######## design 1 ########
$ cat src/rtl/riscv_opcodes_pkg.sv
// Shared RISC-V decode types plus the writeback-source map used by the
// register-file write-port arbiter.
package riscv_opcodes_pkg;

  typedef enum logic [4:0] {
    zero, ra, sp, gp, tp, t0, t1, t2,
    s0,   s1, a0, a1, a2, a3, a4, a5,
    a6,   a7, s2, s3, s4, s5, s6, s7,
    s8,   s9, s10, s11, t3, t4, t5, t6
  } rsd_t;

  localparam int WB_NREQ = 3;
  localparam int WB_EX   = 0;
  localparam int WB_LSU  = 1;
  localparam int WB_MDU  = 2;

endpackage

$ cat src/rtl/rr_arbiter.sv
// N-way round-robin pick: the first set request at or after ptr_i (wrapping)
// gets a one-hot grant and its index.
module rr_arbiter #(
  parameter  int N  = 3,
  localparam int PW = (N > 1) ? $clog2(N) : 1
) (
  input  logic [N-1:0]  req_i,
  input  logic [PW-1:0] ptr_i,
  output logic [N-1:0]  gnt_o,
  output logic [PW-1:0] gnt_idx_o
);

  logic found;

  always_comb begin
    gnt_o     = '0;
    gnt_idx_o = '0;
    found     = 1'b0;
    for (int i = 0; i < N; i++) begin
      for (int j = 0; j < N; j++) begin
        if (!found && req_i[j] && (j == (int'(ptr_i) + i) % N)) begin
          found     = 1'b1;
          gnt_o[j]  = 1'b1;
          gnt_idx_o = PW'(j);
        end
      end
    end
  end

endmodule

$ cat src/rtl/rf_wb_arbiter.sv
// Shares the single RF write port among NREQ writeback sources through
// one-entry buffers and round-robin arbitration; tracks pending destinations.
module rf_wb_arbiter
  import riscv_opcodes_pkg::*;
#(
  parameter  int NREQ = WB_NREQ,
  parameter  int XLEN = 32,
  localparam int PW   = (NREQ > 1) ? $clog2(NREQ) : 1
) (
  input  logic                      clk,
  input  logic                      rst_n,
  input  logic [NREQ-1:0]           req_valid_i,
  output logic [NREQ-1:0]           req_ready_o,
  input  rsd_t [NREQ-1:0]           req_dst_i,
  input  logic [NREQ-1:0][XLEN-1:0] req_data_i,
  input  logic                      rf_hold_i,
  output logic                      rf_we_o,
  output rsd_t                      rf_dst_o,
  output logic [XLEN-1:0]           rf_dst_d_o,
  input  logic                      issue_valid_i,
  input  rsd_t                      issue_dst_i,
  output logic                      issue_ready_o,
  input  rsd_t                      rd_src1_i,
  input  rsd_t                      rd_src2_i,
  output logic                      hazard1_o,
  output logic                      hazard2_o
);

  logic [NREQ-1:0]           full_q, full_d;
  rsd_t [NREQ-1:0]           dst_q, dst_d;
  logic [NREQ-1:0][XLEN-1:0] data_q, data_d;
  logic [31:0]               pending_q, pending_d;
  logic [PW-1:0]             rr_ptr_q, rr_ptr_d;
  logic [NREQ-1:0]           gnt;
  logic [PW-1:0]             gnt_idx;
  logic                      any_full;

  rr_arbiter #(.N(NREQ)) u_rr (
    .req_i     (full_q),
    .ptr_i     (rr_ptr_q),
    .gnt_o     (gnt),
    .gnt_idx_o (gnt_idx)
  );

  // Write is also gated by rst_n so buffered data is dropped on reset rather
  // than slipping into the RF on the reset edge.
  always_comb begin
    any_full      = |full_q;
    rf_we_o       = any_full & ~rf_hold_i & rst_n;
    rf_dst_o      = any_full ? dst_q[gnt_idx]  : zero;
    rf_dst_d_o    = any_full ? data_q[gnt_idx] : '0;
    req_ready_o   = ~full_q | (gnt & {NREQ{~rf_hold_i}});
    issue_ready_o = ~pending_q[issue_dst_i] | (issue_dst_i == zero);
    hazard1_o     = (rd_src1_i != zero) & pending_q[rd_src1_i];
    hazard2_o     = (rd_src2_i != zero) & pending_q[rd_src2_i];
  end

  always_comb begin
    full_d = full_q;
    dst_d  = dst_q;
    data_d = data_q;
    for (int s = 0; s < NREQ; s++) begin
      if (gnt[s] && rf_we_o) full_d[s] = 1'b0;
      // x0 writes are acknowledged but never buffered.
      if (req_valid_i[s] && req_ready_o[s] && req_dst_i[s] != zero) begin
        full_d[s] = 1'b1;
        dst_d[s]  = req_dst_i[s];
        data_d[s] = req_data_i[s];
      end
    end

    rr_ptr_d = rr_ptr_q;
    if (rf_we_o) rr_ptr_d = (gnt_idx == PW'(NREQ - 1)) ? '0 : gnt_idx + PW'(1);

    // Clear before set so a same-cycle reissue keeps the register pending.
    pending_d = pending_q;
    if (rf_we_o) pending_d[rf_dst_o] = 1'b0;
    if (issue_valid_i && issue_ready_o && issue_dst_i != zero) pending_d[issue_dst_i] = 1'b1;
    pending_d[0] = 1'b0;
  end

  always_ff @(posedge clk) begin
    if (!rst_n) begin
      full_q    <= '0;
      dst_q     <= '0;
      data_q    <= '0;
      pending_q <= '0;
      rr_ptr_q  <= '0;
    end else begin
      full_q    <= full_d;
      dst_q     <= dst_d;
      data_q    <= data_d;
      pending_q <= pending_d;
      rr_ptr_q  <= rr_ptr_d;
    end
  end

  always_ff @(posedge clk) begin
    if (rst_n) begin
      for (int s = 0; s < NREQ; s++) begin
        if (req_valid_i[s] && req_ready_o[s] && req_dst_i[s] != zero)
          assert (pending_q[req_dst_i[s]])
            else $error("rf_wb_arbiter: source %0d writes non-pending dst %0d", s, req_dst_i[s]);
        for (int t = s + 1; t < NREQ; t++)
          if (full_q[s] && full_q[t])
            assert (dst_q[s] != dst_q[t])
              else $error("rf_wb_arbiter: buffers %0d and %0d share dst", s, t);
      end
    end
  end

endmodule

$ cat config.mk
export PLATFORM = sky130hd
export DESIGN_NAME = rf_wb_arbiter
export DESIGN_NICKNAME = d
export VERILOG_FILES = /design/src/rtl/riscv_opcodes_pkg.sv /design/src/rtl/rr_arbiter.sv /design/src/rtl/rf_wb_arbiter.sv
export SDC_FILE = /design/constraint.sdc
export NUM_CORES = 1
export LEC_CHECK = 0
export CAP_MARGIN = 20
export CORE_MARGIN = 2
export CORE_UTILIZATION = 50
export CTS_CLUSTER_SIZE = 25
export DETAILED_ROUTE_END_ITERATION = 7
export GPL_TIMING_DRIVEN = 0
export PLACE_DENSITY = 0.87
export SLEW_MARGIN = 20
export SYNTH_ARGS = -nofsm -noshare
export SYNTH_HDL_FRONTEND = slang
export SYNTH_HIERARCHICAL = 1
export SYNTH_SLANG_ARGS = --single-unit
$ cat constraint.sdc
create_clock -name clk -period 2.9 [get_ports clk]
set_input_delay 0.58 -clock clk [delete_from_list [all_inputs] [get_ports clk]]
set_output_delay 0.58 -clock clk [all_outputs]
set_load 0.01 [all_outputs]
design_1/gate_families.png
Scale: 2 px per um.
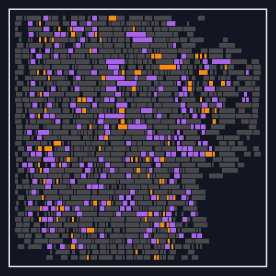
legend:
  orange:
    family: NOR gates
    cells: 97
    where: all over the die
  purple:
    family: inverting AOI/OAI gates
    cells: 223
most frequent logic cell in the layout: nand2_1
Cell Count, Final, Fillers Out: 1357
Comb area share: 0.433

==> impl_metrics.yaml <==
# generated from flow reports
setup_path:
  crit_family: "buffers and inverters"
  critPathMostFrequentCell: "buf_12"
  cp.arrival_ns: 2.79
global_routing:
  first_global_vias: 8475
  grt_first_pass_wirelength_mm: 45.8
  met2_usage: 0.602
yosys:
  synth_xor_xnor_area_share: 0
  fp_nets: 1045
  ys_sh_mux: 0.128
  numSynthFlops: 147
  synth_area_per_cell_sq_um: 8.42
  most_common_cell: "nand2_1"
  synth.distinct_cells: 62
  async_flop_share: 0
layout:
  comb_area_sq_um: 4970
  seq_area_sq_um: 2950
  drive_above_1_share: 0.257
  seq-cell-share: 0.257
  buffers_excl_clock: 296
  final_area_sq_um: 11500
sta:
  hold_ws_ns: 0.464
  finalCritPeriodShare: 1.16
  worst_slack_ns: -0.469
  rsz0062_at_grt: "yes"
  fin_crit_ns: 3.37
  tns_ns: -17.79
  setup_viol: 75
clock_network:
  h-tree-depth: 4
  clock.latency.late_pin_ns: 0.44
  hold_buffers: 0
power:
  p_leak_nw: 4.38
  ir_worst_vdd_mv: 0.431
  power_mw: 6.14
flow_run:
  warnings: 29
die:
  die_w_um: 128
place:
  io_buffers: 171
  post-place-cells: 1269
outcome:
  violations: "setup timing"
  outcome: "finished with violations"
sequential cells by signal, indices dropped and copies added, names as in the netlist:
signal / flops
data_q: 96
pending_q: 31
dst_q: 15
full_q: 3
rr_ptr_q: 2
where the power goes:
part	internal [mW]	switching (mW)
clock network	1.29	0.941
logic	0.785	0.873
registers	2.14	0.109
routing by layer:
layer / part of all wire / vias up
met5: 0 / -
met4: 0.082 / 0
met3: 0.12 / 254
met2: 0.45 / 842
met1: 0.34 / 4065
li1: - / 3709
cell usage in the layout (no fill, tap or decap), drive strengths merged, types with 4 or more instances in the layout:
cell / instances
nand3b: 4
mux4: 21
inv: 12
nor2b: 12
a21oi: 38
mux2i: 46
dlygate4sd2: 5
nand2: 233
nor3: 7
nor2: 74
o211ai: 26
nand4: 6
dfxtp: 147
a2bb2oi: 4
clkinv: 4
nand3: 8
clkinvlp: 4
a32oi: 6
buf: 128
clkdlybuf4s50: 122
o21ai: 20
clkbuf: 55
a32o: 4
o31ai: 9
nand2b: 7
a21boi: 108
what timing repair did:
item / CTS / global route
pin swaps: 36 / 33
resized: 312 / 73
hold endpoints to repair: 0 / 0
setup buffers: 34 / 25
setup endpoints to repair: 72 / 74
gates cloned: 7 / 0

######## design 2 ########
--- src/rtl/uart_pkg.sv ---
// Shared types for the uart_fifo peripheral: parity mode, TX/RX state encodings,
// and the parity helper used by both directions.
package uart_pkg;

    localparam int UART_MAX_DATA_BITS = 8;

    typedef enum logic [1:0] {
        PAR_NONE = 2'd0,
        PAR_ODD  = 2'd1,
        PAR_EVEN = 2'd2
    } parity_e;

    typedef enum logic [2:0] {
        TX_GUARD  = 3'd0,
        TX_IDLE   = 3'd1,
        TX_START  = 3'd2,
        TX_DATA   = 3'd3,
        TX_PARITY = 3'd4,
        TX_STOP   = 3'd5
    } tx_state_e;

    typedef enum logic [2:0] {
        RX_IDLE   = 3'd0,
        RX_START  = 3'd1,
        RX_DATA   = 3'd2,
        RX_PARITY = 3'd3,
        RX_STOP   = 3'd4
    } rx_state_e;

    // Bit that makes the total number of ones odd or even; data above DATA_BITS must be zero.
    function automatic logic parity_bit(input logic [UART_MAX_DATA_BITS-1:0] data,
                                        input parity_e par);
        return (par == PAR_ODD) ? ~(^data) : (^data);
    endfunction

endpackage

--- src/rtl/uart_sync_fifo.sv ---
// Show-ahead synchronous FIFO with registered empty/full flags; a pop on a full
// FIFO frees the slot for a push in the same cycle.
module uart_sync_fifo #(
    parameter int WIDTH = 8,
    parameter int DEPTH = 16
) (
    input  logic             clk,
    input  logic             reset_ni,
    input  logic             push,
    input  logic             pop,
    input  logic [WIDTH-1:0] din,
    output logic [WIDTH-1:0] dout,
    output logic             empty,
    output logic             full
);

    localparam int          AW      = (DEPTH > 1) ? $clog2(DEPTH) : 1;
    localparam logic [AW:0] DEPTH_C = (AW+1)'(DEPTH);

    logic [WIDTH-1:0] mem_q [DEPTH];
    logic [AW-1:0]    wr_ptr_q, wr_ptr_d;
    logic [AW-1:0]    rd_ptr_q, rd_ptr_d;
    logic [AW:0]      count_q, count_d;
    logic             empty_q, full_q;
    logic             do_push, do_pop;

    assign do_pop  = pop & ~empty_q;
    assign do_push = push & (~full_q | do_pop);

    always_comb begin
        wr_ptr_d = wr_ptr_q;
        rd_ptr_d = rd_ptr_q;
        count_d  = count_q;
        if (do_push) wr_ptr_d = wr_ptr_q + AW'(1);
        if (do_pop)  rd_ptr_d = rd_ptr_q + AW'(1);
        case ({do_push, do_pop})
            2'b10:   count_d = count_q + (AW+1)'(1);
            2'b01:   count_d = count_q - (AW+1)'(1);
            default: count_d = count_q;
        endcase
    end

    always_ff @(posedge clk or negedge reset_ni) begin
        if (!reset_ni) begin
            wr_ptr_q <= '0;
            rd_ptr_q <= '0;
            count_q  <= '0;
            empty_q  <= 1'b1;
            full_q   <= 1'b0;
        end else begin
            wr_ptr_q <= wr_ptr_d;
            rd_ptr_q <= rd_ptr_d;
            count_q  <= count_d;
            empty_q  <= (count_d == '0);
            full_q   <= (count_d == DEPTH_C);
        end
    end

    always_ff @(posedge clk) begin
        if (do_push) mem_q[wr_ptr_q] <= din;
    end

    assign dout  = empty_q ? '0 : mem_q[rd_ptr_q];
    assign empty = empty_q;
    assign full  = full_q;

endmodule

--- src/rtl/uart_fifo.sv ---
// Full-duplex UART with TX/RX FIFOs, configurable frame format and sticky errors.
// Optional UART_FIFO_LOOPBACK_EN adds loopback_i to feed tx_o back into the receiver.
module uart_fifo
    import uart_pkg::*;
#(
    parameter int FREQ_HZ    = 12000000,
    parameter int BAUDS      = 115200,
    parameter int DATA_BITS  = 8,
    parameter int PARITY     = 0,
    parameter int STOP_BITS  = 1,
    parameter int FIFO_DEPTH = 16
) (
    input  logic       clk,
    input  logic       reset_ni,
    output logic       tx_o,
    input  logic       rx_i,
`ifdef UART_FIFO_LOOPBACK_EN
    input  logic       loopback_i,
`endif
    input  logic       wr_i,
    input  logic [7:0] tx_data_i,
    input  logic       rd_i,
    output logic [7:0] rx_data_o,
    output logic       rx_valid_o,
    output logic       tx_full_o,
    output logic       busy_o,
    output logic       frame_err_o,
    output logic       parity_err_o,
    output logic       overrun_o,
    input  logic       clear_err_i,
    output logic [2:0] tx_state_o,
    output logic [2:0] rx_state_o
);

    localparam int             DIV        = FREQ_HZ / BAUDS;
    localparam int             CW         = $clog2(DIV);
    localparam int             MB         = UART_MAX_DATA_BITS;
    localparam logic [CW-1:0]  CNT_LAST   = CW'(DIV - 1);
    localparam logic [CW-1:0]  CNT_HALF   = CW'(DIV / 2);
    localparam logic [3:0]     DATA_LAST  = 4'(DATA_BITS - 1);
    localparam logic [3:0]     STOP_LAST  = 4'(STOP_BITS - 1);
    localparam logic [3:0]     GUARD_LAST = 4'd9;
    localparam parity_e        PAR        = parity_e'(PARITY);

    // Handshake: wr_i/rd_i are single-cycle strobes; a push is taken when the FIFO
    // is not full (or popped that cycle), a pop only when the FIFO is not empty.

    logic [DATA_BITS-1:0] tx_fifo_dout;
    logic                 tx_fifo_empty, tx_fifo_full, tx_pop;
    logic [DATA_BITS-1:0] rx_fifo_dout;
    logic                 rx_fifo_empty, rx_fifo_full;
    logic [MB-1:0]        tx_head;

    uart_sync_fifo #(.WIDTH(DATA_BITS), .DEPTH(FIFO_DEPTH)) u_tx_fifo (
        .clk      (clk),
        .reset_ni (reset_ni),
        .push     (wr_i),
        .pop      (tx_pop),
        .din      (tx_data_i[DATA_BITS-1:0]),
        .dout     (tx_fifo_dout),
        .empty    (tx_fifo_empty),
        .full     (tx_fifo_full)
    );

    assign tx_head = MB'(tx_fifo_dout);

    // ---------------- transmitter ----------------
    tx_state_e     tx_state_q, tx_state_d;
    logic [CW-1:0] tx_cnt_q, tx_cnt_d;
    logic [3:0]    tx_bit_q, tx_bit_d;
    logic [MB-1:0] tx_shift_q, tx_shift_d;
    logic          tx_par_q, tx_par_d;
    logic          tx_q, tx_d;
    logic          tx_tick, tx_start;

    assign tx_tick = (tx_cnt_q == CNT_LAST);

    always_comb begin
        tx_state_d = tx_state_q;
        tx_cnt_d   = tx_cnt_q;
        tx_bit_d   = tx_bit_q;
        tx_shift_d = tx_shift_q;
        tx_par_d   = tx_par_q;
        tx_d       = tx_q;
        tx_start   = 1'b0;
        tx_pop     = 1'b0;
        if (tx_state_q != TX_IDLE) tx_cnt_d = tx_tick ? '0 : tx_cnt_q + CW'(1);
        case (tx_state_q)
            TX_GUARD: begin
                tx_d = 1'b1;
                if (tx_tick) begin
                    if (tx_bit_q == GUARD_LAST) begin
                        tx_state_d = TX_IDLE;
                        tx_bit_d   = '0;
                    end else begin
                        tx_bit_d = tx_bit_q + 4'd1;
                    end
                end
            end
            TX_IDLE: tx_start = ~tx_fifo_empty;
            TX_START: begin
                if (tx_tick) begin
                    tx_state_d = TX_DATA;
                    tx_bit_d   = '0;
                    tx_d       = tx_shift_q[0];
                end
            end
            TX_DATA: begin
                if (tx_tick) begin
                    if (tx_bit_q == DATA_LAST) begin
                        tx_bit_d = '0;
                        if (PAR != PAR_NONE) begin
                            tx_state_d = TX_PARITY;
                            tx_d       = tx_par_q;
                        end else begin
                            tx_state_d = TX_STOP;
                            tx_d       = 1'b1;
                        end
                    end else begin
                        tx_bit_d   = tx_bit_q + 4'd1;
                        tx_shift_d = tx_shift_q >> 1;
                        tx_d       = tx_shift_q[1];
                    end
                end
            end
            TX_PARITY: begin
                if (tx_tick) begin
                    tx_state_d = TX_STOP;
                    tx_bit_d   = '0;
                    tx_d       = 1'b1;
                end
            end
            TX_STOP: begin
                if (tx_tick) begin
                    if (tx_bit_q == STOP_LAST) begin
                        // Chain straight into the next start bit when more data is queued.
                        if (!tx_fifo_empty) tx_start = 1'b1;
                        else                tx_state_d = TX_IDLE;
                    end else begin
                        tx_bit_d = tx_bit_q + 4'd1;
                    end
                end
            end
            default: tx_state_d = TX_IDLE;
        endcase
        if (tx_start) begin
            tx_pop     = 1'b1;
            tx_shift_d = tx_head;
            tx_par_d   = parity_bit(tx_head, PAR);
            tx_state_d = TX_START;
            tx_cnt_d   = '0;
            tx_bit_d   = '0;
            tx_d       = 1'b0;
        end
    end

    always_ff @(posedge clk or negedge reset_ni) begin
        if (!reset_ni) begin
            tx_state_q <= TX_GUARD;
            tx_cnt_q   <= '0;
            tx_bit_q   <= '0;
            tx_shift_q <= '0;
            tx_par_q   <= 1'b0;
            tx_q       <= 1'b1;
        end else begin
            tx_state_q <= tx_state_d;
            tx_cnt_q   <= tx_cnt_d;
            tx_bit_q   <= tx_bit_d;
            tx_shift_q <= tx_shift_d;
            tx_par_q   <= tx_par_d;
            tx_q       <= tx_d;
        end
    end

    // ---------------- receiver ----------------
    logic rx_line;
`ifdef UART_FIFO_LOOPBACK_EN
    assign rx_line = loopback_i ? tx_q : rx_i;
`else
    assign rx_line = rx_i;
`endif

    logic          sync1_q, sync2_q, rx_prev_q;
    rx_state_e     rx_state_q, rx_state_d;
    logic [CW-1:0] rx_cnt_q, rx_cnt_d;
    logic [3:0]    rx_bit_q, rx_bit_d;
    logic [MB-1:0] rx_shift_q, rx_shift_d;
    logic          rx_par_q, rx_par_d;
    logic          rx_tick, rx_done;
    logic          frame_set, parity_set, overrun_set;
    logic          frame_err_q, frame_err_d;
    logic          parity_err_q, parity_err_d;
    logic          overrun_q, overrun_d;

    assign rx_tick = (rx_cnt_q == CNT_LAST);

    always_comb begin
        rx_state_d = rx_state_q;
        rx_cnt_d   = rx_cnt_q;
        rx_bit_d   = rx_bit_q;
        rx_shift_d = rx_shift_q;
        rx_par_d   = rx_par_q;
        rx_done    = 1'b0;
        if (rx_state_q != RX_IDLE && rx_state_q != RX_START)
            rx_cnt_d = rx_tick ? '0 : rx_cnt_q + CW'(1);
        case (rx_state_q)
            RX_IDLE: begin
                if (rx_prev_q && !sync2_q) begin
                    rx_state_d = RX_START;
                    rx_cnt_d   = '0;
                end
            end
            RX_START: begin
                rx_cnt_d = rx_cnt_q + CW'(1);
                // Mid-start check rejects glitches and re-phases the counter to mid-bit.
                if (rx_cnt_q == CNT_HALF) begin
                    rx_cnt_d   = '0;
                    rx_bit_d   = '0;
                    rx_shift_d = '0;
                    rx_state_d = sync2_q ? RX_IDLE : RX_DATA;
                end
            end
            RX_DATA: begin
                if (rx_tick) begin
                    rx_shift_d[rx_bit_q[2:0]] = sync2_q;
                    if (rx_bit_q == DATA_LAST) begin
                        rx_state_d = (PAR != PAR_NONE) ? RX_PARITY : RX_STOP;
                    end else begin
                        rx_bit_d = rx_bit_q + 4'd1;
                    end
                end
            end
            RX_PARITY: begin
                if (rx_tick) begin
                    rx_par_d   = sync2_q;
                    rx_state_d = RX_STOP;
                end
            end
            RX_STOP: begin
                if (rx_tick) begin
                    rx_done    = 1'b1;
                    rx_state_d = RX_IDLE;
                end
            end
            default: rx_state_d = RX_IDLE;
        endcase
    end

    assign frame_set   = rx_done & ~sync2_q;
    assign parity_set  = rx_done & (PAR != PAR_NONE) &
                         (rx_par_q != parity_bit(rx_shift_q, PAR));
    assign overrun_set = rx_done & rx_fifo_full & ~rd_i;

    assign frame_err_d  = (frame_err_q  & ~clear_err_i) | frame_set;
    assign parity_err_d = (parity_err_q & ~clear_err_i) | parity_set;
    assign overrun_d    = (overrun_q    & ~clear_err_i) | overrun_set;

    always_ff @(posedge clk or negedge reset_ni) begin
        if (!reset_ni) begin
            sync1_q      <= 1'b1;
            sync2_q      <= 1'b1;
            rx_prev_q    <= 1'b1;
            rx_state_q   <= RX_IDLE;
            rx_cnt_q     <= '0;
            rx_bit_q     <= '0;
            rx_shift_q   <= '0;
            rx_par_q     <= 1'b0;
            frame_err_q  <= 1'b0;
            parity_err_q <= 1'b0;
            overrun_q    <= 1'b0;
        end else begin
            sync1_q      <= rx_line;
            sync2_q      <= sync1_q;
            rx_prev_q    <= sync2_q;
            rx_state_q   <= rx_state_d;
            rx_cnt_q     <= rx_cnt_d;
            rx_bit_q     <= rx_bit_d;
            rx_shift_q   <= rx_shift_d;
            rx_par_q     <= rx_par_d;
            frame_err_q  <= frame_err_d;
            parity_err_q <= parity_err_d;
            overrun_q    <= overrun_d;
        end
    end

    uart_sync_fifo #(.WIDTH(DATA_BITS), .DEPTH(FIFO_DEPTH)) u_rx_fifo (
        .clk      (clk),
        .reset_ni (reset_ni),
        .push     (rx_done),
        .pop      (rd_i),
        .din      (rx_shift_q[DATA_BITS-1:0]),
        .dout     (rx_fifo_dout),
        .empty    (rx_fifo_empty),
        .full     (rx_fifo_full)
    );

    assign tx_o         = tx_q;
    assign rx_data_o    = MB'(rx_fifo_dout);
    assign rx_valid_o   = ~rx_fifo_empty;
    assign tx_full_o    = tx_fifo_full;
    assign busy_o       = (tx_state_q != TX_IDLE) | ~tx_fifo_empty;
    assign frame_err_o  = frame_err_q;
    assign parity_err_o = parity_err_q;
    assign overrun_o    = overrun_q;
    assign tx_state_o   = tx_state_q;
    assign rx_state_o   = rx_state_q;

endmodule
--- config.mk ---
export PLATFORM = sky130hd
export DESIGN_NAME = uart_fifo
export DESIGN_NICKNAME = d
export VERILOG_FILES = /design/src/rtl/uart_pkg.sv /design/src/rtl/uart_sync_fifo.sv /design/src/rtl/uart_fifo.sv
export SDC_FILE = /design/constraint.sdc
export NUM_CORES = 1
export LEC_CHECK = 0
export CAP_MARGIN = 15
export CORE_ASPECT_RATIO = 1.1
export CORE_MARGIN = 4
export CORE_UTILIZATION = 55
export CTS_BUF_LIST = sky130_fd_sc_hd__clkbuf_4 sky130_fd_sc_hd__clkbuf_8
export DETAILED_ROUTE_END_ITERATION = 10
export PLACE_DENSITY = 0.82
export SKIP_CTS_REPAIR_TIMING = 1
export SLEW_MARGIN = 20
export SYNTH_ARGS = -nofsm -noshare
export SYNTH_HDL_FRONTEND = slang
export SYNTH_SLANG_ARGS = --single-unit
--- constraint.sdc ---
create_clock -name clk -period 3.5 [get_ports clk]
set_input_delay 0.35 -clock clk [delete_from_list [all_inputs] [get_ports clk]]
set_output_delay 0.35 -clock clk [all_outputs]
set_load 0.03 [all_outputs]
design_2/clock_map.png
Scale: 1.5 px per um.
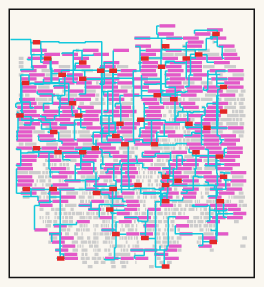
legend:
  red:
    item: cells driving clock nets
    count: 52
  magenta:
    item: flip-flops
    count: 337
  cyan:
    item: clock wires
    length: 4010 um
routed clock nets: 53

==> impl_metrics.yaml <==
# generated from flow reports
outcome:
  outcome: "finished clean"
yosys:
  common_cells: "256 x edfxtp_1, 75 x dfrtp_1, 73 x mux4_2"
  synth_seq_share: 0.674
  enable_flop_cells: 256
  most_common_cell: "edfxtp_1"
  async_flop_share: 0.240
  yosys_area_sq_um: 14400
  top_cell_area_share: 0.533
  area_leaders: "edfxtp_1 53%, dfrtp_1 13%, mux4_2 11%, ha_1 2.2%, o21ai_0 1.2%"
setup_path:
  cp.arrival_ns: 3.04
  critPathMostFrequentCell: "mux4_2"
  worstPathMaxFanout: 17
sta:
  fin_crit_ns: 3.39
  max_freq_mhz: 295
  tightest_slew_ns: 1.04
  setup_viol: 0
  tns_ns: 0
  finalHoldViolCount: 0
  rsz0062_at_grt: "yes"
  skew_ns: 0.0117
global_routing:
  gr-total-overflow: 0
  first_global_vias: 8346
  met2_usage: 0.345
  grt.busiest_layer: "met2"
  grt_max_degree: 82
  grt_first_pass_wirelength_mm: 45.6
  met3_usage: 0.0341
power:
  powerClk_mw: 3.38
  p_sw_mw: 2.84
  switching_share: 0.275
  power_mw: 10.3
  power_leader: "registers"
drt:
  routed_via_density: 5.98
  met2WireLength_mm: 14.6
  drc: 0
  vias: 8014
  wl_met1_mm: 11.2
min_path:
  holdCritPathClass: "in2reg"
  hold_end: "sync1_q"
  whs_path_depth: 1
place:
  hpwlAfterDp_mm: 18.0
  place_ws_ns: 0.116
  gp_congestion: 0.856
layout:
  layout.nets: 994
  drive_above_1_share: 0.221
  diodes: 0
  final_cells: 1340
  final_cell_mix: "256 x edfxtp_1, 73 x mux4_2, 73 x dfrtp_1, 57 x clkbuf_8, 39 x nand2_1"
die:
  core_region_area_sq_um: 25600
  die_w_um: 162
  fp_util: 0.564
  io_pins: 35
clock_network:
  clk_pin_slew_worst_paths_ns: 0.07
  ctsLongestPathBuffers: 3
flow_run:
  warnings: 37
design_2/gate_families.png
Scale: 1.5 px per um.
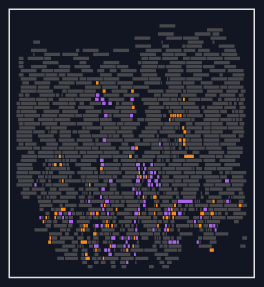
legend:
  orange:
    family: NOR gates
    cells: 76
  purple:
    family: inverting AOI/OAI gates
    cells: 92

-- cells by family (layout without fill, tap and decap cells) --
kind of cell,Yosys count,count (layout),share of synthesized area
muxes,90,90,0.126
DFF,337,337,0.674
and+or+nand+nor,193,193,0.0758
xor gates and xnor gates,25,25,0.0152
adders and majority gates,26,26,0.0231
buffers and inverters,76,196,0.0222
AOI/OAI and AO/OA,127,127,0.0634
-- state kept, by name (all words and copies together) (netlist names), 3 cells and up --
signal	cells
u_tx_fifo.mem_q	128
tx_bit_q	4
u_rx_fifo.rd_ptr_q	4
tx_state_o	3
u_tx_fifo.rd_ptr_q	4
u_rx_fifo.mem_q	128
rx_bit_q	4
u_rx_fifo.count_q	5
u_tx_fifo.wr_ptr_q	4
rx_state_o	3
u_rx_fifo.wr_ptr_q	4
tx_shift_q	8
rx_cnt_q	7
u_tx_fifo.count_q	5
rx_shift_q	8
tx_cnt_q	7
-- layout make-up --
cell class	instances	area, sq um
Sequential cell	337	9720
Fill cell	1740	9180
Multi-Input combinational cell	461	4380
Clock buffer	75	920
Timing Repair Buffer	68	637
Tap cell	346	433
Clock inverter	19	165
Inverter	34	130

######## design 3 ########
--- src/rtl/clk_meas_pkg.sv ---
// clk_meas_pkg: state encoding and shared constants for the clock period meter.
package clk_meas_pkg;

  localparam logic [1:0] ST_IDLE    = 2'd0;
  localparam logic [1:0] ST_MEASURE = 2'd1;
  localparam logic [1:0] ST_TIMEOUT = 2'd2;

  localparam int CNT_W_DEFAULT = 28;

  localparam int AVG_DEPTH = 4;
  localparam int AVG_SHIFT = $clog2(AVG_DEPTH);

endpackage

--- src/rtl/sync_edge_det.sv ---
// sync_edge_det: multi-flop synchronizer for an asynchronous pin plus
// single-cycle rise/fall strobes on the synchronized level.
module sync_edge_det #(
  parameter int SYNC_STAGES = 2
) (
  input  logic clock_in,
  input  logic reset,
  input  logic async_in,
  output logic s,
  output logic rise,
  output logic fall
);

  logic [SYNC_STAGES-1:0] sync_q;
  logic                   s_d_q;

  always_ff @(posedge clock_in or posedge reset) begin
    if (reset) begin
      sync_q <= '0;
      s_d_q  <= 1'b0;
    end else begin
      sync_q <= {sync_q[SYNC_STAGES-2:0], async_in};
      s_d_q  <= sync_q[SYNC_STAGES-1];
    end
  end

  assign s    = sync_q[SYNC_STAGES-1];
  assign rise = s & ~s_d_q;
  assign fall = ~s & s_d_q;

endmodule

--- src/rtl/clk_period_meter.sv ---
// clk_period_meter: measures period and high time of a slow input in clock_in cycles.
// Define CLK_PERIOD_METER_AVG_EN to report the average of every 4 periods instead.
module clk_period_meter
  import clk_meas_pkg::*;
#(
  parameter int CNT_W       = CNT_W_DEFAULT,
  parameter int SYNC_STAGES = 2
) (
  input  logic             clock_in,
  input  logic             reset,
  input  logic             enable,
  input  logic             signal_in,
  output logic [CNT_W-1:0] period_count,
  output logic [CNT_W-1:0] high_count,
  output logic             meas_valid,
  output logic             timeout
);

  localparam logic [CNT_W-1:0] CNT_MAX = {CNT_W{1'b1}};
  localparam logic [CNT_W-1:0] CNT_ONE = {{(CNT_W-1){1'b0}}, 1'b1};

  function automatic logic [CNT_W-1:0] sat_inc(input logic [CNT_W-1:0] v);
    return (v == CNT_MAX) ? v : v + CNT_ONE;
  endfunction

  logic             sig_s_unused;
  logic             rise;
  logic             fall;
  logic [1:0]       state_q, state_d;
  logic [CNT_W-1:0] cnt_q, cnt_d, cnt_inc;
  logic [CNT_W-1:0] hi_q, hi_d;
  logic [CNT_W-1:0] period_q, period_d;
  logic [CNT_W-1:0] high_q, high_d;
  logic             timeout_q, timeout_d;
  logic             upd_q, upd_d;
  logic             valid_q;
  logic             res_stb;
  logic             tmo_stb;
  logic             avg_clr;

  sync_edge_det #(
    .SYNC_STAGES(SYNC_STAGES)
  ) u_sync (
    .clock_in (clock_in),
    .reset    (reset),
    .async_in (signal_in),
    .s        (sig_s_unused),
    .rise     (rise),
    .fall     (fall)
  );

  // Measurement FSM: cnt is 1 in the cycle after a rise, so at the next rise it equals the period.
  always_comb begin
    state_d   = state_q;
    cnt_d     = cnt_q;
    hi_d      = hi_q;
    timeout_d = timeout_q;
    res_stb   = 1'b0;
    tmo_stb   = 1'b0;
    cnt_inc   = sat_inc(cnt_q);
    if (!enable) begin
      state_d   = ST_IDLE;
      cnt_d     = '0;
      hi_d      = '0;
      timeout_d = 1'b0;
    end else begin
      case (state_q)
        ST_IDLE: begin
          cnt_d = '0;
          hi_d  = '0;
          if (rise) begin
            state_d = ST_MEASURE;
            cnt_d   = CNT_ONE;
          end
        end
        ST_MEASURE: begin
          if (fall) hi_d = cnt_q;
          if (rise) begin
            res_stb = 1'b1;
            cnt_d   = CNT_ONE;
          end else begin
            cnt_d = cnt_inc;
            if (cnt_inc == CNT_MAX) begin
              state_d   = ST_TIMEOUT;
              timeout_d = 1'b1;
              tmo_stb   = 1'b1;
            end
          end
        end
        ST_TIMEOUT: begin
          if (fall) hi_d = cnt_q;
          if (rise) begin
            state_d   = ST_MEASURE;
            cnt_d     = CNT_ONE;
            timeout_d = 1'b0;
          end
        end
        default: begin
          state_d   = ST_IDLE;
          cnt_d     = '0;
          hi_d      = '0;
          timeout_d = 1'b0;
        end
      endcase
    end
  end

  assign avg_clr = ~enable | tmo_stb;

`ifdef CLK_PERIOD_METER_AVG_EN
  localparam int ACC_W = CNT_W + AVG_SHIFT;
  localparam logic [AVG_SHIFT-1:0] AVG_LAST = AVG_SHIFT'(AVG_DEPTH - 1);

  logic [ACC_W-1:0]     acc_p_q, acc_p_d, acc_h_q, acc_h_d;
  logic [ACC_W-1:0]     sum_p, sum_h;
  logic [AVG_SHIFT-1:0] phase_q, phase_d;

  // Result stage: accumulate AVG_DEPTH periods, publish the truncated mean on the last one.
  always_comb begin
    period_d = period_q;
    high_d   = high_q;
    upd_d    = 1'b0;
    acc_p_d  = acc_p_q;
    acc_h_d  = acc_h_q;
    phase_d  = phase_q;
    sum_p    = acc_p_q + {{AVG_SHIFT{1'b0}}, cnt_q};
    sum_h    = acc_h_q + {{AVG_SHIFT{1'b0}}, hi_q};
    if (tmo_stb) begin
      period_d = '0;
      high_d   = '0;
    end
    if (avg_clr) begin
      acc_p_d = '0;
      acc_h_d = '0;
      phase_d = '0;
    end else if (res_stb) begin
      if (phase_q == AVG_LAST) begin
        period_d = sum_p[ACC_W-1:AVG_SHIFT];
        high_d   = sum_h[ACC_W-1:AVG_SHIFT];
        upd_d    = 1'b1;
        acc_p_d  = '0;
        acc_h_d  = '0;
        phase_d  = '0;
      end else begin
        acc_p_d = sum_p;
        acc_h_d = sum_h;
        phase_d = phase_q + 1'b1;
      end
    end
  end

  always_ff @(posedge clock_in or posedge reset) begin
    if (reset) begin
      acc_p_q <= '0;
      acc_h_q <= '0;
      phase_q <= '0;
    end else begin
      acc_p_q <= acc_p_d;
      acc_h_q <= acc_h_d;
      phase_q <= phase_d;
    end
  end
`else
  // Result stage: publish every period; outputs read zero while timed out.
  always_comb begin
    period_d = period_q;
    high_d   = high_q;
    upd_d    = 1'b0;
    if (tmo_stb) begin
      period_d = '0;
      high_d   = '0;
    end else if (res_stb) begin
      period_d = cnt_q;
      high_d   = hi_q;
      upd_d    = 1'b1;
    end
  end

  logic avg_clr_unused;
  assign avg_clr_unused = avg_clr;
`endif

  always_ff @(posedge clock_in or posedge reset) begin
    if (reset) begin
      state_q   <= ST_IDLE;
      cnt_q     <= '0;
      hi_q      <= '0;
      period_q  <= '0;
      high_q    <= '0;
      timeout_q <= 1'b0;
      upd_q     <= 1'b0;
      valid_q   <= 1'b0;
    end else begin
      state_q   <= state_d;
      cnt_q     <= cnt_d;
      hi_q      <= hi_d;
      period_q  <= period_d;
      high_q    <= high_d;
      timeout_q <= timeout_d;
      upd_q     <= upd_d;
      valid_q   <= upd_q;
    end
  end

  assign period_count = period_q;
  assign high_count   = high_q;
  assign meas_valid   = valid_q;
  assign timeout      = timeout_q;

endmodule
--- config.mk ---
export PLATFORM = sky130hd
export DESIGN_NAME = clk_period_meter
export DESIGN_NICKNAME = d
export VERILOG_FILES = /design/src/rtl/clk_meas_pkg.sv /design/src/rtl/sync_edge_det.sv /design/src/rtl/clk_period_meter.sv
export SDC_FILE = /design/constraint.sdc
export NUM_CORES = 1
export LEC_CHECK = 0
export CAP_MARGIN = 25
export CELL_PAD_IN_SITES_DETAIL_PLACEMENT = 1
export CELL_PAD_IN_SITES_GLOBAL_PLACEMENT = 1
export CORE_ASPECT_RATIO = 1.4
export CORE_MARGIN = 2
export CORE_UTILIZATION = 40
export DETAILED_ROUTE_END_ITERATION = 8
export GPL_TIMING_DRIVEN = 0
export PLACE_DENSITY = 0.75
export SLEW_MARGIN = 20
export SYNTH_ARGS = -nofsm -noshare
export SYNTH_HDL_FRONTEND = slang
export SYNTH_HIERARCHICAL = 1
export SYNTH_SLANG_ARGS = --single-unit
--- constraint.sdc ---
create_clock -name clock_in -period 3.65 [get_ports clock_in]
set_input_delay 0.5475 -clock clock_in [delete_from_list [all_inputs] [get_ports clock_in]]
set_output_delay 0.5475 -clock clock_in [all_outputs]
set_load 0.02 [all_outputs]
design_3/gate_families.png
Scale: 2 px per um.
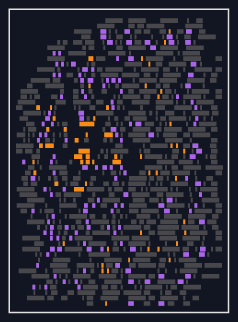
legend:
  orange:
    family: NOR gates
    cells: 57
  purple:
    family: inverting AOI/OAI gates
    cells: 138
    where: all over the die
Cell Count, Final, Fillers Out: 919
most frequent logic cell in the layout: nand2_1
Comb area share: 0.351

==> impl_metrics.yaml <==
# generated from flow reports
yosys:
  synth.distinct_cells: 63
  ys_sh_aoi: 0.158
  synth_xor_xnor_area_share: 0.00996
  synthFlopType: "dfrtp_1"
  enable_flop_cells: 0
  async_flop_share: 1.00
  synth_seq_share: 0.488
clock_network:
  numClockSinks: 120
  hold_buffers: 0
  clock.latency.late_pin_ns: 0.42
  cts_tree: "done"
  cts_setup_buffers: 0
sta:
  skew_ns: 0.00844
  tightest_slew_ns: 0.731
  finalHoldViolCount: 0
  setup_viol: 0
  fin_crit_ns: 3.35
power:
  p_sw_mw: 0.751
  comb_power_share: 0.032
  power.share.clock: 0.553
setup_path:
  cp.arrival_ns: 3.65
  timing.rr.start: "cnt_q[18]"
  path_class: "reg2reg"
  critPathLaunchType: "flop"
  cp_num_buf_inv: 2
  cp-endpoint: "period_count[9]"
  r2r-end: "period_count[9]"
  crit_cells: 10
drt:
  ant_nets: 0
  firstDrtPassIters: 5
  dr_wl_met3_um: 551
global_routing:
  grt_max_degree: 71
  met1_usage: 0.303
  grt_first_pass_wirelength_mm: 29.9
  grtUsageTotal: 0.242
  grt.busiest_layer: "met2"
min_path:
  holdCritPathClass: "reg2reg"
  whs_path_depth: 0
die:
  rows: 53
  die_h_um: 151
  fp_util: 0.409
flow_run:
  warnings: 30
outcome:
  outcome: "finished clean"
layout:
  clkCellAreaFrac: 0.0816
  n_all_inverters: 6
  final_cell_mix: "152 x nand2_1, 119 x dfrtp_1, 61 x clkdlybuf4s50_1, 55 x o21ai_0, 37 x o21ai_2"
place:
  hpwlAfterDp_mm: 13.0
design_3/metal_stack.png
Scale: 3 px per um.
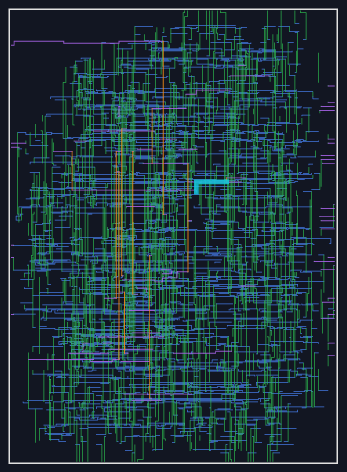
legend:
  purple:
    layer: met3
    wire_length: 552 um
  cyan:
    layer: met5
    wire_length: 13.5 um
  blue:
    layer: met1
    wire_length: 8010 um
  green:
    layer: met2
    wire_length: 9510 um
  orange:
    layer: met4
    wire_length: 403 um
final WL: 18.5 mm
via count: 5071
Avg WL per Cell: 20.1 um

==> metrics by stage <==
| step | utilization | hold slack, ns | setup TNS [ns] | setup WS [ns] | std cells |
|---|---|---|---|---|---|
| floorplan | - | 0.301 | 0 | 0.00173 | 632 |
| global placement | 0.466 | 0.332 | -197.35 | -1.69 | 885 |
| detailed placement | 0.468 | 0.340 | 0 | 0.144 | 887 |
| CTS | 0.510 | 0.362 | 0 | 0.124 | 919 |
| global route | 0.511 | 0.369 | 0 | 0.0993 | 919 |
| finish | 0.511 | 0.359 | 0 | 0.302 | 919 |
==> power by group through the flow <==
stage,clock network (mW),logic [mW],registers (mW)
2_1_floorplan,0,0.0672,1.36
3_3_place_gp,0,0.0962,1.36
3_5_place_dp,0,0.105,1.36
4_1_cts,1.81,0.106,1.34
5_1_grt,1.88,0.115,1.34
6_report,1.79,0.103,1.34
==> flip-flops by register name, summed over array words and instances, names as in the netlist <==
signal and count:
period_count 28, u_sync/s_d_q 1, u_sync/sync_q 2, high_count 28, timeout 1, cnt_q 28, meas_valid 1, upd_q 1
state_q 2, hi_q 28

######## design 4 ########
design_4/final_clocks.png
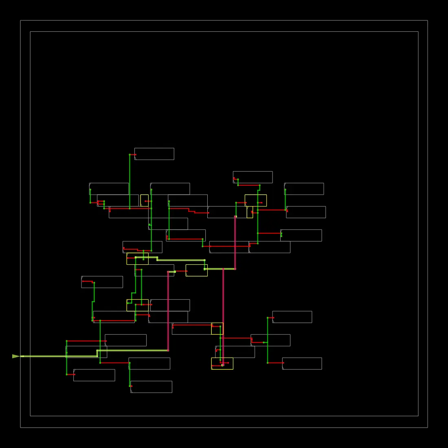
<file path="config.mk">
export PLATFORM = sky130hd
export DESIGN_NAME = matrix_display_sched
export DESIGN_NICKNAME = d
export VERILOG_FILES = /design/src/rtl/matrix_display_sched.sv
export SDC_FILE = /design/constraint.sdc
export NUM_CORES = 1
export LEC_CHECK = 0
export ABC_CLOCK_PERIOD_IN_PS = 4900
export CORE_MARGIN = 2
export CORE_UTILIZATION = 39
export DETAILED_ROUTE_END_ITERATION = 10
export GPL_ROUTABILITY_DRIVEN = 0
export GPL_TIMING_DRIVEN = 0
export PLACE_DENSITY = 0.88
export SLEW_MARGIN = 20
export SYNTH_ARGS = -nofsm -noshare
export SYNTH_HDL_FRONTEND = slang
export SYNTH_SLANG_ARGS = --single-unit
export TNS_END_PERCENT = 100
</file>
<file path="constraint.sdc">
create_clock -name clk -period 4.9 [get_ports clk]
set_input_delay 0.735 -clock clk [delete_from_list [all_inputs] [get_ports clk]]
set_output_delay 0.735 -clock clk [all_outputs]
set_load 0.02 [all_outputs]
</file>
<file path="src/rtl/matrix_display_sched.sv">
// Shared 8x8 LED matrix / buzzer scheduler: fixed-priority grant with a minimum
// frame hold, row-by-row scan of the owner's bitmap, and a gated beep divider.
module matrix_display_sched #(
  parameter int ROW_DIV     = 4,
  parameter int HOLD_FRAMES = 2,
  parameter int BEEP_DIV    = 11
) (
  input  logic        clk,
  input  logic        rst,
  input  logic [2:0]  req,
  input  logic [63:0] bmp0,
  input  logic [63:0] bmp1,
  input  logic [63:0] bmp2,
  input  logic [2:0]  beep_en,
  output logic [7:0]  hang,
  output logic [7:0]  gre,
  output logic        beep,
  output logic [1:0]  grant,
  output logic        frame_done
);

  localparam int DW = (ROW_DIV > 1) ? $clog2(ROW_DIV) : 1;
  localparam int BW = (BEEP_DIV > 1) ? $clog2(BEEP_DIV) : 1;
  localparam int HW = $clog2(HOLD_FRAMES + 1);

  localparam logic [DW-1:0] DWELL_MAX = DW'(ROW_DIV - 1);
  localparam logic [BW-1:0] BEEP_MAX  = BW'(BEEP_DIV - 1);
  localparam logic [HW-1:0] HOLD_SAT  = HW'(HOLD_FRAMES);

  localparam logic [0:0] S_IDLE = 1'b0;
  localparam logic [0:0] S_SCAN = 1'b1;

  logic [0:0]    r_state;
  logic [1:0]    r_grant;
  logic [2:0]    r_row;
  logic [DW-1:0] r_dwell;
  logic [HW-1:0] r_held;
  logic [7:0]    r_hang;
  logic [7:0]    r_gre;
  logic          r_beep;
  logic [BW-1:0] r_beep_cnt;

  logic [0:0]    w_nxt_state;
  logic [1:0]    w_nxt_grant;
  logic [2:0]    w_nxt_row;
  logic [DW-1:0] w_nxt_dwell;
  logic [HW-1:0] w_nxt_held;
  logic          w_load;
  logic [63:0]   w_nxt_bmp;
  logic          w_owner_req;
  logic          w_owner_beep;
  logic          w_higher_req;
  logic          w_dwell_last;
  logic          w_frame_last;
  logic [HW-1:0] w_held_inc;
  logic          w_grant_chg;

  function automatic logic [1:0] pick_src(input logic [2:0] rq);
    if (rq[0])      return 2'd0;
    else if (rq[1]) return 2'd1;
    else if (rq[2]) return 2'd2;
    else            return 2'd3;
  endfunction

  always_comb begin
    w_owner_req  = 1'b0;
    w_owner_beep = 1'b0;
    w_higher_req = 1'b0;
    case (r_grant)
      2'd0: begin w_owner_req = req[0]; w_owner_beep = beep_en[0]; end
      2'd1: begin w_owner_req = req[1]; w_owner_beep = beep_en[1]; w_higher_req = req[0]; end
      2'd2: begin w_owner_req = req[2]; w_owner_beep = beep_en[2]; w_higher_req = |req[1:0]; end
      default: ;
    endcase
  end

  assign w_dwell_last = (r_dwell == DWELL_MAX);
  assign w_frame_last = w_dwell_last && (r_row == 3'd7);
  assign w_held_inc   = (r_held == HOLD_SAT) ? HOLD_SAT : r_held + HW'(1);

  always_comb begin
    w_nxt_state = r_state;
    w_nxt_grant = r_grant;
    w_nxt_row   = r_row;
    w_nxt_dwell = r_dwell;
    w_nxt_held  = r_held;
    w_load      = 1'b0;
    if (r_state == S_IDLE) begin
      if (|req) begin
        w_nxt_state = S_SCAN;
        w_nxt_grant = pick_src(req);
        w_nxt_row   = 3'd0;
        w_nxt_dwell = '0;
        w_nxt_held  = '0;
        w_load      = 1'b1;
      end
    end else if (!w_dwell_last) begin
      w_nxt_dwell = r_dwell + DW'(1);
    end else begin
      // Row 7 wraps to row 0 naturally; the frame boundary only decides ownership.
      w_nxt_dwell = '0;
      w_nxt_row   = r_row + 3'd1;
      w_load      = 1'b1;
      if (r_row == 3'd7) begin
        w_nxt_held = w_held_inc;
        if (!w_owner_req) begin
          w_nxt_held = '0;
          if (|req) begin
            w_nxt_grant = pick_src(req);
          end else begin
            w_nxt_state = S_IDLE;
            w_nxt_grant = 2'd3;
            w_load      = 1'b0;
          end
        end else if (w_higher_req && (w_held_inc == HOLD_SAT)) begin
          w_nxt_grant = pick_src(req);
          w_nxt_held  = '0;
        end
      end
    end
  end

  always_comb begin
    case (w_nxt_grant)
      2'd0:    w_nxt_bmp = bmp0;
      2'd1:    w_nxt_bmp = bmp1;
      2'd2:    w_nxt_bmp = bmp2;
      default: w_nxt_bmp = '0;
    endcase
  end

  assign w_grant_chg = (w_nxt_grant != r_grant);

  always_ff @(posedge clk or posedge rst) begin
    if (rst) begin
      r_state    <= S_IDLE;
      r_grant    <= 2'd3;
      r_row      <= '0;
      r_dwell    <= '0;
      r_held     <= '0;
      r_hang     <= '1;
      r_gre      <= '0;
      r_beep     <= 1'b0;
      r_beep_cnt <= '0;
    end else begin
      r_state <= w_nxt_state;
      r_grant <= w_nxt_grant;
      r_row   <= w_nxt_row;
      r_dwell <= w_nxt_dwell;
      r_held  <= w_nxt_held;
      if (w_load) begin
        r_hang <= ~(8'h80 >> w_nxt_row);
        r_gre  <= w_nxt_bmp[{w_nxt_row, 3'b000} +: 8];
      end else if (w_nxt_state == S_IDLE) begin
        r_hang <= '1;
        r_gre  <= '0;
      end
      if (w_grant_chg || (r_state != S_SCAN) || !w_owner_beep) begin
        r_beep_cnt <= '0;
        r_beep     <= 1'b0;
      end else if (r_beep_cnt == BEEP_MAX) begin
        r_beep_cnt <= '0;
        r_beep     <= ~r_beep;
      end else begin
        r_beep_cnt <= r_beep_cnt + BW'(1);
      end
    end
  end

  assign hang       = r_hang;
  assign gre        = r_gre;
  assign beep       = r_beep;
  assign grant      = r_grant;
  assign frame_done = (r_state == S_SCAN) && w_frame_last;

endmodule

</file>
==> impl_metrics.yaml <==
# generated from flow reports
outcome:
  outcome: "finished clean"
place:
  io_buffers: 219
  post-place-cells: 712
  place_ws_ns: 0.766
layout:
  combAreaFraction: 0.398
  comb_area_sq_um: 2250
  bufAreaShareNonClock: 0.418
  final_cell_mix: "219 x clkdlybuf4s50_1, 66 x mux2i_1, 42 x nor2_1, 34 x nand2_1"
drt:
  drtIter0Drc: 364
  wl_per_cell_um: 20.3
  routed_wl_mm: 14.6
  ant_nets: 0
  firstDrtPassIters: 6
yosys:
  async_flop_share: 1.00
  top_cell_area_share: 0.204
setup_path:
  timing.rr.start: "grant[0]"
  regToRegSetupSlack_ns: 1.34
  worstPathRequired_ns: 5.09
  path_class: "in2reg"
  r2r-end: "gre[0]"
  cp_slowest_cell: "nor3_1"
min_path:
  holdCritPathClass: "reg2reg"
  whs_path_depth: 1
global_routing:
  gr-total-overflow: 0
  first_global_vias: 4205
flow_run:
  warnings: 30
sta:
  max_freq_mhz: 253
  tightest_slew_ns: 0.933
clock_network:
  ctsResizeCount: 0
die:
  nWellTaps: 105
  fp_util: 0.398
power:
  p_int_mw: 1.16
  power_frac_seq: 0.180
  comb_power_share: 0.731
## Picture notes: design_4/final_clocks.png
CLK BUF: 6
clk ins delay skew pair: 0.29 ns
Final Skew: 0.00947 ns
clock-net power: 0.199 mW
CTS sink count: 31

worst max path at each step:
stage,depth (start not counted),slack (ns),start,to
6_report,9,0.95,req[0],gre[2]
5_1_grt,9,0.84,req[0],gre[1]
4_1_cts,9,1.04,req[0],gre[0]
3_5_place_dp,9,0.77,req[0],gre[0]
3_3_place_gp,9,0.70,req[0],gre[0]
2_1_floorplan,12,1.93,grant[0],gre[4]
metrics by stage:
stage,util,instance area [sq um]
3_5_place_dp,0.684,5560
5_1_grt,0.694,5650
2_1_floorplan,-,3240
3_3_place_gp,0.684,5560
4_1_cts,0.694,5650
6_report,0.694,5650
worst reg2reg max path, cell delays in order, from the launching register on:
cell	delay (ns)
dfstp_2	0.60
inv_1	0.11
ha_1	0.22
a22oi_1	0.24
a21oi_1	0.19
a21o_1	0.23
a31o_2	0.24
buf_2	0.18
nand2_1	0.25
clkbuf_1	0.49
o22ai_1	0.20
nor4_1	0.38
a211oi_1	0.08
metal layers:
metal	track usage	wire, um	vias to the layer above
li1	-	-	1952
met1	0.395	5620	2021
met2	0.531	7160	261
met3	0.0719	1620	26
met4	0.0737	246	0
met5	0	0	-

######## design 5 ########
**src/rtl/ssp1_i2c_target.sv**
```systemverilog
// ssp1_i2c_target: 7-bit-address I2C target with an auto-incrementing byte register port.
// Rev 1.0 - initial release.
`default_nettype none
`timescale 1ns/1ps

module ssp1_i2c_target #(
   parameter logic [6:0] TargetAddress = 7'h42,
   parameter int         AddrWidth     = 8,
   parameter int         FilterLen     = 3
) (
   input  logic                 i_sys_clk,
   input  logic                 i_rst_n,
   input  logic                 i_sda,
   input  logic                 i_scl,
   output logic                 o_sda_oe_n,
   output logic                 o_scl_oe_n,
   output logic [AddrWidth-1:0] o_addr,
   output logic                 o_wr_valid,
   output logic [7:0]           o_wr_data,
   input  logic [7:0]           i_rd_data,
   output logic                 o_busy
);

   localparam int CntW = (FilterLen > 1) ? $clog2(FilterLen) : 1;
   localparam logic [CntW-1:0] CntMax = CntW'(FilterLen - 1);

   typedef enum logic [3:0] {
      IDLE, ADDR, ADDR_ACK, PTR, PTR_ACK, WDATA, WDATA_ACK, RDATA, RACK, IGNORE
   } state_t;

   // Index 0 = SDA, index 1 = SCL.
   logic [1:0]      s1_q, s2_q, filt_q, prev_q;
   logic [CntW-1:0] cnt_q [2];

   always_ff @(posedge i_sys_clk or negedge i_rst_n) begin
      if (!i_rst_n) begin
         s1_q     <= 2'b11;
         s2_q     <= 2'b11;
         filt_q   <= 2'b11;
         prev_q   <= 2'b11;
         cnt_q[0] <= '0;
         cnt_q[1] <= '0;
      end else begin
         s1_q   <= {i_scl, i_sda};
         s2_q   <= s1_q;
         prev_q <= filt_q;
         for (int k = 0; k < 2; k++) begin
            if (s2_q[k] == filt_q[k]) begin
               cnt_q[k] <= '0;
            end else if (cnt_q[k] == CntMax) begin
               filt_q[k] <= s2_q[k];
               cnt_q[k]  <= '0;
            end else begin
               cnt_q[k] <= cnt_q[k] + 1'b1;
            end
         end
      end
   end

   logic sda_f, start_ev, stop_ev, rise_ev, fall_ev;
   assign sda_f    = filt_q[0];
   assign start_ev =  prev_q[0] & ~filt_q[0] & prev_q[1] & filt_q[1];
   assign stop_ev  = ~prev_q[0] &  filt_q[0] & prev_q[1] & filt_q[1];
   assign rise_ev  = ~prev_q[1] &  filt_q[1];
   assign fall_ev  =  prev_q[1] & ~filt_q[1];

   state_t               state_q, state_d;
   logic [3:0]           bitcnt_q, bitcnt_d;
   logic [7:0]           shreg_q, shreg_d;
   logic                 oe_q, oe_d;
   logic [AddrWidth-1:0] addr_q, addr_d;
   logic                 wrv_q, wrv_d;
   logic [7:0]           wrd_q, wrd_d;
   logic                 busy_q, busy_d;
   logic [7:0]           rx_byte;

   always_ff @(posedge i_sys_clk or negedge i_rst_n) begin
      if (!i_rst_n) begin
         state_q  <= IDLE;
         bitcnt_q <= '0;
         shreg_q  <= '0;
         oe_q     <= 1'b1;
         addr_q   <= '0;
         wrv_q    <= 1'b0;
         wrd_q    <= '0;
         busy_q   <= 1'b0;
      end else begin
         state_q  <= state_d;
         bitcnt_q <= bitcnt_d;
         shreg_q  <= shreg_d;
         oe_q     <= oe_d;
         addr_q   <= addr_d;
         wrv_q    <= wrv_d;
         wrd_q    <= wrd_d;
         busy_q   <= busy_d;
      end
   end

   always_comb begin
      state_d  = state_q;
      bitcnt_d = bitcnt_q;
      shreg_d  = shreg_q;
      oe_d     = oe_q;
      addr_d   = addr_q;
      wrv_d    = 1'b0;
      wrd_d    = wrd_q;
      busy_d   = busy_q;
      rx_byte  = {shreg_q[6:0], sda_f};

      // The pointer steps the cycle after each write strobe, whatever the bus does next.
      if (wrv_q) addr_d = addr_q + 1'b1;

      if (stop_ev) begin
         state_d = IDLE;
         oe_d    = 1'b1;
         busy_d  = 1'b0;
      end else if (start_ev) begin
         state_d  = ADDR;
         bitcnt_d = '0;
         oe_d     = 1'b1;
         busy_d   = 1'b0;
      end else begin
         case (state_q)
            IDLE, IGNORE: oe_d = 1'b1;
            ADDR, PTR, WDATA: begin
               if (rise_ev && bitcnt_q < 4'd8) begin
                  shreg_d  = rx_byte;
                  bitcnt_d = bitcnt_q + 4'd1;
                  if (state_q == ADDR && bitcnt_q == 4'd7 && rx_byte[7:1] != TargetAddress)
                     state_d = IGNORE;
               end else if (fall_ev && bitcnt_q == 4'd8) begin
                  oe_d = 1'b0;
                  case (state_q)
                     ADDR: begin
                        state_d = ADDR_ACK;
                        busy_d  = 1'b1;
                     end
                     PTR: begin
                        addr_d  = AddrWidth'(shreg_q);
                        state_d = PTR_ACK;
                     end
                     default: begin
                        wrv_d   = 1'b1;
                        wrd_d   = shreg_q;
                        state_d = WDATA_ACK;
                     end
                  endcase
               end
            end
            ADDR_ACK: begin
               if (fall_ev) begin
                  if (shreg_q[0]) begin
                     shreg_d  = i_rd_data;
                     oe_d     = i_rd_data[7];
                     bitcnt_d = 4'd1;
                     state_d  = RDATA;
                  end else begin
                     oe_d     = 1'b1;
                     bitcnt_d = '0;
                     state_d  = PTR;
                  end
               end
            end
            PTR_ACK, WDATA_ACK: begin
               if (fall_ev) begin
                  oe_d     = 1'b1;
                  bitcnt_d = '0;
                  state_d  = WDATA;
               end
            end
            RDATA: begin
               if (fall_ev) begin
                  if (bitcnt_q == 4'd8) begin
                     oe_d    = 1'b1;
                     state_d = RACK;
                  end else begin
                     shreg_d  = {shreg_q[6:0], 1'b0};
                     oe_d     = shreg_q[6];
                     bitcnt_d = bitcnt_q + 4'd1;
                  end
               end
            end
            RACK: begin
               // A fall seen here can only follow an ACKed 9th clock; a NACK has already left.
               if (rise_ev) begin
                  if (sda_f) begin
                     state_d = IGNORE;
                     busy_d  = 1'b0;
                  end else begin
                     addr_d = addr_q + 1'b1;
                  end
               end else if (fall_ev) begin
                  shreg_d  = i_rd_data;
                  oe_d     = i_rd_data[7];
                  bitcnt_d = 4'd1;
                  state_d  = RDATA;
               end
            end
            default: state_d = IDLE;
         endcase
      end
   end

   assign o_sda_oe_n = oe_q;
   assign o_scl_oe_n = 1'b1;
   assign o_addr     = addr_q;
   assign o_wr_valid = wrv_q;
   assign o_wr_data  = wrd_q;
   assign o_busy     = busy_q;

endmodule

`default_nettype wire

```
**config.mk**
```make
export PLATFORM = sky130hd
export DESIGN_NAME = ssp1_i2c_target
export DESIGN_NICKNAME = d
export VERILOG_FILES = /design/src/rtl/ssp1_i2c_target.sv
export SDC_FILE = /design/constraint.sdc
export NUM_CORES = 1
export LEC_CHECK = 0
export CORE_UTILIZATION = 57
export DETAILED_ROUTE_END_ITERATION = 8
export GPL_TIMING_DRIVEN = 1
export PLACE_DENSITY = 0.8
export SLEW_MARGIN = 15
export SYNTH_ARGS = -nofsm -noshare
export SYNTH_HDL_FRONTEND = slang
export SYNTH_SLANG_ARGS = --single-unit
```
**constraint.sdc**
```tcl
create_clock -name i_sys_clk -period 2.59 [get_ports i_sys_clk]
set_input_delay 0.518 -clock i_sys_clk [delete_from_list [all_inputs] [get_ports i_sys_clk]]
set_output_delay 0.518 -clock i_sys_clk [all_outputs]
set_load 0.02 [all_outputs]
```
design_5/final_clocks.png
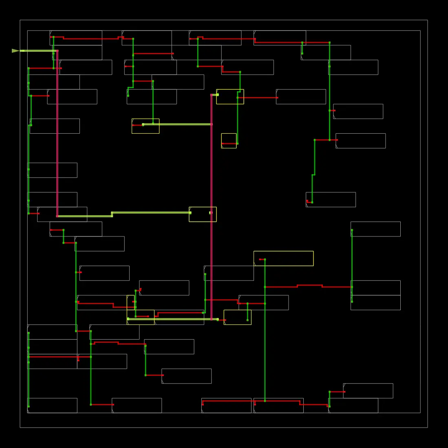
clock-net power: 0.538 mW
Flops: 47

design_5/clock_map.png
Scale: 4 px per um.
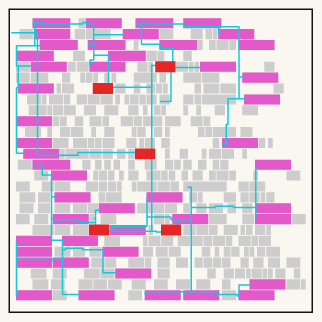
legend:
  magenta:
    item: flip-flops
    count: 47
  cyan:
    item: clock wires
    length: 566 um
  red:
    item: cells driving clock nets
    count: 5
routed clock nets: 6
flops lie: all over the die
Final Skew: 0.00952 ns
share of total power in the clock network: 0.211
clk ins delay skew pair: 0.30 ns

==> impl_metrics.yaml <==
# generated from flow reports
clock_network:
  cts_buffers: 5
  ctsLongestPathBuffers: 2
  cts_tree: "done"
  numClockSinks: 47
global_routing:
  grt_first_pass_wirelength_mm: 11.7
  grtUsageTotal: 0.277
  gr-total-overflow: 0
yosys:
  yosys_area_sq_um: 3070
  synth.distinct_cells: 70
  common_cells: "38 x dfrtp_1, 22 x nor2_1, 20 x nand2_1"
  synthFlopType: "dfrtp_1"
  ys_cells: 315
  most_common_cell: "dfrtp_1"
  enable_flop_cells: 0
drt:
  ant_nets: 0
  wl_per_cell_um: 17.8
  met2WireLength_mm: 3.35
  drc: 0
sta:
  worst_slack_ns: 0.117
  finalHoldViolCount: 0
  final_max_slew_viol_count: 0
  hold_ws_ns: 0.124
  tightest_slew_ns: 0.658
  setup_viol: 0
setup_path:
  cp-endpoint: "shreg_q[1]"
  r2r-end: "shreg_q[1]"
place:
  post-place-cells: 402
layout:
  diodes: 0
  layout_top_cell: "dfrtp_1"
power:
  pwr_density_cell_nw_per_um2: 733
outcome:
  outcome: "finished clean"
where the power goes:
part	switching [mW]	total, mW	leakage, nW	internal, mW
clock network	0.250	0.538	0.0514	0.288
logic	0.580	1.00	0.821	0.422
registers	0.143	1.01	0.619	0.871
total	0.973	2.55	1.49	1.58
worst max-delay path: stages (launching register included):
cell and delay [ns]:
dfstp_2 0.58, ha_1 0.32, or2b_1 0.32, o21ai_1 0.24, o21ai_2 0.15, nor3_4 0.36, mux2_2 0.39
cells by family after synthesis:
family / count (synthesis) / synth area share
simple gates: 106 / 0.196
compound gates: 91 / 0.217
mux: 22 / 0.0811
fa+ha+maj: 5 / 0.0204
buf+inv: 30 / 0.0583
other cells: 1 / 0.00122
flops: 47 / 0.387
xor+xnor: 13 / 0.0395
cell type report:
type	instances	area, sq um	share of cell area
Timing Repair Buffer	40	370	0.106
Clock inverter	2	37.5	0.0108
Sequential cell	47	1190	0.341
Multi-Input combinational cell	238	1700	0.489
Clock buffer	6	72.6	0.0208
Tap cell	70	87.6	0.0251
Inverter	7	26.3	0.00754

######## design 6 ########
design_6/clock_map.png
Scale: 6 px per um.
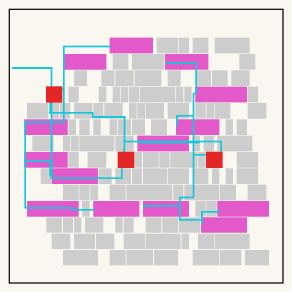
design_6/gate_families.png
Scale: 6 px per um.
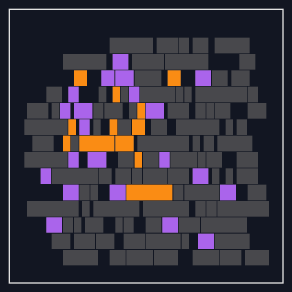
### src/rtl/l2s_monitor.sv
// rtl/l2s_monitor.sv - liveness-to-safety lasso monitor for FG p / GF p properties
// Optional loop-length counter and minimum-loop gate: define L2S_LOOP_LEN_EN.
module l2s_monitor #(
    parameter int STATE_W  = 8,
    parameter int NUM_FAIR = 1,
    parameter int MODE     = 0
`ifdef L2S_LOOP_LEN_EN
    ,
    parameter int MIN_LOOP = 1
`endif
) (
    input  logic                clk,
    input  logic                rst,
    input  logic [STATE_W-1:0]  state_i,
    input  logic                p_i,
    input  logic [NUM_FAIR-1:0] fair_i,
    input  logic                loop_start_i,
    output logic                loop_started_o,
    output logic                loop_closed_o,
    output logic [STATE_W-1:0]  shadow_o,
    output logic                violation_now_o,
    output logic                violation_o
`ifdef L2S_LOOP_LEN_EN
    ,
    output logic [15:0]         loop_len_o
`endif
);

    typedef enum logic [1:0] {
        S_IDLE  = 2'd0,
        S_OPEN  = 2'd1,
        S_FIRED = 2'd2
    } state_t;

    state_t                state_q, state_d;
    logic [STATE_W-1:0]    shadow_q, shadow_d;
    logic                  started_q, started_d;
    logic                  seen_bad_q, seen_bad_d;
    logic                  seen_good_q, seen_good_d;
    logic [NUM_FAIR-1:0]   fair_seen_q, fair_seen_d;
    logic                  violation_q, violation_d;
    logic                  len_ok;
    logic                  prop_refuted;
    logic                  closed;
    logic                  vnow;

`ifdef L2S_LOOP_LEN_EN
    logic [15:0]           len_q, len_d;

    assign len_ok     = (len_q >= 16'(MIN_LOOP));
    assign loop_len_o = len_q;
`else
    assign len_ok     = 1'b1;
`endif

    // Persistence is refuted by any low p in the loop; recurrence by p never high.
    assign prop_refuted = (MODE == 0) ? seen_bad_q : ~seen_good_q;

    // Flags are registered, so the closing cycle's own p/fair are excluded: they
    // duplicate the capture cycle's values because the states are equal.
    assign closed = started_q & (state_i == shadow_q) & len_ok;
    assign vnow   = closed & (&fair_seen_q) & prop_refuted;

    assign loop_started_o  = started_q;
    assign loop_closed_o   = closed;
    assign shadow_o        = shadow_q;
    assign violation_now_o = vnow;
    assign violation_o     = violation_q;

    // Next-state: capture in IDLE, accumulate in OPEN, freeze everything in FIRED.
    always_comb begin
        state_d     = state_q;
        shadow_d    = shadow_q;
        started_d   = started_q;
        seen_bad_d  = seen_bad_q;
        seen_good_d = seen_good_q;
        fair_seen_d = fair_seen_q;
        violation_d = violation_q;
`ifdef L2S_LOOP_LEN_EN
        len_d       = len_q;
`endif
        case (state_q)
            S_IDLE: begin
                if (loop_start_i) begin
                    state_d     = S_OPEN;
                    shadow_d    = state_i;
                    started_d   = 1'b1;
                    seen_bad_d  = ~p_i;
                    seen_good_d = p_i;
                    fair_seen_d = fair_i;
`ifdef L2S_LOOP_LEN_EN
                    len_d       = 16'd0;
`endif
                end
            end
            S_OPEN: begin
                seen_bad_d  = seen_bad_q | ~p_i;
                seen_good_d = seen_good_q | p_i;
                fair_seen_d = fair_seen_q | fair_i;
`ifdef L2S_LOOP_LEN_EN
                if (len_q != 16'hFFFF) begin
                    len_d = len_q + 16'd1;
                end
`endif
                if (vnow) begin
                    state_d     = S_FIRED;
                    violation_d = 1'b1;
                end
            end
            S_FIRED: begin
                state_d = S_FIRED;
            end
            default: begin
                state_d = S_IDLE;
            end
        endcase
    end

    // State register with synchronous active-low reset clearing every field.
    always_ff @(posedge clk) begin
        if (!rst) begin
            state_q     <= S_IDLE;
            shadow_q    <= '0;
            started_q   <= 1'b0;
            seen_bad_q  <= 1'b0;
            seen_good_q <= 1'b0;
            fair_seen_q <= '0;
            violation_q <= 1'b0;
`ifdef L2S_LOOP_LEN_EN
            len_q       <= 16'd0;
`endif
        end else begin
            state_q     <= state_d;
            shadow_q    <= shadow_d;
            started_q   <= started_d;
            seen_bad_q  <= seen_bad_d;
            seen_good_q <= seen_good_d;
            fair_seen_q <= fair_seen_d;
            violation_q <= violation_d;
`ifdef L2S_LOOP_LEN_EN
            len_q       <= len_d;
`endif
        end
    end

endmodule

### config.mk
export PLATFORM = sky130hd
export DESIGN_NAME = l2s_monitor
export DESIGN_NICKNAME = d
export VERILOG_FILES = /design/src/rtl/l2s_monitor.sv
export SDC_FILE = /design/constraint.sdc
export NUM_CORES = 1
export LEC_CHECK = 0
export ABC_CLOCK_PERIOD_IN_PS = 1400
export CORE_MARGIN = 2
export CORE_UTILIZATION = 43
export DETAILED_ROUTE_END_ITERATION = 6
export GPL_TIMING_DRIVEN = 0
export HOLD_SLACK_MARGIN = 0.1
export PLACE_DENSITY = 0.85
export SETUP_SLACK_MARGIN = 0.1
export SLEW_MARGIN = 20
export SYNTH_ARGS = -nofsm -noshare
export SYNTH_HDL_FRONTEND = slang
export SYNTH_SLANG_ARGS = --single-unit
### constraint.sdc
create_clock -name clk -period 1.4 [get_ports clk]
set_input_delay 0.28 -clock clk [delete_from_list [all_inputs] [get_ports clk]]
set_output_delay 0.28 -clock clk [all_outputs]
set_load 0.02 [all_outputs]
==> impl_metrics.yaml <==
# generated from flow reports
yosys:
  synth_xor_xnor_area_share: 0.0833
  synth.distinct_cells: 22
  yosys_area_sq_um: 736
  ys_sh_mux: 0.0136
  area_leaders: "dfxtp_1 38%, xnor2_1 8.3%, a21boi_0 8.2%, nand2_1 7.1%, nand3_1 6.8%"
  synthFlopType: "dfxtp_1"
  fa_ha_area_frac: 0.0340
  synth_warnings: 0
  top_cell_area_share: 0.381
  synthSimpleGateAreaFrac: 0.257
  syn-cell-area_sq_um: 736
  synth_area_per_cell_sq_um: 8.08
min_path:
  holdCritPathClass: "in2reg"
layout:
  largest_register_ffs: 8
  post-route-util: 0.754
  final_area_sq_um: 1170
  drive_above_1_share: 0.333
  seq_area_sq_um: 300
  diodes: 0
die:
  dieArea_sq_um: 2060
  die_w_um: 45.4
  io_pins: 25
  core_region_area_sq_um: 1560
sta:
  tightest_slew_ns: 0.261
  tns_ns: -1.17
  skew_ns: 0.0134
  worst_slack_ns: -0.451
  setup_viol: 5
  rsz0062_at_grt: "yes"
  relSlewSlack: 0.825
  fin_crit_ns: 1.85
clock_network:
  ctsLongestPathBuffers: 2
  numClockSinks: 14
  cts_setup_buffers: 6
global_routing:
  grtUsageTotal: 0.227
  first_global_vias: 782
place:
  gp_congestion: 0.740
  dpl_cell_area_sq_um: 1040
  place_ws_ns: -1.12
  hpwlAfterDp_mm: 1.36
drt:
  drtIter0Drc: 21
  vias: 801
flow_run:
  cap_violations: 0
setup_path:
  cp-end-kind: "primary output"
  path_class: "reg2out"
outcome:
  outcome: "finished with violations"
  violations: "setup timing"
About design_6/clock_map.png:
legend:
  red:
    item: cells driving clock nets
    count: 3
  magenta:
    item: flip-flops
    count: 14
  cyan:
    item: clock wires
    length: 212 um
routed clock nets: 4

About design_6/gate_families.png:
legend:
  orange:
    family: NOR gates
    cells: 12
    where: center
  purple:
    family: inverting AOI/OAI gates
    cells: 21
Cell Count, Final, Fillers Out: 142
Comb area share: 0.435
most frequent logic cell in the layout: nand2_1

==> final timing paths <==
path / cells past startpoint / slack, ns / startpoint / endpoint
worst min register to register: 2 / 0.48 / state_q[1] / state_q[1]
worst max register to register: 7 / -0.15 / shadow_o[7] / state_q[0]
worst max-delay path: 5 / -0.45 / shadow_o[7] / violation_now_o
worst min-delay path: 3 / 0.33 / state_i[2] / shadow_o[2]
==> critical path, stage by stage (launching register included) <==
cell and delay (ns):
dfxtp_4 0.36, xnor2_2 0.12, nand2_1 0.10, or3_4 0.41
nor3_4 0.15, buf_6 0.14
==> layout make-up <==
type                            instances  share of cell area
Sequential cell                        14               0.256
Multi-Input combinational cell         69               0.435
Inverter                                5              0.0160
Tap cell                               16              0.0170
Clock buffer                            4              0.0224
Timing Repair Buffer                   31               0.240
Buffer                                  3              0.0149
==> power by group <==
| part | switching [mW] | internal [mW] |
|---|---|---|
| clock | 0.138 | 0.111 |
| sequential | 0.0549 | 0.465 |
| combinational | 0.307 | 0.254 |
| total | 0.500 | 0.830 |
==> metal layers <==
metal,routed length [um],track usage,vias up
met5,0,0,-
met4,40,0.100,0
met3,119,0.0760,6
met2,1090,0.389,31
met1,890,0.253,384
li1,-,-,380

######## design 7 ########
design_7/clock_map.png
Scale: 2 px per um.
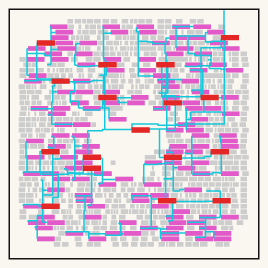
**config.mk**
```make
export PLATFORM = sky130hd
export DESIGN_NAME = fwd_scoreboard
export DESIGN_NICKNAME = d
export VERILOG_FILES = /design/src/rtl/fwd_scoreboard_pkg.sv /design/src/rtl/fwd_scoreboard_match.sv /design/src/rtl/fwd_scoreboard.sv
export SDC_FILE = /design/constraint.sdc
export NUM_CORES = 1
export LEC_CHECK = 0
export ABC_AREA = 0
export CORE_MARGIN = 4
export CORE_UTILIZATION = 55
export CTS_CLUSTER_DIAMETER = 50
export DETAILED_ROUTE_END_ITERATION = 8
export GPL_ROUTABILITY_DRIVEN = 0
export PLACE_DENSITY = 0.95
export SYNTH_ARGS = -nofsm -noshare
export SYNTH_HDL_FRONTEND = slang
export SYNTH_SLANG_ARGS = --single-unit
```
**constraint.sdc**
```tcl
create_clock -name i_clk -period 9.7 [get_ports i_clk]
set_input_delay 0.97 -clock i_clk [delete_from_list [all_inputs] [get_ports i_clk]]
set_output_delay 0.97 -clock i_clk [all_outputs]
set_load 0.01 [all_outputs]
```
**src/rtl/fwd_scoreboard_pkg.sv**
```systemverilog
// Shared types for the forwarding scoreboard: the in-flight writer entry
// and the tag-match helper used by every read-port encoder.
package fwd_pkg;

   localparam int XLEN   = 32;
   localparam int REG_AW = 5;

   localparam logic [REG_AW-1:0] REG_ZERO = {REG_AW{1'b0}};

   typedef struct packed {
      logic              valid;
      logic              we;
      logic [REG_AW-1:0] rd;
      logic              rdy;
      logic [XLEN-1:0]   data;
   } entry_t;

   // x0 is hard-wired, so a writer targeting it must never be seen as a producer
   function automatic logic entry_hit(input entry_t e, input logic [REG_AW-1:0] rs);
      return e.valid & e.we & (e.rd == rs) & (rs != REG_ZERO);
   endfunction

endpackage

```
**src/rtl/fwd_scoreboard_match.sv**
```systemverilog
// Per-port priority encoder: finds the youngest in-flight writer of one
// source register and reports whether it was found, its readiness and data.
module fwd_match
   import fwd_pkg::*;
#(
   parameter int DEPTH = 3
) (
   input  entry_t [DEPTH-1:0] i_entries,
   input  logic [REG_AW-1:0]  i_rs,
   output logic               o_hit,
   output logic               o_rdy,
   output logic [XLEN-1:0]    o_data
);

   // scan oldest to youngest so the lowest index overwrites and wins
   always_comb begin
      o_hit  = 1'b0;
      o_rdy  = 1'b0;
      o_data = {XLEN{1'b0}};
      for (int k = DEPTH - 1; k >= 0; k--) begin
         if (entry_hit(i_entries[k], i_rs)) begin
            o_hit  = 1'b1;
            o_rdy  = i_entries[k].rdy;
            o_data = i_entries[k].data;
         end else begin
            o_hit  = o_hit;
            o_rdy  = o_rdy;
            o_data = o_data;
         end
      end
   end

endmodule

```
**src/rtl/fwd_scoreboard.sv**
```systemverilog
// EX-stage bypass scoreboard: tracks DEPTH in-flight writers, resolves
// youngest-wins forwarding per source port and flags load-use hazards.
module fwd_scoreboard
   import fwd_pkg::*;
#(
   parameter int XLEN         = fwd_pkg::XLEN,
   parameter int REG_AW       = fwd_pkg::REG_AW,
   parameter int NUM_RD_PORTS = 2,
   parameter int DEPTH        = 3,
   parameter int CNT_W        = 16
) (
   input  logic                           i_clk,
   input  logic                           i_rst,
   input  logic                           i_hold,
   input  logic                           i_flush,
   input  logic                           i_ex_valid,
   input  logic                           i_ex_we,
   input  logic                           i_ex_is_load,
   input  logic [REG_AW-1:0]              i_ex_rd,
   input  logic [XLEN-1:0]                i_ex_result,
   input  logic [NUM_RD_PORTS*REG_AW-1:0] i_ex_rs,
   input  logic [XLEN-1:0]                i_mem_rdata,
   output logic [NUM_RD_PORTS-1:0]        o_fwd_valid,
   output logic [NUM_RD_PORTS*XLEN-1:0]   o_fwd_data,
   output logic                           o_hazard_stall,
   output logic [CNT_W-1:0]               o_hazard_cnt
);

   localparam logic [CNT_W-1:0] CNT_MAX = {CNT_W{1'b1}};
   localparam logic [CNT_W-1:0] CNT_ONE = {{(CNT_W-1){1'b0}}, 1'b1};

   entry_t [DEPTH-1:0]           r_entries;
   entry_t                       w_new_entry;
   entry_t                       w_aged_entry;
   logic [NUM_RD_PORTS-1:0]      w_hit;
   logic [NUM_RD_PORTS-1:0]      w_rdy;
   logic [NUM_RD_PORTS-1:0]      w_need_stall;
   logic [NUM_RD_PORTS*XLEN-1:0] w_match_data;
   logic                         w_hazard;
   logic [CNT_W-1:0]             r_hazard_cnt;

   for (genvar g = 0; g < NUM_RD_PORTS; g++) begin : g_port
      fwd_match #(
         .DEPTH(DEPTH)
      ) u_match (
         .i_entries(r_entries),
         .i_rs     (i_ex_rs[g*REG_AW +: REG_AW]),
         .o_hit    (w_hit[g]),
         .o_rdy    (w_rdy[g]),
         .o_data   (w_match_data[g*XLEN +: XLEN])
      );

      assign o_fwd_valid[g]             = w_hit[g] & w_rdy[g];
      assign o_fwd_data[g*XLEN +: XLEN] = (w_hit[g] & w_rdy[g]) ? w_match_data[g*XLEN +: XLEN]
                                                                : {XLEN{1'b0}};
      assign w_need_stall[g]            = w_hit[g] & ~w_rdy[g];
   end

   assign w_hazard       = i_ex_valid & (|w_need_stall);
   assign o_hazard_stall = w_hazard;
   assign o_hazard_cnt   = r_hazard_cnt;

   // a stalled or flushed EX instruction enters the pipe as a bubble
   always_comb begin
      w_new_entry.valid = i_ex_valid & ~i_flush & ~w_hazard;
      w_new_entry.we    = i_ex_we;
      w_new_entry.rd    = i_ex_rd;
      w_new_entry.rdy   = ~i_ex_is_load;
      w_new_entry.data  = i_ex_result;
   end

   // a load leaving entry 0 picks up its memory data, which makes it ready
   always_comb begin
      w_aged_entry = r_entries[0];
      if (!r_entries[0].rdy) begin
         w_aged_entry.rdy  = 1'b1;
         w_aged_entry.data = i_mem_rdata;
      end else begin
         w_aged_entry.rdy  = r_entries[0].rdy;
         w_aged_entry.data = r_entries[0].data;
      end
   end

   // writer shift register; hold freezes everything, including flush
   always_ff @(posedge i_clk or posedge i_rst) begin
      if (i_rst) begin
         r_entries <= '0;
      end else if (!i_hold) begin
         r_entries[0] <= w_new_entry;
         r_entries[1] <= w_aged_entry;
         for (int k = 2; k < DEPTH; k++) begin
            r_entries[k] <= r_entries[k-1];
         end
      end
   end

   // saturating count of cycles that actually stalled the pipe
   always_ff @(posedge i_clk or posedge i_rst) begin
      if (i_rst) begin
         r_hazard_cnt <= {CNT_W{1'b0}};
      end else if (w_hazard && !i_hold && (r_hazard_cnt != CNT_MAX)) begin
         r_hazard_cnt <= r_hazard_cnt + CNT_ONE;
      end
   end

endmodule

```
==> impl_metrics.yaml <==
# generated from flow reports
place:
  place_ws_ns: 4.24
  dpl_cell_area_sq_um: 9190
clock_network:
  cts_tree: "done"
  clock.latency.late_pin_ns: 0.43
  cts_root_buf: "clkbuf_16"
  ctsResizeCount: 0
  clk_pin_slew_worst_paths_ns: 0.06
sta:
  rsz0062_at_grt: "no"
  tightest_slew_ns: 1.09
  relSlewSlack: 0.272
  finalCritPeriodShare: 0.575
layout:
  fill_cells: 818
  drive_above_1_share: 0.174
  layout.nets: 927
  biggestCellCategory: "multi-input combinational cells"
  clock_buffers: 19
global_routing:
  grt_first_pass_wirelength_mm: 33.1
  antenna_found_initial: 0
  met3_usage: 0.0763
  met1_usage: 0.356
drt:
  dr_wl_met3_mm: 1.80
  vias: 6396
  routed_wl_mm: 21.0
  wl_per_cell_um: 20.4
  drc: 0
yosys:
  syn-cell-area_sq_um: 7400
  synth_xor_xnor_area_share: 0.0521
  logic_family: "multiplexers"
setup_path:
  regToRegSetupSlack_ns: 6.64
  worstPathMaxFanout: 69
  cp_slowest_stage_delay_ns: 0.94
power:
  switching_share: 0.248
  power_leader: "the clock network"
  pwr_density_cell_nw_per_um2: 167
  comb_power_share: 0.120
  ir_worst_vdd_mv: 0.130
die:
  die_w_um: 124
  die_h_um: 124
flow_run:
  cap_violations: 0
outcome:
  outcome: "finished clean"
## Picture notes: design_7/clock_map.png
legend:
  cyan:
    item: clock wires
    length: 1740 um
  red:
    item: cells driving clock nets
    count: 17
  magenta:
    item: flip-flops
    count: 136
routed clock nets: 18
flops lie: all over the die

[cell usage in the layout, fill, tap and decap left out, types with 3 or more instances in the layout]
cell type,instances
xnor2_1,37
clkdlybuf4s50_1,167
mux2i_1,33
xor2_1,7
clkinvlp_4,4
clkbuf_16,17
nor2_1,69
mux2_2,85
dfrtp_1,135
o21ai_0,32
nand3_1,7
nand4_1,14
and3_1,4
buf_4,10
a22oi_1,66
bufinv_16,6
clkinv_2,3
nor3_1,7
nand2_1,46
and2_1,3
a211oi_1,64
[how the worst min path moves through the flow]
stage                     slack (ns)              end             from  depth (start not counted)
final                           0.49  o_hazard_cnt[9]  o_hazard_cnt[9]                          1
after global routing            0.51  o_hazard_cnt[9]  o_hazard_cnt[9]                          1
after CTS                       0.49  o_hazard_cnt[9]  o_hazard_cnt[9]                          1
after detailed placement        0.48  o_hazard_cnt[9]  o_hazard_cnt[9]                          1
after global placement          0.48  o_hazard_cnt[9]  o_hazard_cnt[9]                          1
after floorplan                 0.47    r_entries[39]    r_entries[39]                          2
[flip-flops by register name, indices dropped and copies added, names as in the netlist]
name,flops
o_hazard_cnt,16
r_entries,120

######## design 8 ########
design_8/pdn.png
Scale: 2 px per um. Pins as bars on the die edge.
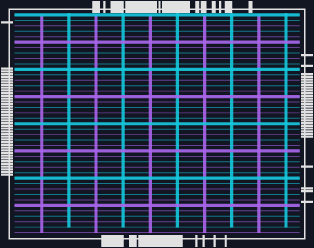
design_8/final_clocks.png
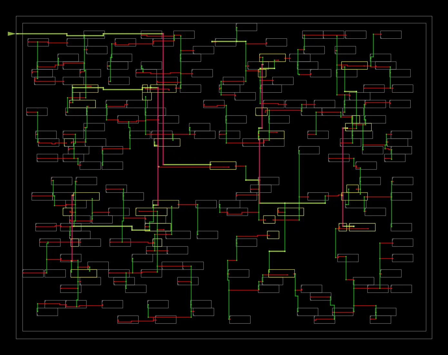
## config.mk

```make
export PLATFORM = sky130hd
export DESIGN_NAME = fft_frame_feeder_flat
export DESIGN_NICKNAME = d
export VERILOG_FILES = /design/src/rtl/fft_frame_feeder_if.sv /design/src/rtl/fft_frame_feeder.sv /design/src/flat_wrapper.sv
export SDC_FILE = /design/constraint.sdc
export NUM_CORES = 1
export LEC_CHECK = 0
export ABC_AREA = 0
export CAP_MARGIN = 5
export CORE_AREA = 2 2 145 112
export DETAILED_ROUTE_END_ITERATION = 16
export DIE_AREA = 0 0 147 114
export MAX_ROUTING_LAYER = met4
export PLACE_DENSITY = 0.83
export SYNTH_ARGS = -nofsm -noshare
export SYNTH_HDL_FRONTEND = slang
export SYNTH_SLANG_ARGS = --single-unit
```

## constraint.sdc

```tcl
create_clock -name clk -period 3.2 [get_ports clk]
set_input_delay 0.64 -clock clk [delete_from_list [all_inputs] [get_ports clk]]
set_output_delay 0.64 -clock clk [all_outputs]
set_load 0.02 [all_outputs]
```

## src/rtl/fft_frame_feeder_if.sv

```systemverilog
// Stream bundle between the charge-grid readout and the FFT sink.
// Upstream side: in_valid/in_ready/in_real/in_imag/in_last.
// Downstream side: sink_valid/sink_ready/sink_sop/sink_eop/sink_real/
// sink_imag/sink_error and fftpts_in.
// The slave modport is the frame feeder. The master modport is its
// environment, which drives the samples and sink_ready.
interface fft_frame_feeder_if #(
  parameter int DATA_W = 32,
  parameter int PTS_W  = 8
);
  logic              in_valid;
  logic              in_ready;
  logic [DATA_W-1:0] in_real;
  logic [DATA_W-1:0] in_imag;
  logic              in_last;
  logic              sink_valid;
  logic              sink_ready;
  logic              sink_sop;
  logic              sink_eop;
  logic [DATA_W-1:0] sink_real;
  logic [DATA_W-1:0] sink_imag;
  logic [1:0]        sink_error;
  logic [PTS_W-1:0]  fftpts_in;

  modport master (
    output in_valid, in_real, in_imag, in_last, sink_ready,
    input  in_ready, sink_valid, sink_sop, sink_eop, sink_real, sink_imag,
           sink_error, fftpts_in
  );

  modport slave (
    input  in_valid, in_real, in_imag, in_last, sink_ready,
    output in_ready, sink_valid, sink_sop, sink_eop, sink_real, sink_imag,
           sink_error, fftpts_in
  );
endinterface

```

## src/rtl/fft_frame_feeder.sv

```systemverilog
// fft_frame_feeder: cuts an unframed complex sample stream into FFT frames.
// Ports:
//   clk, rst      single clock; synchronous active-high reset
//   cfg_npts      requested frame length
//   cfg_load      strobe that requests cfg_npts and clears len_err
//   cfg_err       one-cycle pulse when an illegal length is rejected
//   len_err       sticky flag; in_last disagreed with the counter framing
//   frames_done   count of eop beats taken by the FFT (wraps)
//   bus (slave)   upstream valid/ready stream in, FFT sink stream out
// The datapath has an output register and one skid register, so sink_ready
// never reaches in_ready combinationally.
module fft_frame_feeder #(
  parameter int DATA_W  = 32,
  parameter int PTS_W   = 8,
  parameter int MAX_PTS = 128
) (
  input  logic             clk,
  input  logic             rst,
  input  logic [PTS_W-1:0] cfg_npts,
  input  logic             cfg_load,
  output logic             cfg_err,
  output logic             len_err,
  output logic [15:0]      frames_done,
  fft_frame_feeder_if.slave bus
);

  localparam logic [PTS_W-1:0] MAXP = PTS_W'(MAX_PTS);
  localparam logic [PTS_W-1:0] ONE  = PTS_W'(1);
  localparam logic [PTS_W-1:0] MINP = PTS_W'(8);

  typedef struct packed {
    logic [DATA_W-1:0] re;
    logic [DATA_W-1:0] im;
    logic              sop;
    logic              eop;
  } beat_t;

  logic [PTS_W-1:0] pend, act, cnt, len_now;
  beat_t            out_q, skid_q, in_beat;
  logic             out_vld, skid_vld;
  logic             accept, drain, sop_tag, eop_tag, legal;

  assign accept  = bus.in_valid & ~skid_vld;
  assign drain   = out_vld & bus.sink_ready;
  assign sop_tag = (cnt == '0);
  // The sop sample latches pend in this cycle, so eop detection for the
  // current sample must already use the length that this frame will get.
  assign len_now = sop_tag ? pend : act;
  assign eop_tag = (cnt == len_now - ONE);
  assign legal   = (cfg_npts >= MINP) && (cfg_npts <= MAXP) &&
                   ((cfg_npts & (cfg_npts - ONE)) == '0);

  assign in_beat = '{re: bus.in_real, im: bus.in_imag, sop: sop_tag, eop: eop_tag};

  assign bus.in_ready   = ~skid_vld;
  assign bus.sink_valid = out_vld;
  assign bus.sink_sop   = out_q.sop;
  assign bus.sink_eop   = out_q.eop;
  assign bus.sink_real  = out_q.re;
  assign bus.sink_imag  = out_q.im;
  assign bus.sink_error = 2'b00;
  assign bus.fftpts_in  = act;

  always_ff @(posedge clk) begin
    if (rst) begin
      pend        <= MAXP;
      act         <= MAXP;
      cnt         <= '0;
      out_q       <= '0;
      skid_q      <= '0;
      out_vld     <= 1'b0;
      skid_vld    <= 1'b0;
      cfg_err     <= 1'b0;
      len_err     <= 1'b0;
      frames_done <= '0;
    end else begin
      cfg_err <= 1'b0;
      if (cfg_load) begin
        len_err <= 1'b0;
        if (legal) pend <= cfg_npts;
        else       cfg_err <= 1'b1;
      end

      if (accept) begin
        if (sop_tag) act <= pend;
        cnt <= eop_tag ? '0 : cnt + ONE;
        // A fresh framing error on the same cycle as cfg_load wins over the
        // clear, so it cannot be lost.
        if (bus.in_last != eop_tag) len_err <= 1'b1;
      end

      if (drain || !out_vld) begin
        if (skid_vld) begin
          // in_ready is low while skid is full, so nothing is accepted here.
          out_q    <= skid_q;
          out_vld  <= 1'b1;
          skid_vld <= 1'b0;
        end else if (accept) begin
          out_q   <= in_beat;
          out_vld <= 1'b1;
        end else begin
          out_vld   <= 1'b0;
          out_q.sop <= 1'b0;
          out_q.eop <= 1'b0;
        end
      end else if (accept) begin
        skid_q   <= in_beat;
        skid_vld <= 1'b1;
      end

      if (drain && out_q.eop) frames_done <= frames_done + 16'd1;
    end
  end

endmodule
```

## src/flat_wrapper.sv

```systemverilog
// flat-port wrapper written by rule: the top's interface ports become plain ports
module fft_frame_feeder_flat 
#(
  parameter int DATA_W  = 32,
  parameter int PTS_W   = 8,
  parameter int MAX_PTS = 128
)
  (clk, rst, cfg_npts, cfg_load, cfg_err, len_err, frames_done, bus_in_valid, bus_in_real, bus_in_imag, bus_in_last, bus_sink_ready, bus_in_ready, bus_sink_valid, bus_sink_sop, bus_sink_eop, bus_sink_real, bus_sink_imag, bus_sink_error, bus_fftpts_in);
  fft_frame_feeder_if #(.DATA_W(DATA_W), .PTS_W(PTS_W)) bus_i ();
  input  logic clk;
  input  logic rst;
  input  logic [PTS_W-1:0] cfg_npts;
  input  logic cfg_load;
  output logic cfg_err;
  output logic len_err;
  output logic [15:0] frames_done;
  input wire logic [$bits(bus_i.in_valid)-1:0] bus_in_valid;
  input wire logic [$bits(bus_i.in_real)-1:0] bus_in_real;
  input wire logic [$bits(bus_i.in_imag)-1:0] bus_in_imag;
  input wire logic [$bits(bus_i.in_last)-1:0] bus_in_last;
  input wire logic [$bits(bus_i.sink_ready)-1:0] bus_sink_ready;
  output wire logic [$bits(bus_i.in_ready)-1:0] bus_in_ready;
  output wire logic [$bits(bus_i.sink_valid)-1:0] bus_sink_valid;
  output wire logic [$bits(bus_i.sink_sop)-1:0] bus_sink_sop;
  output wire logic [$bits(bus_i.sink_eop)-1:0] bus_sink_eop;
  output wire logic [$bits(bus_i.sink_real)-1:0] bus_sink_real;
  output wire logic [$bits(bus_i.sink_imag)-1:0] bus_sink_imag;
  output wire logic [$bits(bus_i.sink_error)-1:0] bus_sink_error;
  output wire logic [$bits(bus_i.fftpts_in)-1:0] bus_fftpts_in;
  assign bus_i.in_valid = bus_in_valid;
  assign bus_i.in_real = bus_in_real;
  assign bus_i.in_imag = bus_in_imag;
  assign bus_i.in_last = bus_in_last;
  assign bus_i.sink_ready = bus_sink_ready;
  assign bus_in_ready = bus_i.in_ready;
  assign bus_sink_valid = bus_i.sink_valid;
  assign bus_sink_sop = bus_i.sink_sop;
  assign bus_sink_eop = bus_i.sink_eop;
  assign bus_sink_real = bus_i.sink_real;
  assign bus_sink_imag = bus_i.sink_imag;
  assign bus_sink_error = bus_i.sink_error;
  assign bus_fftpts_in = bus_i.fftpts_in;
  fft_frame_feeder #(.DATA_W(DATA_W), .PTS_W(PTS_W), .MAX_PTS(MAX_PTS)) u_core (.clk(clk), .rst(rst), .cfg_npts(cfg_npts), .cfg_load(cfg_load), .cfg_err(cfg_err), .len_err(len_err), .frames_done(frames_done), .bus(bus_i));
endmodule
```

==> impl_metrics.yaml <==
# generated from flow reports
yosys:
  enable_flop_cells: 0
  async_flop_share: 0
  area_leaders: "dfxtp_1 47%, mux2i_1 9.6%, nand2_1 7.7%, a211oi_1 7.0%, a21oi_1 5.9%"
  common_cells: "176 x dfxtp_1, 154 x nand2_1, 101 x nor2_1"
  yosys_area_sq_um: 7500
  synth_seq_share: 0.470
  ys_sh_aoi: 0.162
  synth_xor_xnor_area_share: 0.0292
layout:
  final_cell_mix: "175 x dfxtp_1, 170 x clkdlybuf4s50_1, 153 x nand2_1, 99 x nor2_1, 87 x a21oi_1"
  final_cells: 1233
  seq_area_sq_um: 3530
  drive_above_1_share: 0.0704
global_routing:
  antenna_found_initial: 0
  met3_usage: 0.0512
  grt.busiest_layer: "met2"
  grt_first_pass_wirelength_mm: 30.3
  met2_usage: 0.350
  gr-total-overflow: 0
power:
  power_frac_seq: 0.461
  comb_power_share: 0.139
  p_int_mw: 3.71
  p_seq_mw: 2.34
  p_leak_nw: 3.45
sta:
  hold_ws_ns: 0.455
  finalCritPeriodShare: 0.941
  final_max_slew_viol_count: 0
drt:
  routed_wl_mm: 18.5
  drtIter0Drc: 448
  wl_per_cell_um: 15.0
  drc: 0
setup_path:
  cp-end-kind: "flop"
  timing.rr.start: "u_core.cnt[0]"
  cp-endpoint: "u_core.bus.sink_eop"
  cp-startpoint: "u_core.cnt[0]"
die:
  io_pins: 174
  core_region_area_sq_um: 15500
  rows: 40
  die_w_um: 147
  fp_util: 0.483
place:
  place_ws_ns: 0.106
  post-place-cells: 1200
clock_network:
  cts_tree: "done"
  clk_pin_slew_worst_paths_ns: 0.07
  h-tree-depth: 4
  cts_root_buf: "clkbuf_16"
min_path:
  hold_end: "u_core.skid_q[30]"
outcome:
  outcome: "finished clean"
Notes on design_8/pdn.png above:
legend:
  cyan:
    net: VDD
  purple:
    net: VSS
met4 straps: 10
rows: 40
met5 straps: 8
signal pins: 174
Die Height: 114 um
Peak VDD IR: 0.353 mV

Notes on design_8/final_clocks.png above:
clk ins delay skew pair: 0.43 ns
Final Skew: 0.0100 ns
TritonCTS buffer count: 17
CTS sink count: 176
Flops: 176

==> cell type report <==
cell class / count / share of cell area
multi-input combinational: 616 / 0.369
timing repair buffer: 186 / 0.189
clock buffer: 17 / 0.0426
tap: 210 / 0.0263
clock inverter: 15 / 0.0153
inverter: 13 / 0.00489
sequential: 176 / 0.353
==> critical path: stages (launching register included) <==
cell	delay, ns
dfxtp_1	0.36
inv_1	0.09
ha_1	0.18
or4b_1	0.48
nor3_2	0.19
a21oi_2	0.07
ha_2	0.23
xnor2_2	0.14
xnor2_1	0.22
nand4_2	0.25
or4_4	0.54
a211oi_2	0.18
==> timing repair <==
action	CTS	global route
setup endpoints to repair	0	9
resized	0	3
setup buffers	0	1
==> registers in the layout, summed over array words and instances (netlist names) <==
name and cells:
u_core.bus.sink_valid 1, u_core.frames_done 16, u_core.len_err 1, u_core.bus.sink_eop 1
u_core.cnt 8, u_core.cfg_err 1, u_core.bus.fftpts_in 8, u_core.skid_q 66
u_core.pend 8, u_core.bus.sink_imag 32, u_core.bus.sink_real 32, u_core.bus.sink_sop 1
u_core.skid_vld 1

######## design 9 ########
design_9/final_clocks.png
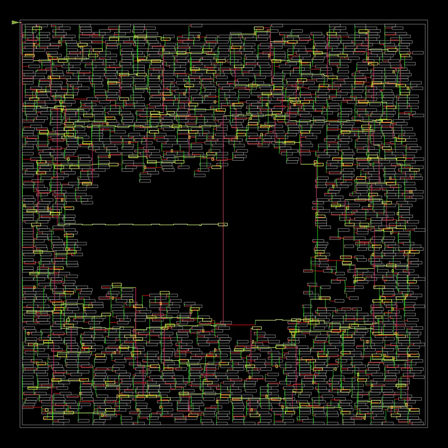
design_9/pdn.png
Scale: 1 px per um. Pins as bars on the die edge.
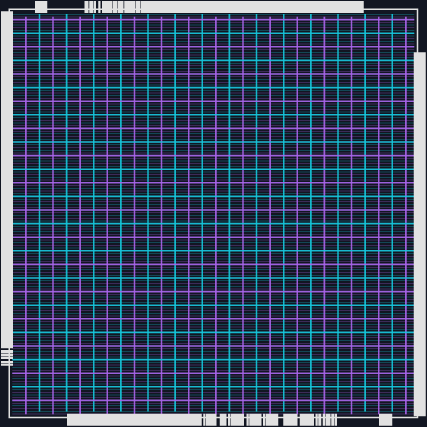
File: config.mk
export PLATFORM = sky130hd
export DESIGN_NAME = param_rom_stream_ctrl_flat
export DESIGN_NICKNAME = d
export VERILOG_FILES = /design/src/rtl/param_rom_stream_ctrl_if.sv /design/src/rtl/param_rom_stream_ctrl.sv /design/src/flat_wrapper.sv
export SDC_FILE = /design/constraint.sdc
export NUM_CORES = 2
export LEC_CHECK = 0
export CORE_MARGIN = 2
export CORE_UTILIZATION = 49
export CTS_CLUSTER_SIZE = 12
export DETAILED_ROUTE_END_ITERATION = 12
export PLACE_DENSITY = 0.75
export SYNTH_ARGS = -nofsm -noshare
export SYNTH_HDL_FRONTEND = slang
export SYNTH_SLANG_ARGS = --single-unit
File: constraint.sdc
create_clock -name clk -period 12.3 [get_ports clk]
set_input_delay 3.69 -clock clk [delete_from_list [all_inputs] [get_ports clk]]
set_output_delay 3.69 -clock clk [all_outputs]
set_load 0.02 [all_outputs]
File: src/rtl/param_rom_stream_ctrl_if.sv
// Valid/ready stream carrying parameter-ROM words from the sequencer to its consumer.
interface param_rom_stream_ctrl_if #(
  parameter int DATA_WIDTH = 512
);
  logic [DATA_WIDTH-1:0] data_out;
  logic                  data_out_valid;
  logic                  data_out_last;
  logic                  data_out_ready;

  modport master (output data_out, data_out_valid, data_out_last, input data_out_ready);
  modport slave  (input data_out, data_out_valid, data_out_last, output data_out_ready);
endinterface

File: src/rtl/param_rom_stream_ctrl.sv
// Credited read scheduler for a registered-output parameter ROM: streams OUT_DEPTH words
// per pass, repeat_count passes per job, through a small FIFO that absorbs ROM latency.
module param_rom_stream_ctrl #(
  parameter int DATA_WIDTH   = 512,
  parameter int OUT_DEPTH    = 32,
  parameter int ROM_LATENCY  = 2,
  parameter int FIFO_DEPTH   = 4,
  parameter int REPEAT_WIDTH = 16,
  parameter int ADDR_WIDTH   = $clog2(OUT_DEPTH) + 1
) (
  input  logic                    clk,
  input  logic                    rst,
  input  logic                    start,
  input  logic [REPEAT_WIDTH-1:0] repeat_count,
  output logic                    busy,
  output logic                    done,
  output logic [ADDR_WIDTH-1:0]   rom_addr,
  output logic                    rom_ce,
  input  logic [DATA_WIDTH-1:0]   rom_q,
  param_rom_stream_ctrl_if.master stream
);

  localparam logic [1:0] IDLE  = 2'd0;
  localparam logic [1:0] RUN   = 2'd1;
  localparam logic [1:0] DRAIN = 2'd2;
  localparam logic [1:0] DONE  = 2'd3;

  localparam int PTR_W = (FIFO_DEPTH > 1) ? $clog2(FIFO_DEPTH) : 1;
  localparam int CNT_W = $clog2(FIFO_DEPTH + ROM_LATENCY + 1);
  localparam logic [ADDR_WIDTH-1:0] LAST_ADDR = ADDR_WIDTH'(OUT_DEPTH - 1);
  localparam logic [PTR_W-1:0]      LAST_PTR  = PTR_W'(FIFO_DEPTH - 1);

  logic [1:0]              state;
  logic [ADDR_WIDTH-1:0]   addr;
  logic [REPEAT_WIDTH-1:0] pass_cnt;
  logic [ROM_LATENCY-1:0]  tag_valid;
  logic [ROM_LATENCY-1:0]  tag_last;

  logic [DATA_WIDTH-1:0]   fifo_data [FIFO_DEPTH];
  logic                    fifo_last [FIFO_DEPTH];
  logic [PTR_W-1:0]        wr_ptr;
  logic [PTR_W-1:0]        rd_ptr;
  logic [CNT_W-1:0]        fifo_count;
  logic [CNT_W-1:0]        inflight;

  logic issue;
  logic issue_last;
  logic fifo_push;
  logic fifo_pop;
  logic fifo_valid;
  logic fifo_full;
  logic drained;

  // NOTE: every signal written in always_comb gets a default first, so no latch is inferred.
  always_comb begin
    inflight = '0;
    for (int i = 0; i < ROM_LATENCY; i++) inflight = inflight + CNT_W'(tag_valid[i]);
  end

  // Credit counts words already owed to the FIFO, so a push can never find it full.
  assign issue      = (state == RUN) && ((inflight + fifo_count) < CNT_W'(FIFO_DEPTH));
  assign issue_last = (addr == LAST_ADDR);
  assign fifo_push  = tag_valid[ROM_LATENCY-1];
  assign fifo_valid = (fifo_count != '0);
  assign fifo_full  = (fifo_count == CNT_W'(FIFO_DEPTH));
  assign fifo_pop   = fifo_valid && stream.data_out_ready;
  // Looking through this cycle's pop lets done follow the final handshake by one cycle.
  assign drained    = (inflight == '0) &&
                      ((fifo_count == '0) || ((fifo_count == CNT_W'(1)) && fifo_pop));

  // NOTE: sequential state uses non-blocking assignments so every flop samples pre-edge values.
  always_ff @(posedge clk or negedge rst) begin
    if (!rst) begin
      state    <= IDLE;
      addr     <= '0;
      pass_cnt <= '0;
    end else begin
      case (state)
        IDLE: if (start) begin
          addr     <= '0;
          pass_cnt <= repeat_count;
          state    <= (repeat_count != '0) ? RUN : DONE;
        end
        RUN: if (issue) begin
          if (issue_last) begin
            addr     <= '0;
            pass_cnt <= pass_cnt - REPEAT_WIDTH'(1);
            if (pass_cnt == REPEAT_WIDTH'(1)) state <= DRAIN;
          end else begin
            addr <= addr + ADDR_WIDTH'(1);
          end
        end
        DRAIN: if (drained) state <= DONE;
        DONE:  state <= IDLE;
        default: state <= IDLE;
      endcase
    end
  end

  // Tag pipeline mirrors the ROM read latency; the oldest stage marks a valid rom_q.
  always_ff @(posedge clk or negedge rst) begin
    if (!rst) begin
      tag_valid <= '0;
      tag_last  <= '0;
    end else begin
      tag_valid[0] <= issue;
      tag_last[0]  <= issue && issue_last;
      for (int i = 1; i < ROM_LATENCY; i++) begin
        tag_valid[i] <= tag_valid[i-1];
        tag_last[i]  <= tag_last[i-1];
      end
    end
  end

  // NOTE: FIFO storage is not reset; the outputs are gated by fifo_count, which is.
  always_ff @(posedge clk) begin
    if (fifo_push) begin
      fifo_data[wr_ptr] <= rom_q;
      fifo_last[wr_ptr] <= tag_last[ROM_LATENCY-1];
    end
  end

  always_ff @(posedge clk or negedge rst) begin
    if (!rst) begin
      wr_ptr     <= '0;
      rd_ptr     <= '0;
      fifo_count <= '0;
    end else begin
      if (fifo_push) wr_ptr <= (wr_ptr == LAST_PTR) ? '0 : wr_ptr + PTR_W'(1);
      if (fifo_pop)  rd_ptr <= (rd_ptr == LAST_PTR) ? '0 : rd_ptr + PTR_W'(1);
      case ({fifo_push, fifo_pop})
        2'b10:   fifo_count <= fifo_count + CNT_W'(1);
        2'b01:   fifo_count <= fifo_count - CNT_W'(1);
        default: fifo_count <= fifo_count;
      endcase
    end
  end

  no_fifo_overflow: assert property (@(posedge clk) disable iff (!rst)
    !(fifo_push && !fifo_pop && fifo_full));

  assign busy                  = (state != IDLE);
  assign done                  = (state == DONE);
  assign rom_ce                = (state == RUN) || (state == DRAIN);
  assign rom_addr              = (state == RUN) ? addr : '0;
  assign stream.data_out       = fifo_valid ? fifo_data[rd_ptr] : '0;
  assign stream.data_out_last  = fifo_valid && fifo_last[rd_ptr];
  assign stream.data_out_valid = fifo_valid;

endmodule

File: src/flat_wrapper.sv
// flat-port wrapper written by rule: the top's interface ports become plain ports
module param_rom_stream_ctrl_flat 
#(
  parameter int DATA_WIDTH   = 512,
  parameter int OUT_DEPTH    = 32,
  parameter int ROM_LATENCY  = 2,
  parameter int FIFO_DEPTH   = 4,
  parameter int REPEAT_WIDTH = 16,
  parameter int ADDR_WIDTH   = $clog2(OUT_DEPTH) + 1
)
  (clk, rst, start, repeat_count, busy, done, rom_addr, rom_ce, rom_q, stream_data_out, stream_data_out_valid, stream_data_out_last, stream_data_out_ready);
  param_rom_stream_ctrl_if #(.DATA_WIDTH(DATA_WIDTH)) stream_i ();
  input  logic clk;
  input  logic rst;
  input  logic start;
  input  logic [REPEAT_WIDTH-1:0] repeat_count;
  output logic busy;
  output logic done;
  output logic [ADDR_WIDTH-1:0] rom_addr;
  output logic rom_ce;
  input  logic [DATA_WIDTH-1:0] rom_q;
  output wire logic [$bits(stream_i.data_out)-1:0] stream_data_out;
  output wire logic [$bits(stream_i.data_out_valid)-1:0] stream_data_out_valid;
  output wire logic [$bits(stream_i.data_out_last)-1:0] stream_data_out_last;
  input wire logic [$bits(stream_i.data_out_ready)-1:0] stream_data_out_ready;
  assign stream_data_out = stream_i.data_out;
  assign stream_data_out_valid = stream_i.data_out_valid;
  assign stream_data_out_last = stream_i.data_out_last;
  assign stream_i.data_out_ready = stream_data_out_ready;
  param_rom_stream_ctrl #(.DATA_WIDTH(DATA_WIDTH), .OUT_DEPTH(OUT_DEPTH), .ROM_LATENCY(ROM_LATENCY), .FIFO_DEPTH(FIFO_DEPTH), .REPEAT_WIDTH(REPEAT_WIDTH), .ADDR_WIDTH(ADDR_WIDTH)) u_core (.clk(clk), .rst(rst), .start(start), .repeat_count(repeat_count), .busy(busy), .done(done), .rom_addr(rom_addr), .rom_ce(rom_ce), .rom_q(rom_q), .stream(stream_i));
endmodule
==> impl_metrics.yaml <==
# generated from flow reports
flow_run:
  cap_violations: 0
yosys:
  postSynthCellCount: 3519
  most_common_cell: "edfxtp_1"
  area_leaders: "edfxtp_1 78%, mux4_2 15%, and2_1 4.1%, dfrtp_1 1.1%, clkbuf_1 0.51%"
  top_cell_area_share: 0.775
  yosys_area_sq_um: 79500
drt:
  drtIter0Drc: 3517
  dr_wl_met3_mm: 20.2
min_path:
  whs_path_depth: 0
sta:
  worst_slack_ns: 4.05
  setup_viol: 0
  tns_ns: 0
layout:
  bufAreaShareNonClock: 0.113
  comb_area_sq_um: 16200
outcome:
  outcome: "finished clean"
power:
  power_mw: 24.2
setup_path:
  timing.rr.start: "u_core.wr_ptr[1]"
Notes on design_9/final_clocks.png above:
Final Skew: 0.0442 ns
Flops: 2087

Notes on design_9/pdn.png above:
legend:
  cyan:
    net: VDD
  purple:
    net: VSS
met1 rails: 148
signal pins: 1055
met4 straps: 29
Core Region: 161000 sq um
Peak VDD IR: 0.184 mV
Die Height: 407 um

-- worst max-delay path, stage by stage, from the launching register on --
cell and delay [ns]:
dfrtp_4 1.04, buf_12 0.62, buf_4 0.53, mux4_2 0.57, and2_1 0.18, clkdlybuf4s50_1 0.57
-- cells by family after synthesis --
kind of cell	synth area share
flip-flops	0.786
AND/OR/NAND/NOR	0.0480
multiplexers	0.146
buffers and inverters	0.0101
AND-OR/OR-AND	0.00572
adder cells (fa/ha/maj)	0.00331
XOR/XNOR	0.000331
-- report_power, final --
group / leakage [nW] / internal, mW / switching (mW) / total (mW)
Clock: 2.86 / 3.13 / 2.52 / 5.65
Combinational: 9.40 / 4.55 / 5.10 / 9.65
Sequential: 19.0 / 8.65 / 0.290 / 8.94
-- registers in the layout, indices dropped and copies added (netlist names) --
name,count
u_core.fifo_data,2048
u_core.fifo_count,3
u_core.rd_ptr,2
u_core.tag_last,2
u_core.fifo_last,4
u_core.pass_cnt,16
u_core.tag_valid,2
u_core.wr_ptr,2
u_core.state,2
u_core.addr,6
-- routing by layer --
layer,up-vias,track usage
li1,16700,-
met1,20600,0.278
met2,1664,0.361
met3,379,0.0853
met4,72,0.0997
met5,-,0

######## design 10 ########
design_10/final_clocks.png
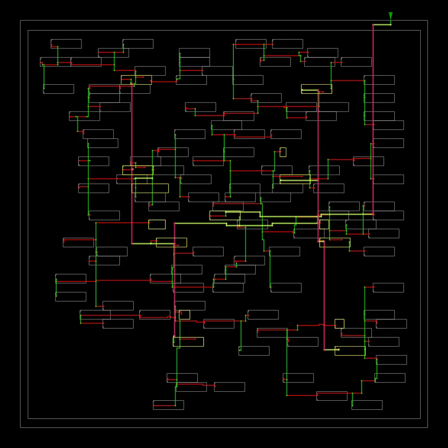
## config.mk

```make
export PLATFORM = sky130hd
export DESIGN_NAME = dmem_lsu
export DESIGN_NICKNAME = d
export VERILOG_FILES = /design/src/rtl/dmem_lsu.sv
export SDC_FILE = /design/constraint.sdc
export NUM_CORES = 1
export LEC_CHECK = 0
export ABC_AREA = 1
export CAP_MARGIN = 25
export CORE_MARGIN = 2
export CORE_UTILIZATION = 40
export DETAILED_ROUTE_END_ITERATION = 6
export PLACE_DENSITY = 0.71
export SYNTH_ARGS = -nofsm -noshare
export SYNTH_HDL_FRONTEND = slang
export SYNTH_SLANG_ARGS = --single-unit
```

## constraint.sdc

```tcl
create_clock -name clk -period 4 [get_ports clk]
set_input_delay 0.4 -clock clk [delete_from_list [all_inputs] [get_ports clk]]
set_output_delay 0.4 -clock clk [all_outputs]
set_load 0.01 [all_outputs]
```

## src/rtl/dmem_lsu.sv

```systemverilog
// dmem_lsu - load/store unit between the core memory stage and the data bus.
//
// Decodes RISC-V load/store func3 into byte enables, lane-shifted store data
// and load extension, and runs one bus access at a time through a small FSM.
//
// Build option: define LSU_MISALIGN_SPLIT_EN to split lane-crossing accesses
// into two aligned beats. Without it, such accesses complete with rsp_err=1
// and no bus beat.
//
// Parameters: XLEN (32 or 64) datapath width, AW byte-address width.
// Ports:
//   clk, rst                 clock, asynchronous active-high reset
//   req_valid/req_ready      core request handshake (ready only in IDLE)
//   req_we, req_func3        store flag, RISC-V func3 (size + unsigned)
//   req_addr, req_wdata      byte address, right-aligned store data
//   mem_valid/mem_ready      bus beat handshake
//   mem_we, mem_addr         beat direction, lane-aligned beat address
//   mem_be, mem_wdata        byte enables, lane-shifted store data
//   mem_rvalid, mem_rdata    read data for the oldest read beat
//   rsp_valid                one-cycle completion pulse
//   rsp_rdata, rsp_err       extended load data, illegal/misaligned flag
module dmem_lsu #(
    parameter int XLEN = 32,
    parameter int AW   = 32
) (
    input  logic              clk,
    input  logic              rst,
    input  logic              req_valid,
    output logic              req_ready,
    input  logic              req_we,
    input  logic [2:0]        req_func3,
    input  logic [AW-1:0]     req_addr,
    input  logic [XLEN-1:0]   req_wdata,
    output logic              mem_valid,
    input  logic              mem_ready,
    output logic              mem_we,
    output logic [AW-1:0]     mem_addr,
    output logic [XLEN/8-1:0] mem_be,
    output logic [XLEN-1:0]   mem_wdata,
    input  logic              mem_rvalid,
    input  logic [XLEN-1:0]   mem_rdata,
    output logic              rsp_valid,
    output logic [XLEN-1:0]   rsp_rdata,
    output logic              rsp_err
);

    localparam int BW = XLEN / 8;
    localparam int OW = $clog2(BW);
`ifdef LSU_MISALIGN_SPLIT_EN
    // Two beats worth of lanes are needed to describe a crossing access.
    localparam int MW = 2 * BW;
    localparam int DW = 2 * XLEN;
`else
    localparam int MW = BW;
    localparam int DW = XLEN;
`endif

    typedef enum logic [2:0] {
        S_IDLE = 3'd0,
        S_BUS0 = 3'd1,
        S_RD0  = 3'd2,
`ifdef LSU_MISALIGN_SPLIT_EN
        S_BUS1 = 3'd3,
        S_RD1  = 3'd4,
`endif
        S_RESP = 3'd5
    } state_t;

    // Ones in the low 2^size lanes of an MW-lane mask.
    function automatic logic [MW-1:0] size_mask(input logic [1:0] size);
        logic [MW-1:0] m;
        int            n;
        n = int'(32'd1 << size);
        for (int i = 0; i < MW; i++) begin
            if (i < n) m[i] = 1'b1;
            else       m[i] = 1'b0;
        end
        return m;
    endfunction

    // Keep the low 8*2^size bits, then sign- or zero-extend to XLEN.
    function automatic logic [XLEN-1:0] extend(input logic [XLEN-1:0] d,
                                               input logic [1:0]      size,
                                               input logic            uns);
        logic [XLEN-1:0] r;
        logic            sgn;
        int              nb;
        nb = int'(32'd8 << size);
        if (nb > XLEN) nb = XLEN;
        else           nb = nb;
        sgn = 1'b0;
        for (int i = 0; i < XLEN; i++) begin
            if (i == nb - 1) sgn = d[i];
            else             sgn = sgn;
        end
        for (int i = 0; i < XLEN; i++) begin
            if (i < nb)   r[i] = d[i];
            else if (uns) r[i] = 1'b0;
            else          r[i] = sgn;
        end
        return r;
    endfunction

    state_t           state_r;
    logic [1:0]       size_r;
    logic             uns_r;
    logic             we_r;
    logic [OW-1:0]    off_r;
`ifdef LSU_MISALIGN_SPLIT_EN
    logic             split_r;
    logic [BW-1:0]    be_hi_r;
    logic [XLEN-1:0]  wdata_hi_r;
    logic [XLEN-1:0]  buf_lo_r;
    logic [XLEN-1:0]  buf_hi_r;
`endif

    logic [1:0]       size_s;
    logic [OW-1:0]    off_s;
    logic [4:0]       span_s;
    logic             split_s;
    logic             illegal_s;
    logic             err_s;
    logic [MW-1:0]    mask_s;
    logic [DW-1:0]    wvec_s;
    logic [AW-1:0]    base_addr_s;
    logic [DW-1:0]    rvec_s;
    logic [DW-1:0]    rshift_s;
    logic [XLEN-1:0]  load_res_s;

    assign req_ready = (state_r == S_IDLE);

    // Request decode: legality, lane-crossing test, byte mask and store data.
    always_comb begin
        size_s    = req_func3[1:0];
        off_s     = req_addr[OW-1:0];
        span_s    = 5'(off_s) + (5'd1 << size_s);
        split_s   = (span_s > 5'(BW));
        if (req_we && req_func3[2]) begin
            illegal_s = 1'b1;
        end else if ((XLEN == 32) && ((size_s == 2'd3) || (req_func3 == 3'b110))) begin
            illegal_s = 1'b1;
        end else begin
            illegal_s = 1'b0;
        end
`ifdef LSU_MISALIGN_SPLIT_EN
        err_s = illegal_s;
`else
        err_s = illegal_s | split_s;
`endif
        mask_s      = size_mask(size_s) << off_s;
        wvec_s      = DW'(req_wdata) << {off_s, 3'b000};
        base_addr_s = {req_addr[AW-1:OW], {OW{1'b0}}};
    end

    // Load data assembly: buf_hi is zero unless the second beat has arrived.
    always_comb begin
`ifdef LSU_MISALIGN_SPLIT_EN
        if (state_r == S_RD1) rvec_s = {mem_rdata, buf_lo_r};
        else                  rvec_s = {buf_hi_r, mem_rdata};
`else
        rvec_s = mem_rdata;
`endif
        rshift_s   = rvec_s >> {off_r, 3'b000};
        load_res_s = extend(rshift_s[XLEN-1:0], size_r, uns_r);
    end

    // Access FSM with registered bus and response outputs.
    always_ff @(posedge clk or posedge rst) begin
        if (rst) begin
            state_r    <= S_IDLE;
            size_r     <= 2'd0;
            uns_r      <= 1'b0;
            we_r       <= 1'b0;
            off_r      <= '0;
`ifdef LSU_MISALIGN_SPLIT_EN
            split_r    <= 1'b0;
            be_hi_r    <= '0;
            wdata_hi_r <= '0;
            buf_lo_r   <= '0;
            buf_hi_r   <= '0;
`endif
            mem_valid  <= 1'b0;
            mem_we     <= 1'b0;
            mem_addr   <= '0;
            mem_be     <= '0;
            mem_wdata  <= '0;
            rsp_valid  <= 1'b0;
            rsp_rdata  <= '0;
            rsp_err    <= 1'b0;
        end else begin
            case (state_r)
                S_IDLE: begin
                    rsp_valid <= 1'b0;
                    if (req_valid) begin
                        size_r <= size_s;
                        uns_r  <= req_func3[2];
                        we_r   <= req_we;
                        off_r  <= off_s;
`ifdef LSU_MISALIGN_SPLIT_EN
                        split_r    <= split_s;
                        be_hi_r    <= mask_s[2*BW-1:BW];
                        wdata_hi_r <= wvec_s[2*XLEN-1:XLEN];
                        buf_lo_r   <= '0;
                        buf_hi_r   <= '0;
`endif
                        if (err_s) begin
                            rsp_valid <= 1'b1;
                            rsp_err   <= 1'b1;
                            rsp_rdata <= '0;
                            state_r   <= S_RESP;
                        end else begin
                            mem_valid <= 1'b1;
                            mem_we    <= req_we;
                            mem_addr  <= base_addr_s;
                            mem_be    <= mask_s[BW-1:0];
                            mem_wdata <= wvec_s[XLEN-1:0];
                            state_r   <= S_BUS0;
                        end
                    end else begin
                        state_r <= S_IDLE;
                    end
                end
                S_BUS0: begin
                    if (mem_ready) begin
                        if (!we_r) begin
                            mem_valid <= 1'b0;
                            state_r   <= S_RD0;
`ifdef LSU_MISALIGN_SPLIT_EN
                        end else if (split_r) begin
                            // Store goes straight to its second beat.
                            mem_addr  <= mem_addr + AW'(BW);
                            mem_be    <= be_hi_r;
                            mem_wdata <= wdata_hi_r;
                            state_r   <= S_BUS1;
`endif
                        end else begin
                            mem_valid <= 1'b0;
                            rsp_valid <= 1'b1;
                            rsp_err   <= 1'b0;
                            rsp_rdata <= '0;
                            state_r   <= S_RESP;
                        end
                    end else begin
                        state_r <= S_BUS0;
                    end
                end
                S_RD0: begin
                    if (mem_rvalid) begin
`ifdef LSU_MISALIGN_SPLIT_EN
                        buf_lo_r <= mem_rdata;
                        if (split_r) begin
                            mem_valid <= 1'b1;
                            mem_addr  <= mem_addr + AW'(BW);
                            mem_be    <= be_hi_r;
                            mem_wdata <= wdata_hi_r;
                            state_r   <= S_BUS1;
                        end else begin
                            rsp_valid <= 1'b1;
                            rsp_err   <= 1'b0;
                            rsp_rdata <= load_res_s;
                            state_r   <= S_RESP;
                        end
`else
                        rsp_valid <= 1'b1;
                        rsp_err   <= 1'b0;
                        rsp_rdata <= load_res_s;
                        state_r   <= S_RESP;
`endif
                    end else begin
                        state_r <= S_RD0;
                    end
                end
`ifdef LSU_MISALIGN_SPLIT_EN
                S_BUS1: begin
                    if (mem_ready) begin
                        mem_valid <= 1'b0;
                        if (!we_r) begin
                            state_r <= S_RD1;
                        end else begin
                            rsp_valid <= 1'b1;
                            rsp_err   <= 1'b0;
                            rsp_rdata <= '0;
                            state_r   <= S_RESP;
                        end
                    end else begin
                        state_r <= S_BUS1;
                    end
                end
                S_RD1: begin
                    if (mem_rvalid) begin
                        buf_hi_r  <= mem_rdata;
                        rsp_valid <= 1'b1;
                        rsp_err   <= 1'b0;
                        rsp_rdata <= load_res_s;
                        state_r   <= S_RESP;
                    end else begin
                        state_r <= S_RD1;
                    end
                end
`endif
                S_RESP: begin
                    rsp_valid <= 1'b0;
                    rsp_err   <= 1'b0;
                    rsp_rdata <= '0;
                    state_r   <= S_IDLE;
                end
                default: begin
                    mem_valid <= 1'b0;
                    rsp_valid <= 1'b0;
                    state_r   <= S_IDLE;
                end
            endcase
        end
    end

endmodule
```

==> impl_metrics.yaml <==
# generated from flow reports
outcome:
  outcome: "finished clean"
power:
  comb_power_share: 0.493
setup_path:
  cp.arrival_ns: 3.06
  cp-end-kind: "flop"
  reg2reg_depth: 16
drt:
  routed_wl_mm: 17.0
  ant_nets: 0
  met2WireLength_mm: 7.87
min_path:
  holdCritStartpoint: "rsp_rdata[15]"
place:
  gp_congestion: 0.861
yosys:
  area_leaders: "dfrtp_1 49%, nand2_1 20%, o21ai_0 5.2%, nand3_1 4.0%, inv_1 2.6%"
  synth_warnings: 0
  postSynthCellCount: 722
sta:
  skew_ns: 0.00911
  finalHoldViolCount: 0
global_routing:
  grt.busiest_layer: "met2"
layout:
  final_cell_mix: "307 x nand2_1, 207 x clkdlybuf4s50_1, 111 x dfrtp_1, 58 x o21ai_0, 45 x nand3_1"
## Picture notes: design_10/final_clocks.png
CTS sink count: 111
TritonCTS buffer count: 9
Flops: 111
CLK BUF: 10
clk ins delay skew pair: 0.36 ns

-- metrics by stage --
stage	power [mW]	utilization	worst slack (ns)	std cells	cell area (sq um)
after floorplan	3.33	-	0.669	725	5650
after global placement	4.53	0.560	0.909	1081	7750
after detailed placement	4.56	0.561	0.808	1082	7760
after CTS	5.50	0.583	1.18	1097	8060
after global routing	5.87	0.583	0.903	1098	8070
final	5.47	0.583	1.19	1098	8070
-- registers in the layout (all words and copies together), names as in the netlist --
register / count
state_r: 3
mem_addr: 30
mem_wdata: 32
we_r: 1
mem_we: 1
size_r: 2
rsp_err: 1
rsp_valid: 1
rsp_rdata: 32
mem_be: 4
mem_valid: 1
off_r: 2
uns_r: 1
-- worst min-delay path: cells and delay by family, from the launching register on --
kind	cells	cell delay [ns]
flops	1	0.34
simple gates	2	0.10
-- power groups by stage --
stage / combinational [mW] / clock, mW / sequential, mW
3_5_place_dp: 2.70 / 0 / 1.86
4_1_cts: 2.72 / 0.940 / 1.85
6_report: 2.70 / 0.925 / 1.85
5_1_grt: 2.97 / 0.985 / 1.91
3_3_place_gp: 2.66 / 0 / 1.86
2_1_floorplan: 1.33 / 0 / 2.00


==> layout pictures side by side <==
Routed clock nets over the placement.
image #1
Scale: 2 px per um.
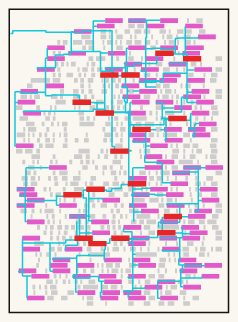
image #2
Scale: 1 px per um.
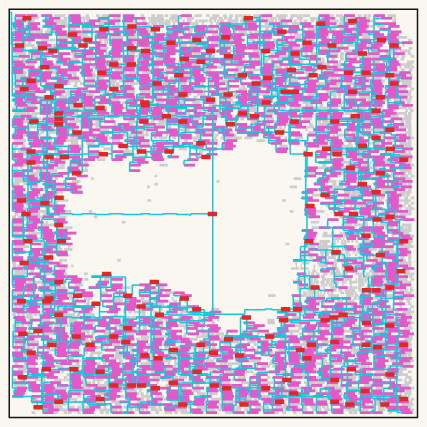
image #3
Scale: 2 px per um.
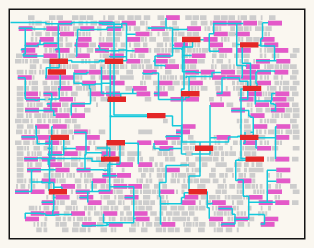
image #4
Scale: 2 px per um.
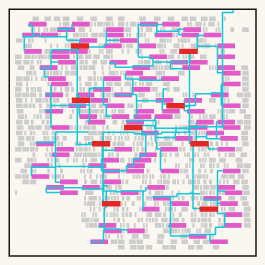
image #5
Scale: 3 px per um.
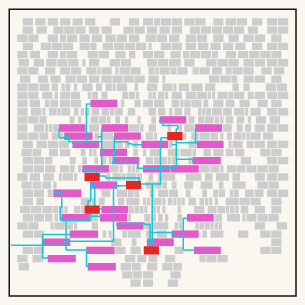
image #6
Scale: 2 px per um.
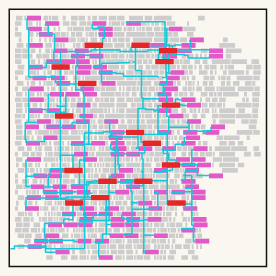
The one with the most sequential cells is image #2.
| from | picture |
|---|---|
| design 3 | image #1 |
| design 8 | image #3 |
| design 10 | image #4 |
| design 1 | image #6 |
| design 9 | image #2 |
| design 4 | image #5 |

Key to image #4:
legend:
  cyan:
    item: clock wires
    length: 1460 um
  red:
    item: cells driving clock nets
    count: 9
  magenta:
    item: flip-flops
    count: 111
flops lie: all over the die
routed clock nets: 10


==> layout pictures side by side <==
The clock network.
shot_01.png
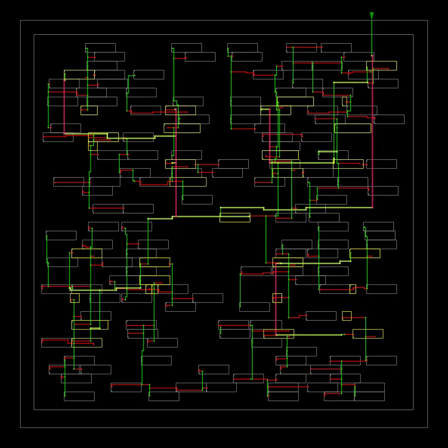
shot_02.png
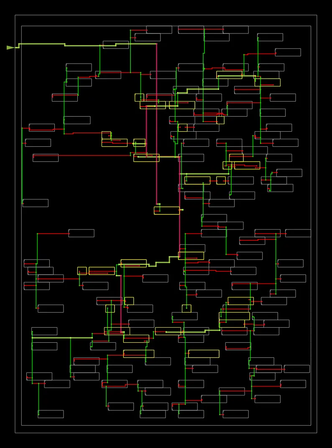
shot_03.png
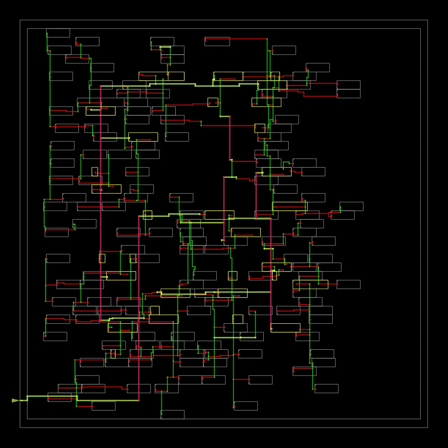
shot_04.png
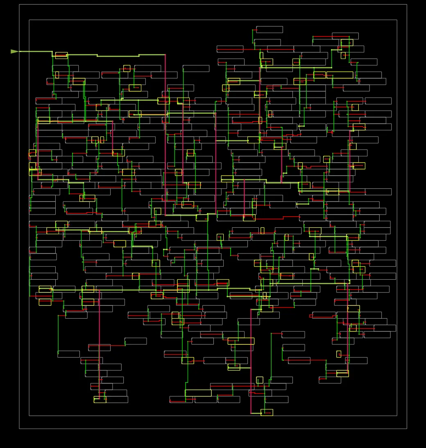
shot_05.png
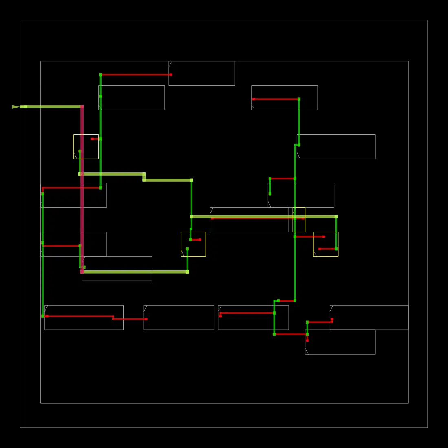
| picture | from |
|---|---|
| shot_01.png | design 7 |
| shot_02.png | design 3 |
| shot_05.png | design 6 |
| shot_03.png | design 1 |
| shot_04.png | design 2 |
The one with the fewest clock buffers is shot_05.png.
The one with the most clock buffers is shot_04.png.

Power and IR drop assume default switching activity.
